######## lamp_fpu_sqrt_ctrl ########
lamp_fpu_sqrt_ctrl/flops_by_reg.png
Scale: 6 px per um. Other sequential cells in the stronger grey, the rest of the logic in the fainter grey.
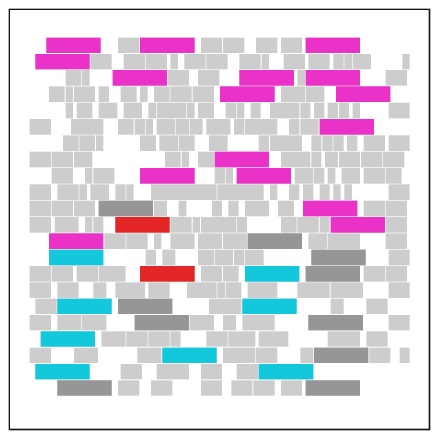

### config.mk
export PLATFORM = sky130hd
export DESIGN_NAME = lamp_fpu_sqrt_ctrl
export DESIGN_NICKNAME = d
export VERILOG_FILES = /design/src/rtl/lamp_fpu_sqrt_ctrl.sv
export SDC_FILE = /design/constraint.sdc
export NUM_CORES = 1
export LEC_CHECK = 0
export ABC_CLOCK_PERIOD_IN_PS = 2500
export CORE_MARGIN = 3
export CORE_UTILIZATION = 45
export CTS_CLUSTER_SIZE = 20
export DETAILED_ROUTE_END_ITERATION = 10
export GPL_ROUTABILITY_DRIVEN = 1
export HOLD_SLACK_MARGIN = 0.03
export PLACE_DENSITY_LB_ADDON = 0.08
export SYNTH_ARGS = -nofsm -noshare
export SYNTH_HDL_FRONTEND = slang
export SYNTH_SLANG_ARGS = --single-unit
### constraint.sdc
create_clock -name clk -period 2.5 [get_ports clk]
set_input_delay 0.5 -clock clk [delete_from_list [all_inputs] [get_ports clk]]
set_output_delay 0.5 -clock clk [all_outputs]
set_load 0.05 [all_outputs]
### src/rtl/lamp_fpu_sqrt_ctrl.sv
// Square-root front end: classifies lamp floats, dispatches normals to the core, rounds (RNE) and repacks its result.
// Optional core watchdog: define LAMP_FPU_SQRT_TIMEOUT_EN.
module lamp_fpu_sqrt_ctrl #(
    parameter int unsigned E_DW           = 8,
    parameter int unsigned F_DW           = 7,
    parameter int unsigned TIMEOUT_CYCLES = 64
) (
    input  logic                   clk,
    input  logic                   rst,
    input  logic                   op_valid_i,
    output logic                   op_ready_o,
    input  logic [E_DW+F_DW:0]     op_i,
    output logic                   res_valid_o,
    input  logic                   res_ready_i,
    output logic [E_DW+F_DW:0]     res_o,
    output logic                   invalid_o,
    output logic                   inexact_o,
    output logic                   core_doSqrt_o,
    output logic                   core_signum_o,
    output logic [E_DW-1:0]        core_extExp_o,
    output logic [F_DW:0]          core_extMant_o,
    input  logic                   core_valid_i,
    input  logic                   core_s_i,
    input  logic [E_DW-1:0]        core_e_i,
    input  logic [F_DW+3:0]        core_f_i
);
    localparam int unsigned W = 1 + E_DW + F_DW;
    localparam logic [W-1:0] QNAN = {1'b0, {E_DW{1'b1}}, 1'b1, {(F_DW-1){1'b0}}};
    localparam logic [W-1:0] PINF = {1'b0, {E_DW{1'b1}}, {F_DW{1'b0}}};

    typedef enum logic [1:0] {IDLE, WAIT_CORE, RESULT} state_t;
    state_t state_q, state_d;

    logic [W-1:0]    res_q, res_d;
    logic            inv_q, inv_d, inx_q, inx_d;
    logic [E_DW-1:0] exp_q, exp_d;
    logic [F_DW:0]   mant_q, mant_d;
    logic            tmo_hit;

    logic            op_s;
    logic [E_DW-1:0] op_e;
    logic [F_DW-1:0] op_f;
    assign {op_s, op_e, op_f} = op_i;

    logic            rnd_up, rnd_carry;
    logic [F_DW+1:0] rnd_mant;
    logic [E_DW-1:0] rnd_e;
    logic [F_DW-1:0] rnd_f;

    always_comb begin
        rnd_up    = core_f_i[2] & (core_f_i[1] | core_f_i[0] | core_f_i[3]);
        rnd_mant  = {1'b0, core_f_i[F_DW+3:3]} + {{(F_DW+1){1'b0}}, rnd_up};
        rnd_carry = rnd_mant[F_DW+1];
        rnd_e     = core_e_i + {{(E_DW-1){1'b0}}, rnd_carry};
        rnd_f     = rnd_carry ? '0 : rnd_mant[F_DW-1:0];
    end

`ifdef LAMP_FPU_SQRT_TIMEOUT_EN
    localparam int unsigned CW = $clog2(TIMEOUT_CYCLES + 1);
    logic [CW-1:0] tmo_cnt_q;

    always_ff @(posedge clk or negedge rst) begin
        if (!rst)                     tmo_cnt_q <= '0;
        else if (state_q == WAIT_CORE) tmo_cnt_q <= tmo_cnt_q + CW'(1);
        else                          tmo_cnt_q <= '0;
    end

    assign tmo_hit = (state_q == WAIT_CORE) && (tmo_cnt_q == CW'(TIMEOUT_CYCLES - 1));
`else
    logic unused_tmo;
    assign unused_tmo = (TIMEOUT_CYCLES == 0);
    assign tmo_hit    = 1'b0;
`endif

    always_ff @(posedge clk or negedge rst) begin
        if (!rst) state_q <= IDLE;
        else      state_q <= state_d;
    end

    // Specials are resolved at acceptance so their result is ready the next cycle.
    always_comb begin
        state_d = state_q;
        res_d   = res_q;
        inv_d   = inv_q;
        inx_d   = inx_q;
        exp_d   = exp_q;
        mant_d  = mant_q;
        unique case (state_q)
            IDLE: begin
                if (op_valid_i) begin
                    state_d = RESULT;
                    inv_d   = 1'b0;
                    inx_d   = 1'b0;
                    if (op_e == '0) begin
                        res_d = {op_s, {(W-1){1'b0}}};
                    end else if (op_e == '1 && op_f != '0) begin
                        res_d = QNAN;
                        inv_d = ~op_f[F_DW-1];
                    end else if (op_s) begin
                        res_d = QNAN;
                        inv_d = 1'b1;
                    end else if (op_e == '1) begin
                        res_d = PINF;
                    end else begin
                        state_d = WAIT_CORE;
                        exp_d   = op_e;
                        mant_d  = {1'b1, op_f};
                    end
                end
            end
            WAIT_CORE: begin
                if (core_valid_i) begin
                    state_d = RESULT;
                    res_d   = {core_s_i, rnd_e, rnd_f};
                    inv_d   = 1'b0;
                    inx_d   = |core_f_i[2:0];
                end else if (tmo_hit) begin
                    state_d = RESULT;
                    res_d   = QNAN;
                    inv_d   = 1'b1;
                    inx_d   = 1'b0;
                end
            end
            RESULT: begin
                if (res_ready_i) state_d = IDLE;
            end
            default: state_d = IDLE;
        endcase
    end

    always_ff @(posedge clk or negedge rst) begin
        if (!rst) begin
            res_q  <= '0;
            inv_q  <= 1'b0;
            inx_q  <= 1'b0;
            exp_q  <= '0;
            mant_q <= '0;
        end else begin
            res_q  <= res_d;
            inv_q  <= inv_d;
            inx_q  <= inx_d;
            exp_q  <= exp_d;
            mant_q <= mant_d;
        end
    end

    assign op_ready_o     = (state_q == IDLE);
    assign res_valid_o    = (state_q == RESULT);
    assign core_doSqrt_o  = (state_q == WAIT_CORE);
    assign core_signum_o  = 1'b0;
    assign core_extExp_o  = exp_q;
    assign core_extMant_o = mant_q;
    assign res_o          = res_q;
    assign invalid_o      = inv_q;
    assign inexact_o      = inx_q;
endmodule

######## cache_fill_ctrl ########
`config.mk`:
```
export PLATFORM = sky130hd
export DESIGN_NAME = cache_fill_ctrl
export DESIGN_NICKNAME = d
export VERILOG_FILES = /design/src/rtl/cache_fill_pkg.sv /design/src/rtl/cfc_line_addr.sv /design/src/rtl/cache_fill_ctrl.sv
export SDC_FILE = /design/constraint.sdc
export NUM_CORES = 1
export LEC_CHECK = 0
export CAP_MARGIN = 20
export CORE_ASPECT_RATIO = 1.4
export CORE_MARGIN = 2
export CORE_UTILIZATION = 40
export CTS_BUF_LIST = sky130_fd_sc_hd__clkbuf_4 sky130_fd_sc_hd__clkbuf_8
export DETAILED_ROUTE_END_ITERATION = 12
export PLACE_DENSITY_LB_ADDON = 0.3
export SYNTH_ARGS = -nofsm -noshare
export SYNTH_HDL_FRONTEND = slang
export SYNTH_HIERARCHICAL = 1
export SYNTH_SLANG_ARGS = --single-unit
```
`constraint.sdc`:
```
create_clock -name clk -period 3.5 [get_ports clk]
set_input_delay 0.7 -clock clk [delete_from_list [all_inputs] [get_ports clk]]
set_output_delay 0.7 -clock clk [all_outputs]
set_load 0.005 [all_outputs]
```
`src/rtl/cache_fill_pkg.sv`:
```
// rtl/cache_fill_pkg.sv - shared types and size helpers for the cache fill controller
package cache_fill_pkg;

  typedef enum logic [1:0] {
    IDLE = 2'd0,
    FILL = 2'd1,
    DONE = 2'd2
  } state_e;

  localparam int CH_ICACHE = 0;
  localparam int CH_DCACHE = 1;

  function automatic int calc_bpw(input int data_w);
    return data_w / 8;
  endfunction

  function automatic int calc_idx_w(input int words);
    return $clog2(words);
  endfunction

  function automatic int calc_off_w(input int words, input int data_w);
    return $clog2(words * (data_w / 8));
  endfunction

endpackage

```
`src/rtl/cfc_line_addr.sv`:
```
// rtl/cfc_line_addr.sv - wrapped word index and byte address within a cache line
module cfc_line_addr #(
  parameter int ADDR_W = 16,
  parameter int IDX_W  = 3,
  parameter int BPW    = 2
) (
  input  logic [ADDR_W-1:0] base_i,
  input  logic [IDX_W-1:0]  start_idx_i,
  input  logic [IDX_W-1:0]  cnt_i,
  output logic [IDX_W-1:0]  idx_o,
  output logic [ADDR_W-1:0] addr_o
);

  // IDX_W-bit addition wraps the index modulo the line length for free.
  assign idx_o  = start_idx_i + cnt_i;
  assign addr_o = base_i + ADDR_W'(idx_o) * ADDR_W'(BPW);

endmodule

```
`src/rtl/cache_fill_ctrl.sv`:
```
// rtl/cache_fill_ctrl.sv - multi-channel cache line miss-fill controller
// Optional CACHE_FILL_CRIT_WORD_FIRST_EN: critical-word-first fill order and crit_valid output.
module cache_fill_ctrl
  import cache_fill_pkg::*;
#(
  parameter int DATA_W          = 16,
  parameter int ADDR_W          = 16,
  parameter int WORDS_PER_LINE  = 8,
  parameter int NUM_REQ         = 2,
  localparam int CH_W  = (NUM_REQ > 1) ? $clog2(NUM_REQ) : 1,
  localparam int IDX_W = calc_idx_w(WORDS_PER_LINE)
) (
  input  logic                      clk,
  input  logic                      rst_n,
  input  logic [NUM_REQ-1:0]        miss_req,
  input  logic [NUM_REQ*ADDR_W-1:0] miss_addr,
  output logic                      mem_en,
  output logic [ADDR_W-1:0]         mem_addr,
  input  logic                      mem_valid,
  input  logic [DATA_W-1:0]         mem_rdata,
  output logic                      fill_we,
  output logic [CH_W-1:0]           fill_ch,
  output logic [IDX_W-1:0]          fill_idx,
  output logic [DATA_W-1:0]         fill_data,
  output logic                      tag_we,
`ifdef CACHE_FILL_CRIT_WORD_FIRST_EN
  output logic                      crit_valid,
`endif
  output logic [NUM_REQ-1:0]        fill_done,
  output logic                      busy,
  output logic                      protocol_err
);

  localparam int BPW   = calc_bpw(DATA_W);
  localparam int OFF_W = calc_off_w(WORDS_PER_LINE, DATA_W);
  localparam int CNT_W = IDX_W + 1;
  localparam logic [CNT_W-1:0] LAST = CNT_W'(WORDS_PER_LINE - 1);
  localparam logic [CNT_W-1:0] FULL = CNT_W'(WORDS_PER_LINE);

  state_e            state_q, state_d;
  logic [CH_W-1:0]   ch_q, ch_d;
  logic [ADDR_W-1:0] base_q, base_d;
  logic [IDX_W-1:0]  start_q, start_d;
  logic [CNT_W-1:0]  iss_q, iss_d;
  logic [CNT_W-1:0]  rcv_q, rcv_d;
  logic              perr_q, perr_d;

  logic [CH_W-1:0]   grant_ch;
  logic [ADDR_W-1:0] grant_addr;
  logic [ADDR_W-1:0] iss_addr;
  logic [IDX_W-1:0]  rcv_idx;
  logic [IDX_W-1:0]  iss_idx_unused;
  logic [ADDR_W-1:0] rcv_addr_unused;
  logic              rcv_ok;

  cfc_line_addr #(.ADDR_W(ADDR_W), .IDX_W(IDX_W), .BPW(BPW)) u_iss_addr (
    .base_i      (base_q),
    .start_idx_i (start_q),
    .cnt_i       (iss_q[IDX_W-1:0]),
    .idx_o       (iss_idx_unused),
    .addr_o      (iss_addr)
  );

  cfc_line_addr #(.ADDR_W(ADDR_W), .IDX_W(IDX_W), .BPW(BPW)) u_rcv_addr (
    .base_i      (base_q),
    .start_idx_i (start_q),
    .cnt_i       (rcv_q[IDX_W-1:0]),
    .idx_o       (rcv_idx),
    .addr_o      (rcv_addr_unused)
  );

  // Highest-index requester wins; the last match in the loop is kept.
  always_comb begin
    grant_ch = '0;
    for (int i = 0; i < NUM_REQ; i++) begin
      if (miss_req[i]) grant_ch = CH_W'(i);
    end
    grant_addr = miss_addr[int'(grant_ch)*ADDR_W +: ADDR_W];
  end

  // Data is only accepted for a word that has actually been issued.
  assign rcv_ok = (state_q == FILL) && mem_valid && (rcv_q != iss_q);

  always_ff @(posedge clk) begin
    if (!rst_n) begin
      state_q <= IDLE;
      ch_q    <= '0;
      base_q  <= '0;
      start_q <= '0;
      iss_q   <= '0;
      rcv_q   <= '0;
      perr_q  <= 1'b0;
    end else begin
      state_q <= state_d;
      ch_q    <= ch_d;
      base_q  <= base_d;
      start_q <= start_d;
      iss_q   <= iss_d;
      rcv_q   <= rcv_d;
      perr_q  <= perr_d;
    end
  end

  always_comb begin
    state_d = state_q;
    ch_d    = ch_q;
    base_d  = base_q;
    start_d = start_q;
    iss_d   = iss_q;
    rcv_d   = rcv_q;
    perr_d  = perr_q | (mem_valid & ~rcv_ok);
    case (state_q)
      IDLE: begin
        if (|miss_req) begin
          state_d = FILL;
          ch_d    = grant_ch;
          base_d  = (grant_addr >> OFF_W) << OFF_W;
`ifdef CACHE_FILL_CRIT_WORD_FIRST_EN
          start_d = grant_addr[OFF_W-1 -: IDX_W];
`else
          start_d = '0;
`endif
          iss_d   = '0;
          rcv_d   = '0;
        end
      end
      FILL: begin
        if (iss_q != FULL) iss_d = iss_q + CNT_W'(1);
        if (rcv_ok) begin
          rcv_d = rcv_q + CNT_W'(1);
          if (rcv_q == LAST) state_d = DONE;
        end
      end
      DONE:    state_d = IDLE;
      default: state_d = IDLE;
    endcase
  end

  always_comb begin
    mem_en    = 1'b0;
    mem_addr  = '0;
    fill_we   = 1'b0;
    fill_ch   = '0;
    fill_idx  = '0;
    fill_data = '0;
    tag_we    = 1'b0;
    fill_done = '0;
`ifdef CACHE_FILL_CRIT_WORD_FIRST_EN
    crit_valid = 1'b0;
`endif
    busy         = (state_q != IDLE);
    protocol_err = perr_q;
    if (busy) fill_ch = ch_q;
    if (state_q == FILL && iss_q != FULL) begin
      mem_en   = 1'b1;
      mem_addr = iss_addr;
    end
    if (rcv_ok) begin
      fill_we   = 1'b1;
      fill_idx  = rcv_idx;
      fill_data = mem_rdata;
      tag_we    = (rcv_q == LAST);
`ifdef CACHE_FILL_CRIT_WORD_FIRST_EN
      crit_valid = (rcv_q == '0);
`endif
    end
    if (state_q == DONE) fill_done = NUM_REQ'(1) << ch_q;
  end

endmodule

```
cache_fill_ctrl/clocks.png
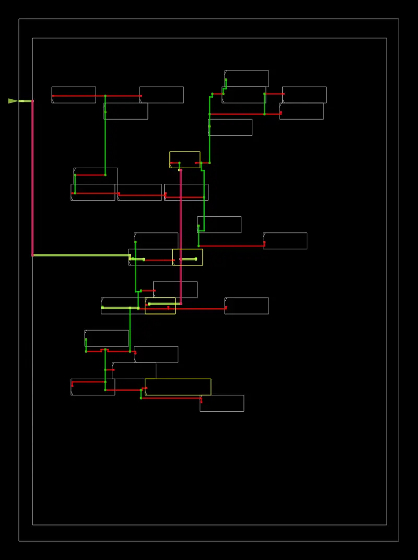
clk sinks: 24
clock buffers: 3
Worst-Skew Late Latency: 0.27 ns

==> notes.md, cache_fill_ctrl <==
flow finished, numbers: status=finished clean, share of cells above drive strength 1=7.17%, Starting Density=41.2%, R2R depth=4, IO Pins=96, Max FO, Critical Path=20, FMAX=310 MHz, Seq. pwr=317 uW, switch share=26.2%, Top Consumer=registers, CTS tree=done, launching point of the worst reg2reg path=state_q[0]$_SDFFE_PN0P_, Initial DRC Count=32, Critical Path End Type=output port, Place WS=0.267 ns, final worst slack=0.276 ns, combinational logic power=230 uW, crit path from=mem_valid, CTS buffer count=3, gr ovfl total=0, slew margin rel.=56.5%, Worst Hold Path Cells=2, Final Power=792 uW, PortBufs=86, Crit path largest cell delay=0.54 ns, Syn Std Cell Area=0.00199 mm^2, Final min period=3.22 ns, total die size=0.00557 mm^2, most frequent CP cell=clkdlybuf4s50_1, Vias=1858, P_int=585 uW, Sequential Power Share=40.0%, Critical path buffers and inverters=3, first-pass GRT wire length=7.78 mm
==> cache_fill_ctrl: layout make-up <==
type | instances | area share (%)
clock buffers | 3 | 1.37
clock inverters | 1 | 0.998
inverters | 12 | 1.50
multi-input cells | 190 | 47.3
flip-flops and latches | 24 | 16.0
well taps | 64 | 2.66
repair buffers | 91 | 30.3
==> cache_fill_ctrl: layout by cell type, fill, tap and decap left out, drive strengths merged, types with 4 or more instances in the layout <==
cell / count
o21ai: 6
nand2: 21
and2: 35
dfxtp: 24
nor2: 8
nand3: 10
conb: 11
inv: 12
xor2: 11
clkdlybuf4s50: 86
nor3b: 5
buf: 5
nand4: 4
and3: 4
mux2i: 12
o211a: 12
xnor2: 12
ha: 8
==> cache_fill_ctrl: flip-flops by register name, indices dropped and copies added, names as in the netlist <==
| register | count |
|---|---|
| base_q | 12 |
| protocol_err | 1 |
| ch_q | 1 |
| state_q | 2 |
| rcv_q | 4 |
| iss_q | 4 |
==> cache_fill_ctrl: metal layers <==
layer / vias up / wire, um / track usage (%)
met5: - / 0 / 0
met4: 0 / 174 / 8.50
met3: 11 / 338 / 3.34
met2: 83 / 2280 / 33.3
met1: 817 / 1670 / 17.4
li1: 947 / - / -
lamp_fpu_sqrt_ctrl/wires.png
Scale: 6 px per um.
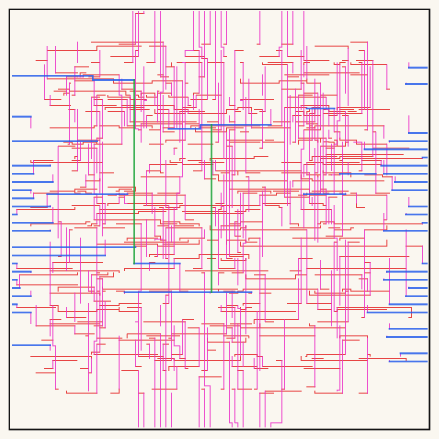
Key: blue = metal 3 [wire length 339 um]; green = metal 4 [wire length 58.5 um]; magenta = metal 2 [wire length 2100 um]; red = metal 1 [wire length 1940 um]
WL/cell: 14.7 um
Final Routed Wirelength: 4.44 mm
Vias: 1519
GRT Total Usage: 19.4%

About lamp_fpu_sqrt_ctrl/flops_by_reg.png:
Key: cyan = `core_extExp_o` [flops 8]; magenta = `res_o` [flops 16]; red = `state_q` [flops 2]

==> notes.md, lamp_fpu_sqrt_ctrl <==
flow finished, numbers: status=finished clean, Critical Path End Type=flip-flop, Pwr per Cell Area=1320 mW/mm^2, P_int=1.99 mW, Hold Slack=0.303 ns, Registers, synthesis=36, max reg flops=16, CP endpoint=res_o[13]$_DFFE_PN0P_, Layout area overhead=54.6%, crit path from=core_f_i[2], R2R depth=6, Comb pwr share=58.4%, Yosys Instances=164, Place WS=-0.238 ns, Top-area cell share=49.2%, slew margin rel.=46.6%, layout filler cell count=273, setup bufs post-CTS=0, syn nets=208, DRC=0, Slew Viols, Final=0, ANT cells=0, final hold vios=0, clk sinks=36, MUX share of area=13.2%, Area contributors post-synth=dfrtp_1 (49%), mux2_4 (6.6%), mux2_2 (5.5%), final setup fails=0, placed cells=292, vias per inst=5.05, hold crit path type=input port to asynchronous set/reset pin, number of global-route vias before repair=1530, Synth logic family=simple AND/OR/NAND/NOR gates, Final min period=2.40 ns, crit path kind=input port to flip-flop, CP Data Required Time=2.68 ns, core region area=0.00380 mm^2, clock network fraction of total power=14.9%, period utilisation layout=96.2%
lamp_fpu_sqrt_ctrl: routing by layer:
metal  vias to the layer above  GRT usage, %
met1                       703          25.7
met5                         -             0
li1                        751             -
met2                        61          30.3
met4                         0          5.74
met3                         4          6.09
lamp_fpu_sqrt_ctrl: worst max-delay path, stage by stage:
cell and delay, ns:
clkdlybuf4s50_1 0.48, and2_4 0.15, ha_2 0.16, nand3_1 0.11, nor2_2 0.12, and3_4 0.19
ha_2 0.17, ha_2 0.19, nand3_1 0.11, xnor2_1 0.15, a21oi_1 0.16, o21ai_1 0.07
lamp_fpu_sqrt_ctrl: power by group through the flow:
stage	clock, mW	sequential (mW)	combinational, mW
after detailed placement	0	1.01	2.19
after floorplan	0	1.87	0.586
final	0.559	0.998	2.19
after global placement	0	0.988	2.17
after global routing	0.605	1.03	2.30
after CTS	0.565	1.00	2.20
lamp_fpu_sqrt_ctrl: layout make-up:
cell class	count	area [um^2]	area share (%)
clock buffers	7	96.3	3.40
clock inverters	1	30.0	1.06
inverters	4	15.0	0.530
multi-input cells	118	891	31.5
flip-flops and latches	36	901	31.8
well taps	48	60.1	2.12
repair buffers	87	838	29.6

## Gallery

Floorplan with the power grid.
image #1
Scale: 4 px per um. Pins as bars on the die edge. Tap cells in grey.
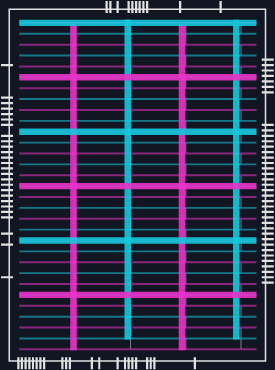
image #2
Scale: 6 px per um. Pins as bars on the die edge. Tap cells in grey.
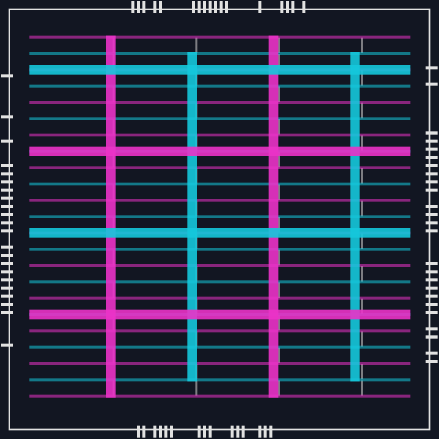
Image #2 is lamp_fpu_sqrt_ctrl.
Image #1 is cache_fill_ctrl.

Key to image #2:
Key: cyan = VDD; magenta = VSS
The core has 22 rows. 4 straps on met5. 48 tap cells. 79 signal pins sit on the boundary.


######## alu_seq_flat ########
==> src/rtl/alu_pkg.sv <==
// Shared constants, opcode encodings, FSM state type and ALU result payload
// for the alu_seq block.
package alu_pkg;

    localparam int unsigned DATA_W = 4;
    localparam int unsigned SEL_W  = 3;

    localparam logic [SEL_W-1:0] OP_ADD = 3'b000;
    localparam logic [SEL_W-1:0] OP_SUB = 3'b001;
    localparam logic [SEL_W-1:0] OP_AND = 3'b010;
    localparam logic [SEL_W-1:0] OP_OR  = 3'b011;
    localparam logic [SEL_W-1:0] OP_XOR = 3'b100;
    localparam logic [SEL_W-1:0] OP_SHL = 3'b101;
    localparam logic [SEL_W-1:0] OP_SHR = 3'b110;
    localparam logic [SEL_W-1:0] OP_ROL = 3'b111;

    typedef enum logic [1:0] {
        ST_IDLE = 2'd0,
        ST_EXEC = 2'd1,
        ST_RESP = 2'd2
    } state_t;

    // ALU result: carry/borrow bit on top of the data word
    typedef struct packed {
        logic              ov;
        logic [DATA_W-1:0] out;
    } alu_res_t;

endpackage

==> src/rtl/alu_seq_if.sv <==
// Command/response handshake bundle for alu_seq.
// ALU_SEQ_ZERO_FLAG_EN adds the rsp_zero response flag.
interface alu_seq_if;
    import alu_pkg::*;

    logic              cmd_valid;
    logic              cmd_ready;
    logic [SEL_W-1:0]  cmd_sel;
    logic [DATA_W-1:0] cmd_a;
    logic [DATA_W-1:0] cmd_b;
    logic              cmd_acc;
    logic              rsp_valid;
    logic              rsp_ready;
    logic [DATA_W-1:0] rsp_out;
    logic              rsp_ov;
    logic [DATA_W-1:0] acc;
`ifdef ALU_SEQ_ZERO_FLAG_EN
    logic              rsp_zero;
`endif

    // Host side
    modport master (
        output cmd_valid, cmd_sel, cmd_a, cmd_b, cmd_acc, rsp_ready,
`ifdef ALU_SEQ_ZERO_FLAG_EN
        input  rsp_zero,
`endif
        input  cmd_ready, rsp_valid, rsp_out, rsp_ov, acc
    );

    // Sequencer side
    modport slave (
        input  cmd_valid, cmd_sel, cmd_a, cmd_b, cmd_acc, rsp_ready,
`ifdef ALU_SEQ_ZERO_FLAG_EN
        output rsp_zero,
`endif
        output cmd_ready, rsp_valid, rsp_out, rsp_ov, acc
    );

endinterface

==> src/rtl/alu_core.sv <==
// Purely combinational 4-bit ALU; result is {ov, out}.
module alu_core
    import alu_pkg::*;
(
    input  logic [SEL_W-1:0]  sel,
    input  logic [DATA_W-1:0] a,
    input  logic [DATA_W-1:0] b,
    output alu_res_t          res
);

    // Opcode decode; ov is only meaningful for add/sub and zero otherwise
    always_comb begin
        res = '0;
        case (sel)
            OP_ADD: res = alu_res_t'({1'b0, a} + {1'b0, b});
            OP_SUB: res = alu_res_t'({1'b0, a} - {1'b0, b});
            OP_AND: res.out = a & b;
            OP_OR:  res.out = a | b;
            OP_XOR: res.out = a ^ b;
            OP_SHL: res.out = (b >= 4'(DATA_W)) ? '0 : (a << b);
            OP_SHR: res.out = (b >= 4'(DATA_W)) ? '0 : (a >> b);
            OP_ROL: res.out = {a[DATA_W-2:0], a[DATA_W-1]};
            default: res = '0;
        endcase
    end

endmodule

==> src/rtl/alu_seq.sv <==
// Handshaked sequencer around alu_core with a result accumulator.
// ALU_SEQ_ZERO_FLAG_EN adds a registered zero-result flag (rsp_zero).
module alu_seq
    import alu_pkg::*;
(
    input  logic      clk,
    input  logic      rst,
    alu_seq_if.slave  bus
);

    state_t            state;
    state_t            state_next;
    logic [SEL_W-1:0]  op_sel;
    logic [DATA_W-1:0] op_a;
    logic [DATA_W-1:0] op_b;
    logic [DATA_W-1:0] rsp_out_q;
    logic              rsp_ov_q;
    logic [DATA_W-1:0] acc_q;
    alu_res_t          alu_res;
    logic              accept;

    assign accept = (state == ST_IDLE) && bus.cmd_valid;

    // State register
    always_ff @(posedge clk or posedge rst) begin
        if (rst) state <= ST_IDLE;
        else     state <= state_next;
    end

    // Next-state logic
    always_comb begin
        state_next = state;
        case (state)
            ST_IDLE: if (bus.cmd_valid) state_next = ST_EXEC;
            ST_EXEC: state_next = ST_RESP;
            ST_RESP: if (bus.rsp_ready) state_next = ST_IDLE;
            default: state_next = ST_IDLE;
        endcase
    end

    // Handshake outputs decoded from state only
    always_comb begin
        bus.cmd_ready = 1'b0;
        bus.rsp_valid = 1'b0;
        case (state)
            ST_IDLE: bus.cmd_ready = 1'b1;
            ST_RESP: bus.rsp_valid = 1'b1;
            default: ;
        endcase
    end

    // Operand capture; A comes from the accumulator when cmd_acc is set
    always_ff @(posedge clk or posedge rst) begin
        if (rst) begin
            op_sel <= '0;
            op_a   <= '0;
            op_b   <= '0;
        end else if (accept) begin
            op_sel <= bus.cmd_sel;
            op_a   <= bus.cmd_acc ? acc_q : bus.cmd_a;
            op_b   <= bus.cmd_b;
        end
    end

    alu_core u_core (
        .sel (op_sel),
        .a   (op_a),
        .b   (op_b),
        .res (alu_res)
    );

    // Result and accumulator capture, only at the end of EXEC
    always_ff @(posedge clk or posedge rst) begin
        if (rst) begin
            rsp_out_q <= '0;
            rsp_ov_q  <= 1'b0;
            acc_q     <= '0;
        end else if (state == ST_EXEC) begin
            rsp_out_q <= alu_res.out;
            rsp_ov_q  <= alu_res.ov;
            acc_q     <= alu_res.out;
        end
    end

`ifdef ALU_SEQ_ZERO_FLAG_EN
    logic rsp_zero_q;

    // Zero flag registered alongside the result
    always_ff @(posedge clk or posedge rst) begin
        if (rst)                    rsp_zero_q <= 1'b0;
        else if (state == ST_EXEC)  rsp_zero_q <= (alu_res.out == '0);
    end

    assign bus.rsp_zero = rsp_zero_q;
`endif

    assign bus.rsp_out = rsp_out_q;
    assign bus.rsp_ov  = rsp_ov_q;
    assign bus.acc     = acc_q;

endmodule

==> src/flat_wrapper.sv <==
// flat-port wrapper written by rule: the top's interface ports become plain ports
module alu_seq_flat import alu_pkg::*;
  (clk, rst, bus_cmd_valid, bus_cmd_sel, bus_cmd_a, bus_cmd_b, bus_cmd_acc, bus_rsp_ready, bus_cmd_ready, bus_rsp_valid, bus_rsp_out, bus_rsp_ov, bus_acc);
  alu_seq_if bus_i ();
  input  logic clk;
  input  logic rst;
  input wire logic [$bits(bus_i.cmd_valid)-1:0] bus_cmd_valid;
  input wire logic [$bits(bus_i.cmd_sel)-1:0] bus_cmd_sel;
  input wire logic [$bits(bus_i.cmd_a)-1:0] bus_cmd_a;
  input wire logic [$bits(bus_i.cmd_b)-1:0] bus_cmd_b;
  input wire logic [$bits(bus_i.cmd_acc)-1:0] bus_cmd_acc;
  input wire logic [$bits(bus_i.rsp_ready)-1:0] bus_rsp_ready;
  output wire logic [$bits(bus_i.cmd_ready)-1:0] bus_cmd_ready;
  output wire logic [$bits(bus_i.rsp_valid)-1:0] bus_rsp_valid;
  output wire logic [$bits(bus_i.rsp_out)-1:0] bus_rsp_out;
  output wire logic [$bits(bus_i.rsp_ov)-1:0] bus_rsp_ov;
  output wire logic [$bits(bus_i.acc)-1:0] bus_acc;
  assign bus_i.cmd_valid = bus_cmd_valid;
  assign bus_i.cmd_sel = bus_cmd_sel;
  assign bus_i.cmd_a = bus_cmd_a;
  assign bus_i.cmd_b = bus_cmd_b;
  assign bus_i.cmd_acc = bus_cmd_acc;
  assign bus_i.rsp_ready = bus_rsp_ready;
  assign bus_cmd_ready = bus_i.cmd_ready;
  assign bus_rsp_valid = bus_i.rsp_valid;
  assign bus_rsp_out = bus_i.rsp_out;
  assign bus_rsp_ov = bus_i.rsp_ov;
  assign bus_acc = bus_i.acc;
  alu_seq u_core (.clk(clk), .rst(rst), .bus(bus_i));
endmodule
==> config.mk <==
export PLATFORM = sky130hd
export DESIGN_NAME = alu_seq_flat
export DESIGN_NICKNAME = d
export VERILOG_FILES = /design/src/rtl/alu_pkg.sv /design/src/rtl/alu_seq_if.sv /design/src/rtl/alu_core.sv /design/src/rtl/alu_seq.sv /design/src/flat_wrapper.sv
export SDC_FILE = /design/constraint.sdc
export NUM_CORES = 1
export LEC_CHECK = 0
export ABC_AREA = 1
export CORE_ASPECT_RATIO = 1.1
export CORE_MARGIN = 8
export CORE_UTILIZATION = 40
export DETAILED_ROUTE_END_ITERATION = 6
export SLEW_MARGIN = 30
export SYNTH_ARGS = -nofsm -noshare
export SYNTH_HDL_FRONTEND = slang
export SYNTH_SLANG_ARGS = --single-unit
==> constraint.sdc <==
create_clock -name clk -period 2.6 [get_ports clk]
set_clock_uncertainty 0.15 [all_clocks]
set_input_delay 0.26 -clock clk [delete_from_list [all_inputs] [get_ports clk]]
set_output_delay 0.26 -clock clk [all_outputs]
set_load 0.05 [all_outputs]
######## rx_fct_credit_ctrl_flat ########
**src/rtl/rx_fct_credit_ctrl_pkg.sv**
```systemverilog
// Shared SpaceWire flow-control constants and the receive-credit FSM encoding.
// The TX credit counter uses the same credit constants.
package rx_fct_credit_ctrl_pkg;

    localparam int CREDIT_MAX = 56;
    localparam int FCT_CREDIT = 8;

    typedef enum logic [1:0] {
        IDLE = 2'd0,
        REQ  = 2'd1,
        GAP  = 2'd2
    } fct_state_e;

endpackage

```
**src/rtl/rx_fct_credit_ctrl_if.sv**
```systemverilog
// Bus between the RX credit manager, the receive FIFO/link FSM side, and the FCT encoder.
// Handshake: fct_req is held high until fct_ack pulses for one cycle; the FCT is committed on that edge.
interface rx_fct_credit_ctrl_if
    import rx_fct_credit_ctrl_pkg::*;
#(
    parameter int AWIDTH = 6
);

    logic              link_enable;
    logic [AWIDTH-1:0] fifo_count;
    logic              nchar_rx;
    logic              fct_ack;
    logic              fct_req;
    logic [AWIDTH-1:0] credit_out;
    logic              credit_error;
    fct_state_e        state;

    modport master (
        output link_enable, fifo_count, nchar_rx, fct_ack,
        input  fct_req, credit_out, credit_error, state
    );

    modport slave (
        input  link_enable, fifo_count, nchar_rx, fct_ack,
        output fct_req, credit_out, credit_error, state
    );

endinterface

```
**src/rtl/rx_fct_credit_ctrl.sv**
```systemverilog
// Receive-side flow-control credit manager: requests FCTs while the FIFO can absorb
// another 8 N-chars and flags any N-char that arrives when the peer holds no credit.
module rx_fct_credit_ctrl #(
    parameter int AWIDTH     = 6,
    parameter int FIFO_LAST  = 63,
    parameter int CREDIT_MAX = rx_fct_credit_ctrl_pkg::CREDIT_MAX,
    parameter int FCT_CREDIT = rx_fct_credit_ctrl_pkg::FCT_CREDIT
) (
    input  logic                 clock,
    input  logic                 reset,
    rx_fct_credit_ctrl_if.slave  bus
);

    import rx_fct_credit_ctrl_pkg::*;

    localparam int W1 = AWIDTH + 1;

    fct_state_e        r_state;
    logic              r_fct_req;
    logic [AWIDTH-1:0] r_credit;
    logic              r_error;

    fct_state_e        w_state_nxt;
    logic              w_req_nxt;
    logic [AWIDTH-1:0] w_credit_nxt;
    logic              w_error_nxt;

    logic [W1-1:0]     w_free;
    logic [W1-1:0]     w_cred_plus;
    logic              w_grant_ok;
    logic              w_ack_hit;

    // Extra bit keeps the free-space and credit sums from wrapping.
    assign w_free      = W1'(FIFO_LAST) - {1'b0, bus.fifo_count};
    assign w_cred_plus = {1'b0, r_credit} + W1'(FCT_CREDIT);
    assign w_grant_ok  = (w_cred_plus <= W1'(CREDIT_MAX)) && (w_cred_plus <= w_free);
    assign w_ack_hit   = (r_state == REQ) && bus.fct_ack;

    always_ff @(posedge clock or negedge reset) begin
        if (!reset) begin
            r_state   <= IDLE;
            r_fct_req <= 1'b0;
            r_credit  <= '0;
            r_error   <= 1'b0;
        end else begin
            r_state   <= w_state_nxt;
            r_fct_req <= w_req_nxt;
            r_credit  <= w_credit_nxt;
            r_error   <= w_error_nxt;
        end
    end

    always_comb begin
        w_state_nxt  = r_state;
        w_req_nxt    = r_fct_req;
        w_credit_nxt = r_credit;
        w_error_nxt  = r_error;

        if (!bus.link_enable) begin
            // Link down abandons any pending request and forgets all credit.
            w_state_nxt  = IDLE;
            w_req_nxt    = 1'b0;
            w_credit_nxt = '0;
            w_error_nxt  = 1'b0;
        end else begin
            case (r_state)
                IDLE: begin
                    if (w_grant_ok) begin
                        w_state_nxt = REQ;
                        w_req_nxt   = 1'b1;
                    end
                end
                REQ: begin
                    if (bus.fct_ack) begin
                        w_state_nxt = GAP;
                        w_req_nxt   = 1'b0;
                    end
                end
                GAP: begin
                    w_state_nxt = IDLE;
                end
                default: begin
                    w_state_nxt = IDLE;
                    w_req_nxt   = 1'b0;
                end
            endcase

            // A char landing with the FCT at zero credit arrived before the grant: error, full 8 granted.
            if (w_ack_hit && bus.nchar_rx) begin
                if (r_credit == '0) begin
                    w_credit_nxt = AWIDTH'(FCT_CREDIT);
                    w_error_nxt  = 1'b1;
                end else begin
                    w_credit_nxt = r_credit + AWIDTH'(FCT_CREDIT - 1);
                end
            end else if (w_ack_hit) begin
                w_credit_nxt = r_credit + AWIDTH'(FCT_CREDIT);
            end else if (bus.nchar_rx) begin
                if (r_credit == '0) begin
                    w_error_nxt = 1'b1;
                end else begin
                    w_credit_nxt = r_credit - AWIDTH'(1);
                end
            end
        end
    end

    assign bus.fct_req      = r_fct_req;
    assign bus.credit_out   = r_credit;
    assign bus.credit_error = r_error;
    assign bus.state        = r_state;

endmodule

```
**src/flat_wrapper.sv**
```systemverilog
// flat-port wrapper written by rule: the top's interface ports become plain ports
module rx_fct_credit_ctrl_flat import rx_fct_credit_ctrl_pkg::*;
#(
    parameter int AWIDTH     = 6,
    parameter int FIFO_LAST  = 63,
    parameter int CREDIT_MAX = rx_fct_credit_ctrl_pkg::CREDIT_MAX,
    parameter int FCT_CREDIT = rx_fct_credit_ctrl_pkg::FCT_CREDIT
)
  (clock, reset, bus_link_enable, bus_fifo_count, bus_nchar_rx, bus_fct_ack, bus_fct_req, bus_credit_out, bus_credit_error, bus_state);
  rx_fct_credit_ctrl_if #(.AWIDTH(AWIDTH)) bus_i ();
  input  logic clock;
  input  logic reset;
  input wire logic [$bits(bus_i.link_enable)-1:0] bus_link_enable;
  input wire logic [$bits(bus_i.fifo_count)-1:0] bus_fifo_count;
  input wire logic [$bits(bus_i.nchar_rx)-1:0] bus_nchar_rx;
  input wire logic [$bits(bus_i.fct_ack)-1:0] bus_fct_ack;
  output wire logic [$bits(bus_i.fct_req)-1:0] bus_fct_req;
  output wire logic [$bits(bus_i.credit_out)-1:0] bus_credit_out;
  output wire logic [$bits(bus_i.credit_error)-1:0] bus_credit_error;
  output wire logic [$bits(bus_i.state)-1:0] bus_state;
  assign bus_i.link_enable = bus_link_enable;
  assign bus_i.fifo_count = bus_fifo_count;
  assign bus_i.nchar_rx = bus_nchar_rx;
  assign bus_i.fct_ack = bus_fct_ack;
  assign bus_fct_req = bus_i.fct_req;
  assign bus_credit_out = bus_i.credit_out;
  assign bus_credit_error = bus_i.credit_error;
  assign bus_state = bus_i.state;
  rx_fct_credit_ctrl #(.AWIDTH(AWIDTH), .FIFO_LAST(FIFO_LAST), .CREDIT_MAX(CREDIT_MAX), .FCT_CREDIT(FCT_CREDIT)) u_core (.clock(clock), .reset(reset), .bus(bus_i));
endmodule
```
**config.mk**
```make
export PLATFORM = sky130hd
export DESIGN_NAME = rx_fct_credit_ctrl_flat
export DESIGN_NICKNAME = d
export VERILOG_FILES = /design/src/rtl/rx_fct_credit_ctrl_pkg.sv /design/src/rtl/rx_fct_credit_ctrl_if.sv /design/src/rtl/rx_fct_credit_ctrl.sv /design/src/flat_wrapper.sv
export SDC_FILE = /design/constraint.sdc
export NUM_CORES = 1
export LEC_CHECK = 0
export ABC_AREA = 1
export CORE_MARGIN = 2
export CORE_UTILIZATION = 46
export CTS_BUF_LIST = sky130_fd_sc_hd__clkbuf_2
export DETAILED_ROUTE_END_ITERATION = 6
export PLACE_DENSITY = 0.78
export SETUP_SLACK_MARGIN = 0.2
export SLEW_MARGIN = 40
export SYNTH_ARGS = -nofsm -noshare
export SYNTH_HDL_FRONTEND = slang
export SYNTH_SLANG_ARGS = --single-unit
```
**constraint.sdc**
```tcl
create_clock -name clock -period 1.6 [get_ports clock]
set_input_delay 0.32 -clock clock [delete_from_list [all_inputs] [get_ports clock]]
set_output_delay 0.32 -clock clock [all_outputs]
set_load 0.01 [all_outputs]
```
######## vga_out_sequencer ########
<file path="config.mk">
export PLATFORM = sky130hd
export DESIGN_NAME = vga_out_sequencer
export DESIGN_NICKNAME = d
export VERILOG_FILES = /design/src/rtl/vga_out_seq_pkg.sv /design/src/rtl/vga_out_sequencer_sync_2ff.sv /design/src/rtl/vga_out_sequencer.sv
export SDC_FILE = /design/constraint.sdc
export NUM_CORES = 1
export LEC_CHECK = 0
export ABC_CLOCK_PERIOD_IN_PS = 1700
export CORE_AREA = 4 4 62 64
export CTS_BUF_LIST = sky130_fd_sc_hd__clkbuf_8
export CTS_CLUSTER_DIAMETER = 80
export CTS_CLUSTER_SIZE = 30
export DETAILED_ROUTE_END_ITERATION = 6
export DIE_AREA = 0 0 66 68
export PLACE_DENSITY_LB_ADDON = 0.12
export SYNTH_ARGS = -nofsm -noshare
export SYNTH_HDL_FRONTEND = slang
export SYNTH_SLANG_ARGS = --single-unit
</file>
<file path="constraint.sdc">
create_clock -name clk -period 1.7 [get_ports clk]
set_input_delay 0.34 -clock clk [delete_from_list [all_inputs] [get_ports clk]]
set_output_delay 0.34 -clock clk [all_outputs]
set_load 0.02 [all_outputs]
</file>
<file path="src/rtl/vga_out_seq_pkg.sv">
// Shared types for the VGA pong start-up / output-mode sequencer.
package vga_out_seq_pkg;

  typedef enum logic [1:0] {
    WAIT_LOCK = 2'd0,
    POR       = 2'd1,
    RUN       = 2'd2,
    SWITCH    = 2'd3
  } state_t;

  localparam logic SEL_8BIT  = 1'b0;
  localparam logic SEL_12BIT = 1'b1;

endpackage

</file>
<file path="src/rtl/vga_out_sequencer_sync_2ff.sv">
// Two-flop synchroniser bank for slow asynchronous board/PLL inputs.
module sync_2ff #(
  parameter int WIDTH = 1
) (
  input  logic             clk,
  input  logic             rst_n,
  input  logic [WIDTH-1:0] d,
  output logic [WIDTH-1:0] q
);

  logic [WIDTH-1:0] s1_d, s1_q;
  logic [WIDTH-1:0] s2_d, s2_q;

  always_comb begin
    s1_d = d;
    s2_d = s1_q;
  end

  always_ff @(posedge clk) begin
    if (!rst_n) begin
      s1_q <= '0;
      s2_q <= '0;
    end else begin
      s1_q <= s1_d;
      s2_q <= s2_d;
    end
  end

  assign q = s2_q;

endmodule

</file>
<file path="src/rtl/vga_out_sequencer.sv">
// Start-up and PMOD pinout controller for the VGA pong core (25.125 MHz domain).
// Optional build macro LOCK_LOSS_RESET_EN: losing PLL lock after start-up returns to WAIT_LOCK.
module vga_out_sequencer
  import vga_out_seq_pkg::*;
#(
  parameter int   POR_CYCLES   = 1024,
  parameter int   LOCK_FILT    = 16,
  parameter int   BLANK_FRAMES = 2,
  parameter logic SEL_DEFAULT  = SEL_8BIT
) (
  input  logic       clk,
  input  logic       rst_n,
  input  logic       pll_locked,
  input  logic       user_rst_req,
  input  logic       sel_req,
  input  logic       vs_in,
  output logic       core_rst,
  output logic       sel_active,
  output logic       blank,
  output logic [1:0] state_o
);

  localparam int PW = $clog2(POR_CYCLES + 1);
  localparam int LW = $clog2(LOCK_FILT + 1);
  localparam int FW = $clog2(BLANK_FRAMES + 1);

  localparam logic [PW-1:0] POR_LOAD  = PW'(POR_CYCLES - 1);
  localparam logic [LW-1:0] LOCK_LAST = LW'(LOCK_FILT - 1);
  localparam logic [FW-1:0] FRM_LAST  = FW'(BLANK_FRAMES - 1);

  logic [2:0] sync_out;
  logic       sync_lock, sync_urst, sync_sel;

  sync_2ff #(.WIDTH(3)) u_sync (
    .clk   (clk),
    .rst_n (rst_n),
    .d     ({pll_locked, user_rst_req, sel_req}),
    .q     (sync_out)
  );

  assign sync_lock = sync_out[2];
  assign sync_urst = sync_out[1];
  assign sync_sel  = sync_out[0];

  state_t          state_d, state_q;
  logic [LW-1:0]   lock_cnt_d, lock_cnt_q;
  logic [PW-1:0]   por_cnt_d, por_cnt_q;
  logic [FW-1:0]   frm_cnt_d, frm_cnt_q;
  logic            core_rst_d, core_rst_q;
  logic            blank_d, blank_q;
  logic            sel_active_d, sel_active_q;
  logic            urst_hold_d, urst_hold_q;
  logic            vs_d, vs_q;
  logic            vs_prev_d, vs_prev_q;
  logic            fe;

  assign fe = vs_prev_q & ~vs_q;

  always_comb begin
    state_d      = state_q;
    lock_cnt_d   = lock_cnt_q;
    por_cnt_d    = por_cnt_q;
    frm_cnt_d    = frm_cnt_q;
    core_rst_d   = core_rst_q;
    blank_d      = blank_q;
    sel_active_d = sel_active_q;
    urst_hold_d  = urst_hold_q;
    vs_d         = vs_in;
    vs_prev_d    = vs_q;

    case (state_q)
      WAIT_LOCK: begin
        core_rst_d = 1'b1;
        blank_d    = 1'b1;
        if (!sync_lock) begin
          lock_cnt_d = '0;
        end else if (lock_cnt_q == LOCK_LAST) begin
          state_d    = POR;
          por_cnt_d  = POR_LOAD;
          lock_cnt_d = '0;
        end else begin
          lock_cnt_d = lock_cnt_q + 1'b1;
        end
      end

      POR: begin
        core_rst_d = 1'b1;
        blank_d    = 1'b1;
        // Only a request that caused this POR can extend it; fresh requests here are ignored.
        urst_hold_d = urst_hold_q & sync_urst;
        if (urst_hold_q && sync_urst) begin
          por_cnt_d = POR_LOAD;
        end else if (por_cnt_q == '0) begin
          state_d    = RUN;
          core_rst_d = 1'b0;
          blank_d    = 1'b0;
        end else begin
          por_cnt_d = por_cnt_q - 1'b1;
        end
      end

      RUN: begin
        core_rst_d = 1'b0;
        blank_d    = 1'b0;
        if (sync_urst) begin
          state_d     = POR;
          por_cnt_d   = POR_LOAD;
          core_rst_d  = 1'b1;
          blank_d     = 1'b1;
          urst_hold_d = 1'b1;
        end else if (fe && (sync_sel != sel_active_q)) begin
          state_d      = SWITCH;
          sel_active_d = sync_sel;
          blank_d      = 1'b1;
          frm_cnt_d    = '0;
        end
      end

      SWITCH: begin
        core_rst_d = 1'b0;
        blank_d    = 1'b1;
        if (sync_urst) begin
          state_d     = POR;
          por_cnt_d   = POR_LOAD;
          core_rst_d  = 1'b1;
          urst_hold_d = 1'b1;
        end else if (fe) begin
          if (frm_cnt_q == FRM_LAST) begin
            state_d = RUN;
            blank_d = 1'b0;
          end else begin
            frm_cnt_d = frm_cnt_q + 1'b1;
          end
        end
      end

      default: begin
        state_d = WAIT_LOCK;
      end
    endcase

`ifdef LOCK_LOSS_RESET_EN
    // Lock loss overrides every other transition once past WAIT_LOCK.
    if ((state_q != WAIT_LOCK) && !sync_lock) begin
      state_d     = WAIT_LOCK;
      core_rst_d  = 1'b1;
      blank_d     = 1'b1;
      lock_cnt_d  = '0;
      urst_hold_d = 1'b0;
    end
`else
`endif
  end

  always_ff @(posedge clk) begin
    if (!rst_n) begin
      state_q      <= WAIT_LOCK;
      lock_cnt_q   <= '0;
      por_cnt_q    <= '0;
      frm_cnt_q    <= '0;
      core_rst_q   <= 1'b1;
      blank_q      <= 1'b1;
      sel_active_q <= SEL_DEFAULT;
      urst_hold_q  <= 1'b0;
      vs_q         <= 1'b1;
      vs_prev_q    <= 1'b1;
    end else begin
      state_q      <= state_d;
      lock_cnt_q   <= lock_cnt_d;
      por_cnt_q    <= por_cnt_d;
      frm_cnt_q    <= frm_cnt_d;
      core_rst_q   <= core_rst_d;
      blank_q      <= blank_d;
      sel_active_q <= sel_active_d;
      urst_hold_q  <= urst_hold_d;
      vs_q         <= vs_d;
      vs_prev_q    <= vs_prev_d;
    end
  end

  assign core_rst   = core_rst_q;
  assign blank      = blank_q;
  assign sel_active = sel_active_q;
  assign state_o    = state_q;

endmodule
</file>
######## lcd_timing_gen ########
`src/rtl/lcd_timing_gen.sv`:
```
// ---------------------------------------------------------------------------
// lcd_timing_gen : raster HSYNC/VSYNC/DE timing, pixel-coordinate request
//                  and DE-aligned RGB register for a parallel RGB LCD panel
// Revision 1.0   : initial release
// ---------------------------------------------------------------------------
`default_nettype none

module lcd_timing_gen #(
  parameter int H_SYNC  = 41,
  parameter int H_BACK  = 2,
  parameter int H_DISP  = 480,
  parameter int H_FRONT = 2,
  parameter int V_SYNC  = 10,
  parameter int V_BACK  = 2,
  parameter int V_DISP  = 272,
  parameter int V_FRONT = 2
) (
  input  logic        clk,
  input  logic        rst_n,
  input  logic        lcd_en,
  input  logic [23:0] lcd_data,
  output logic [11:0] lcd_xpos,
  output logic [11:0] lcd_ypos,
  output logic        lcd_hs,
  output logic        lcd_vs,
  output logic        lcd_de,
  output logic [23:0] lcd_rgb,
  output logic        frame_start
);

  localparam int H_TOTAL = H_SYNC + H_BACK + H_DISP + H_FRONT;
  localparam int V_TOTAL = V_SYNC + V_BACK + V_DISP + V_FRONT;

  localparam logic [11:0] C_H_SYNC = 12'(H_SYNC);
  localparam logic [11:0] C_V_SYNC = 12'(V_SYNC);
  localparam logic [11:0] C_H_ACT0 = 12'(H_SYNC + H_BACK);
  localparam logic [11:0] C_H_ACT1 = 12'(H_SYNC + H_BACK + H_DISP);
  localparam logic [11:0] C_V_ACT0 = 12'(V_SYNC + V_BACK);
  localparam logic [11:0] C_V_ACT1 = 12'(V_SYNC + V_BACK + V_DISP);
  localparam logic [11:0] C_H_LAST = 12'(H_TOTAL - 1);
  localparam logic [11:0] C_V_LAST = 12'(V_TOTAL - 1);

  function automatic logic in_active(input logic [11:0] h, input logic [11:0] v);
    return (h >= C_H_ACT0) && (h < C_H_ACT1) && (v >= C_V_ACT0) && (v < C_V_ACT1);
  endfunction

  logic [11:0] h_q, v_q, h_d, v_d;
  logic [11:0] xpos_q, ypos_q, xpos_d, ypos_d;
  logic        hs1_q, vs1_q, de1_q, fs1_q;
  logic        hs1_d, vs1_d, de1_d, fs1_d;
  logic        hs_q, vs_q, de_q, fs_q;
  logic [23:0] rgb_q;

  // Request timeline: next raster position, parked at (0,0) while disabled.
  always_comb begin
    h_d = '0;
    v_d = '0;
    if (lcd_en) begin
      if (h_q == C_H_LAST) begin
        h_d = '0;
        v_d = (v_q == C_V_LAST) ? 12'd0 : v_q + 12'd1;
      end else begin
        h_d = h_q + 12'd1;
        v_d = v_q;
      end
    end
  end

  // First pipeline stage: decode of the current request position.
  always_comb begin
    hs1_d = 1'b1;
    vs1_d = 1'b1;
    de1_d = 1'b0;
    fs1_d = 1'b0;
    if (lcd_en) begin
      hs1_d = (h_q >= C_H_SYNC);
      vs1_d = (v_q >= C_V_SYNC);
      de1_d = in_active(h_q, v_q);
      fs1_d = (h_q == 12'd0) && (v_q == 12'd0);
    end
  end

  // Coordinates are registered one cycle ahead so they line up with h_q/v_q.
  always_comb begin
    xpos_d = '0;
    ypos_d = '0;
    if (lcd_en && in_active(h_d, v_d)) begin
      xpos_d = h_d - C_H_ACT0;
      ypos_d = v_d - C_V_ACT0;
    end
  end

  always_ff @(posedge clk or negedge rst_n) begin
    if (!rst_n) begin
      h_q    <= '0;
      v_q    <= '0;
      xpos_q <= '0;
      ypos_q <= '0;
      hs1_q  <= 1'b1;
      vs1_q  <= 1'b1;
      de1_q  <= 1'b0;
      fs1_q  <= 1'b0;
      hs_q   <= 1'b1;
      vs_q   <= 1'b1;
      de_q   <= 1'b0;
      fs_q   <= 1'b0;
      rgb_q  <= '0;
    end else begin
      h_q    <= h_d;
      v_q    <= v_d;
      xpos_q <= xpos_d;
      ypos_q <= ypos_d;
      hs1_q  <= hs1_d;
      vs1_q  <= vs1_d;
      de1_q  <= de1_d;
      fs1_q  <= fs1_d;
      hs_q   <= hs1_q;
      vs_q   <= vs1_q;
      de_q   <= de1_q;
      fs_q   <= fs1_q;
      rgb_q  <= de1_q ? lcd_data : 24'd0;
    end
  end

  assign lcd_xpos    = xpos_q;
  assign lcd_ypos    = ypos_q;
  assign lcd_hs      = hs_q;
  assign lcd_vs      = vs_q;
  assign lcd_de      = de_q;
  assign lcd_rgb     = rgb_q;
  assign frame_start = fs_q;

endmodule

`default_nettype wire

```
`config.mk`:
```
export PLATFORM = sky130hd
export DESIGN_NAME = lcd_timing_gen
export DESIGN_NICKNAME = d
export VERILOG_FILES = /design/src/rtl/lcd_timing_gen.sv
export SDC_FILE = /design/constraint.sdc
export NUM_CORES = 1
export LEC_CHECK = 0
export CAP_MARGIN = 0
export CORE_MARGIN = 2
export CORE_UTILIZATION = 50
export DETAILED_ROUTE_END_ITERATION = 12
export GPL_TIMING_DRIVEN = 0
export HOLD_SLACK_MARGIN = 0.03
export PLACE_DENSITY = 0.78
export SLEW_MARGIN = 10
export SYNTH_ARGS = -nofsm -noshare
export SYNTH_HDL_FRONTEND = slang
export SYNTH_SLANG_ARGS = --single-unit
```
`constraint.sdc`:
```
create_clock -name clk -period 9 [get_ports clk]
set_input_delay 2.7 -clock clk [delete_from_list [all_inputs] [get_ports clk]]
set_output_delay 2.7 -clock clk [all_outputs]
set_load 0.1 [all_outputs]
```

==> gallery <==
Floorplan with the power grid.
Plate I
Scale: 4 px per um. Pins as bars on the die edge. Tap cells in grey.
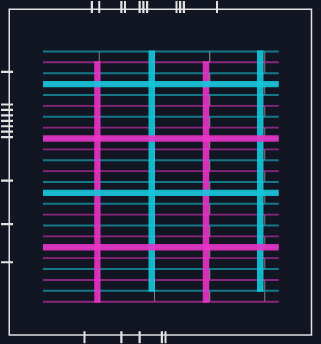
Plate II
Scale: 8 px per um. Pins as bars on the die edge. Tap cells in grey.
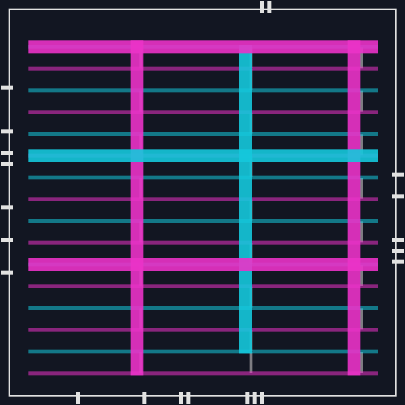
Plate III
Scale: 6 px per um. Pins as bars on the die edge. Tap cells in grey.
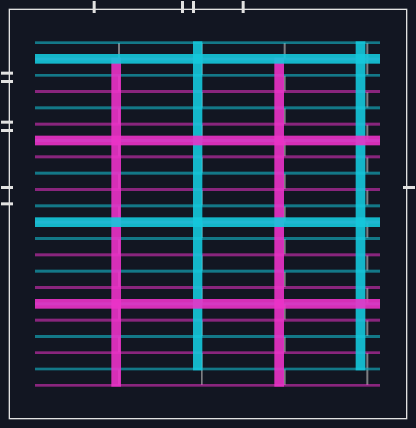
Plate III is vga_out_sequencer.
Plate I is alu_seq_flat.
Plate II is rx_fct_credit_ctrl_flat.
- most pins: Plate I
- largest die: Plate I

Key to Plate III:
Key: cyan = VDD; magenta = VSS
22 met1 rails follow the rows. 4 straps on met4. The core has 21 rows. 4 straps on met5. 46 tap cells.

lcd_timing_gen/layer_met4.png
Scale: 6 px per um. Supply wires on this layer in grey.
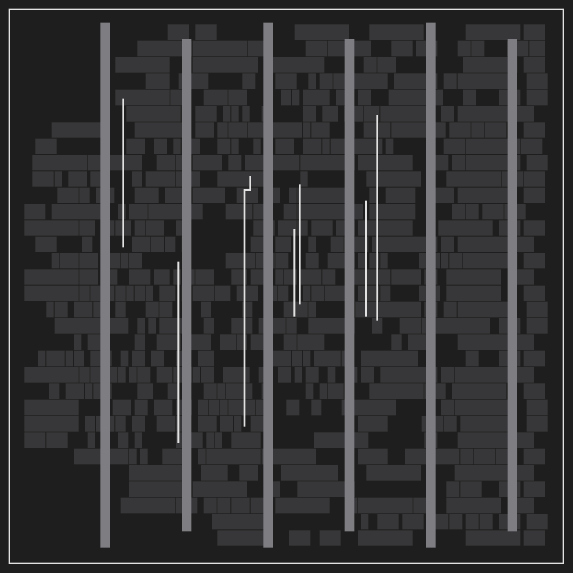
7 nets have wire on it. The layer holds 2.2% of the routed length.
Final Routed Wirelength: 8.22 mm
Vias: 2965

==> notes.md, lcd_timing_gen <==
flow finished, numbers: status=finished clean, Area contributors post-synth=dfrtp_1 (49%), and2_1 (4.7%), xnor2_1 (4.3%), Top delay family on crit path=AND-OR/OR-AND gates, core region area=0.00761 mm^2, Worst-Margin Slew=0.985 ns, clock network fraction of total power=41.7%, tool warnings=32, register area share after synthesis=51.7%, Yosys Instances=364, wire length on met1=3.79 mm, met1 usage=27.6%, most frequent cells in the layout=dfrtp_1 (76), clkdlybuf4s50_1 (76), and2_1 (29), DIE WIDTH=92.1 um, Registers, synthesis=80, Crit path largest cell delay=0.49 ns, CTS buffer count=9, Psw=165 uW, Layout area overhead=29.6%, most frequent CP cell=nor2_1, Async SR Flop Fraction=100%, Worst-Skew Late Latency=0.34 ns, share of cells above drive strength 1=12.6%, die height=92.1 um, largest net degree at the start of global routing=43, non-clk buf share=18.6%, Crit. path cell count=12, metal2 WL=3.79 mm, nets@finish=491, final hold vios=0, setup bufs post-CTS=0
-- lcd_timing_gen: metrics by stage --
| stage | total power [mW] | area, um^2 | utilization, % | instances | hold slack (ns) |
|---|---|---|---|---|---|
| after detailed placement | 0.423 | 4800 | 63.1 | 545 | 0.342 |
| after global routing | 0.740 | 5030 | 66.1 | 561 | 0.353 |
| after global placement | 0.421 | 4780 | 62.9 | 544 | 0.341 |
| after floorplan | 0.396 | 3880 | - | 365 | 0.331 |
| final | 0.712 | 5030 | 66.1 | 561 | 0.352 |
| after CTS | 0.720 | 5030 | 66.1 | 561 | 0.350 |
-- lcd_timing_gen: state kept, by name (all words and copies together) (netlist names) --
register     cells
vs1_q            1
fs1_q            1
de1_q            1
lcd_ypos        12
lcd_xpos        12
lcd_vs           1
lcd_de           1
lcd_hs           1
v_q             12
hs1_q            1
h_q             12
lcd_rgb         24
frame_start      1
-- lcd_timing_gen: cell families after synthesis --
kind of cell	count (synthesis)	share of synthesized area, %
flip-flops	80	51.7
other	1	0.0967
AND/OR/NAND/NOR	146	21.9
XOR/XNOR	29	6.55
adder cells (fa/ha/maj)	10	3.22
AND-OR/OR-AND	54	10.2
buffers and inverters	40	5.32
multiplexers	4	1.03
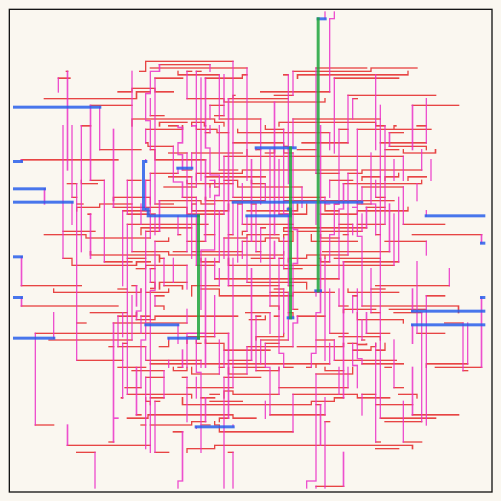
rx_fct_credit_ctrl_flat/wires.png
Scale: 10 px per um.
Key: magenta = metal 2 [wire length 1180 um]; blue = metal 3 [wire length 89.2 um]; red = metal 1 [wire length 1180 um]; green = metal 4 [wire length 56.4 um]

==> notes.md, rx_fct_credit_ctrl_flat <==
flow finished, numbers: Simple-Gate Area Share=33.8%, failing checks=negative setup slack, CTS buffer count=3, average size of a mapped cell=7.40 um^2, vias per inst=5.21, aoi share=12.0%, most frequent cells in the layout=nand2_1 (33), buf_4 (16), clkdlybuf4s50_1 (10), final worst slack=-0.101 ns, Top cell excl fill/tap=nand2_1, Slew Viols, Final=0, status=complete, but fails checks, Critical Path End Type=flip-flop, CP max stage cell=dfrtp_2, Crit path largest cell delay=0.46 ns, Worst-path clk slew=0.12 ns, final setup fails=2, Psw=959 uW
[rx_fct_credit_ctrl_flat: layout make-up]
| cell class | instances | area share [%] |
|---|---|---|
| repair buffers | 38 | 23.8 |
| multi-input cells | 94 | 49.8 |
| flip-flops and latches | 10 | 18.4 |
| clock buffers | 4 | 1.45 |
| inverters | 16 | 4.34 |
| well taps | 25 | 2.26 |
[rx_fct_credit_ctrl_flat: power by group through the flow]
stage               clock network (mW)  registers, mW  logic (mW)
floorplan                            0          0.491       0.686
global placement                     0          0.431        1.17
detailed placement                   0          0.433        1.20
CTS                              0.156          0.418        1.19
global route                     0.173          0.435        1.64
finish                           0.163          0.423        1.49
[rx_fct_credit_ctrl_flat: worst max-delay path: cells and delay by family, from the launching register on]
family,cells,cell delay [ns]
adder cells (fa/ha/maj),2,0.44
XOR/XNOR,1,0.15
AND/OR/NAND/NOR,6,0.47
buffers and inverters,1,0.06
flip-flops,1,0.46
[rx_fct_credit_ctrl_flat: Yosys cell counts (2+ instances only)]
library cell	count
nand4_1	5
ha_1	11
inv_1	13
nand3_1	9
inv_2	3
a21oi_1	4
nor2_2	2
xor2_1	2
dfrtp_1	10
o21ai_1	3
nor2_1	2
o21ai_0	8
nand2_1	36
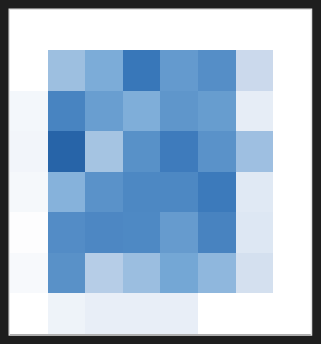
alu_seq_flat/cell_density.png
Scale: 4 px per um. The die is cut into 8 by 8 equal tiles; white is low, dark blue is high, 0 to 100% covered.
31% of the tiles are nearly empty. The emptiest ninth of the die: lower right. The mean over all tiles is 30%. The fullest tile reaches 79%. 1.6% of the tiles are over 75% full. The densest ninth of the die: centre.

==> notes.md, alu_seq_flat <==
flow finished, numbers: Worst-path clk slew=0.08 ns, Simple-Gate Area Share=34.7%, comb_multi_in=170, Final Cell Area=0.00186 mm^2, largest net degree at the start of global routing=24, sequential cell area share=24.2%, Worst-Margin Slew=0.725 ns, Yosys Chip Area=0.00154 mm^2, setup bufs post-CTS=0, most frequent CP cell=nand2_1, inserted tap cell count=50, register area share after synthesis=29.2%, GRT Total Usage=15.1%, Crit path largest cell delay=0.55 ns, Synth top cells by count=nand2_1 (64), inv_1 (28), nor2_1 (28), met3 GRT Util=3.33%, DP Wirelength=3.25 mm, Top delay family on crit path=adder cells, P_clk=241 uW, layout filler cell count=394, Final Power=2.52 mW, top_reg_cell synth=dfrtp_1, DRC=0, uppermost routed layer=met4, P_int=1.11 mW, Synth Instances=233, share of cells above drive strength 1=5.93%, flop count=18, status=finished clean, logic area=900 um^2, CP Cell Sequence=clkinv_1 -> fa_1 -> inv_1 -> nand2_1 -> nand2_1 -> nor2_1 -> nor2_1 -> nand2_1 -> nor2_1 -> nand2_1 -> nand2_1 -> nand2_1, Psw=1.41 mW, Critical Path End Type=flip-flop, RSZ-0062 raised after global routing=false, CP max stage cell=fa_1, Layout area overhead=20.7%, Final min period=2.22 ns, setup TNS=0 ns, vias per inst=4.89, CTS buffer count=3, non-clk buf share=14.0%, final setup fails=0, storage element area=450 um^2, hold crit path type=input port to asynchronous set/reset pin, Initial DRC Count=92, Non-clk bufs=26, H-tree levels=1, Starting Density=41.8%, tool warnings=34
## alu_seq_flat: stage by stage
step,worst slack [ns],std cells,utilization (%)
detailed placement,0.421,299,49.0
global placement,0.477,299,49.0
CTS,0.401,303,50.5
finish,0.378,303,50.5
floorplan,0.628,233,-
global route,0.141,303,50.5
## alu_seq_flat: worst paths after layout
path,startpoint,to,slack (ns),depth (start not counted)
setup / recovery,u_core.op_b[1]$_DFFE_PP0P_,u_core.bus.acc[2]$_DFFE_PP0N_,0.38,12
hold / removal,rst,u_core.op_sel[2]$_DFFE_PP0P_,0.26,2
setup reg to reg,u_core.op_b[1]$_DFFE_PP0P_,u_core.bus.acc[2]$_DFFE_PP0N_,0.38,12
hold reg to reg,u_core.state[1]$_DFFE_PP0P_,u_core.state[1]$_DFFE_PP0P_,0.36,2
max in group asynchronous,rst,u_core.state[1]$_DFFE_PP0P_,1.58,2
min in group clk,u_core.state[1]$_DFFE_PP0P_,u_core.state[1]$_DFFE_PP0P_,0.36,2
vga_out_sequencer/wires.png
Scale: 6 px per um.
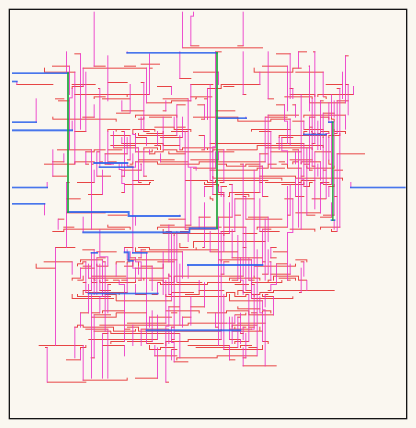
Key: blue = metal 3 [wire length 167 um]; magenta = metal 2 [wire length 1440 um]; red = metal 1 [wire length 1420 um]; green = metal 4 [wire length 68.7 um]

==> notes.md, vga_out_sequencer <==
flow finished, numbers: IO Pins=11, Final Routed Wirelength=3.10 mm, Worst-path clk slew=0.06 ns, total die size=0.00449 mm^2, Place WS=-0.0404 ns, Peak supply drop=0.659 mV, syn nets=176, met1 usage=17.9%, Layout area overhead=34.7%, storage element area=646 um^2, Top cell excl fill/tap=dfxtp_1, met2 usage=24.9%, Worst Min Path Start=u_sync.s1_q[1]$_SDFF_PN0_, DP Wirelength=2.08 mm, max cap viols=0, setup TNS=0 ns, final worst slack=0.0172 ns, Reg-to-Reg End=por_cnt_q[3]$_SDFFE_PN0P_, Comb pwr share=3.1%, crit path kind=flip-flop to flip-flop, initial antenna violation count=0, Clock Path Buffers=2, hold_buf cts=0, DIE WIDTH=66 um, status=finished clean, WL/cell=12.4 um, hold crit path type=flip-flop to flip-flop, CTS buffer count=5, Hold EP=u_sync.q[1]$_SDFF_PN0_, clock buffers=7, Max FO, Critical Path=6, Registers, synthesis=32, GP Congestion=0.783, Yosys Instances=167, non-clk buf share=15.2%, Slew Viols, Final=0, inserted tap cell count=46, Top delay family on crit path=AND-OR/OR-AND gates, PostCTS Resize Cnt=7, CP startpoint kind=flip-flop, CP Data Required Time=1.88 ns, CTS tree=done, final setup fails=0, slew margin rel.=60.8%, die height=68 um, placed cells=237, clk sinks=32, Sequential Power Share=53.4%
==> vga_out_sequencer: registers in the layout (all words and copies together), names as in the netlist <==
register and count:
blank 1, u_sync.s1_q 3, u_sync.q 3, sel_active 1
por_cnt_q 11, vs_prev_d 1, state_o 2, frm_cnt_q 2
core_rst 1, urst_hold_q 1, lock_cnt_q 5, vs_prev_q 1
==> vga_out_sequencer: synthesized netlist by cell type (2+ instances only) <==
master	n
buf_2	2
clkbuf_1	2
nor2_1	15
a311oi_2	3
nor3_1	5
nand3_1	5
dfxtp_1	32
and2_1	8
a21oi_1	13
a21oi_2	3
a311oi_1	2
mux2i_1	2
inv_1	5
o31ai_1	2
nor2b_1	2
o21ai_0	10
nor4_1	3
nand2_1	18
or3_1	6
o21ai_1	2
nand2b_1	7
ha_1	3
==> vga_out_sequencer: cells by family (layout without fill, tap and decap cells) <==
group / Yosys count / in the layout / share of synthesized area (%)
buffers and inverters: 12 / 48 / 3.80
AND/OR/NAND/NOR: 77 / 77 / 28.2
adder cells (fa/ha/maj): 3 / 3 / 2.59
XOR/XNOR: 1 / 1 / 0.605
flip-flops: 32 / 32 / 44.2
AND-OR/OR-AND: 40 / 40 / 19.2
multiplexers: 2 / 2 / 1.38


==> notes/layouts.md <==
Pictures saved along the way, in no particular order.

Metal layers overlaid.
panel A
Scale: 4 px per um.
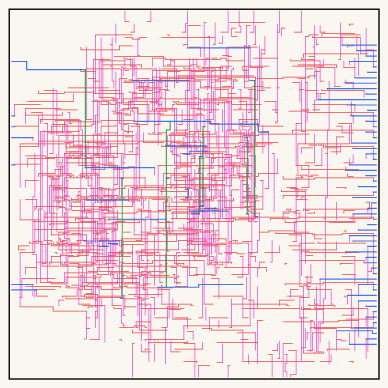
panel B
Scale: 6 px per um.
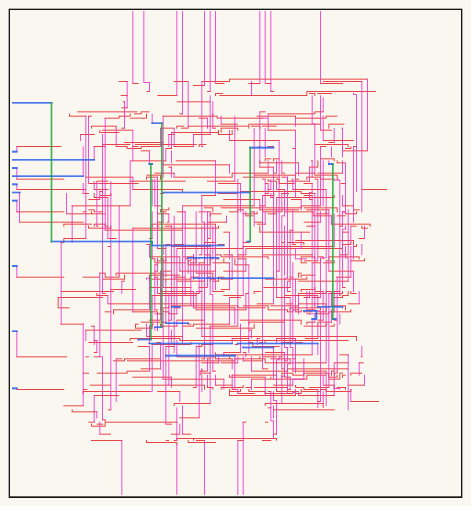
panel C
Scale: 6 px per um.
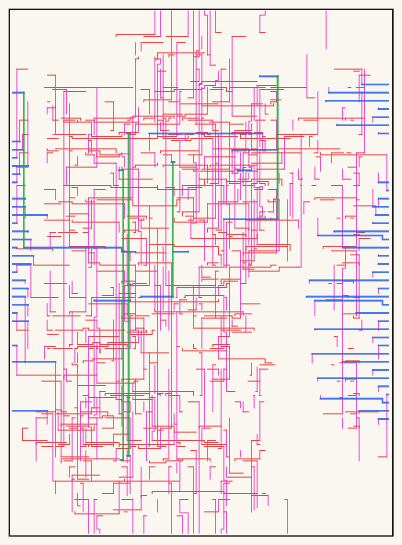
Of these, most wire: panel A
Of these, largest die: panel A
panel C -> cache_fill_ctrl
panel B -> alu_seq_flat
panel A -> lcd_timing_gen


## Gallery

Placement density heat map.
(a)
Scale: 8 px per um. The die is cut into 10 by 10 equal tiles; white is low, dark blue is high, 0 to 100% covered.
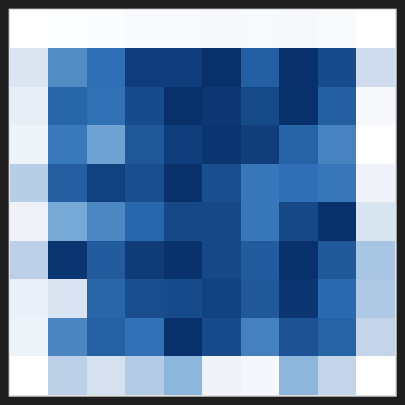
(b)
Scale: 6 px per um. The die is cut into 7 by 7 equal tiles; white is low, dark blue is high, 0 to 100% covered.
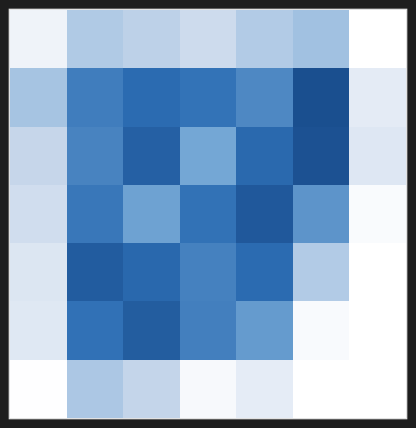
(c)
Scale: 6 px per um. The die is cut into 7 by 7 equal tiles; white is low, dark blue is high, 0 to 100% covered.
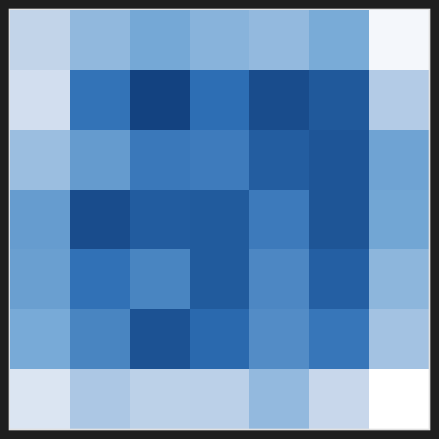
(d)
Scale: 4 px per um. The die is cut into 9 by 9 equal tiles; white is low, dark blue is high, 0 to 100% covered.
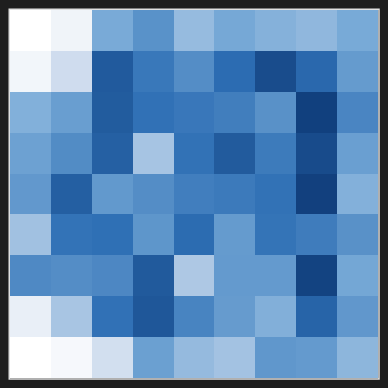
(e)
Scale: 4 px per um. The die is cut into 6 by 9 equal tiles; white is low, dark blue is high, 0 to 100% covered.
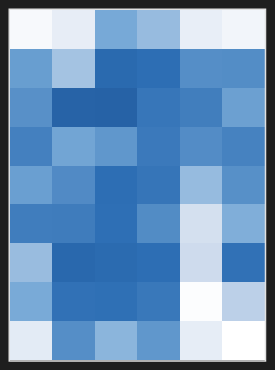
For rx_fct_credit_ctrl_flat, see (a).
For cache_fill_ctrl, see (e).
For lcd_timing_gen, see (d).
For lamp_fpu_sqrt_ctrl, see (c).
For vga_out_sequencer, see (b).

No activity file was given, so power comes from the tool's default toggle rates.
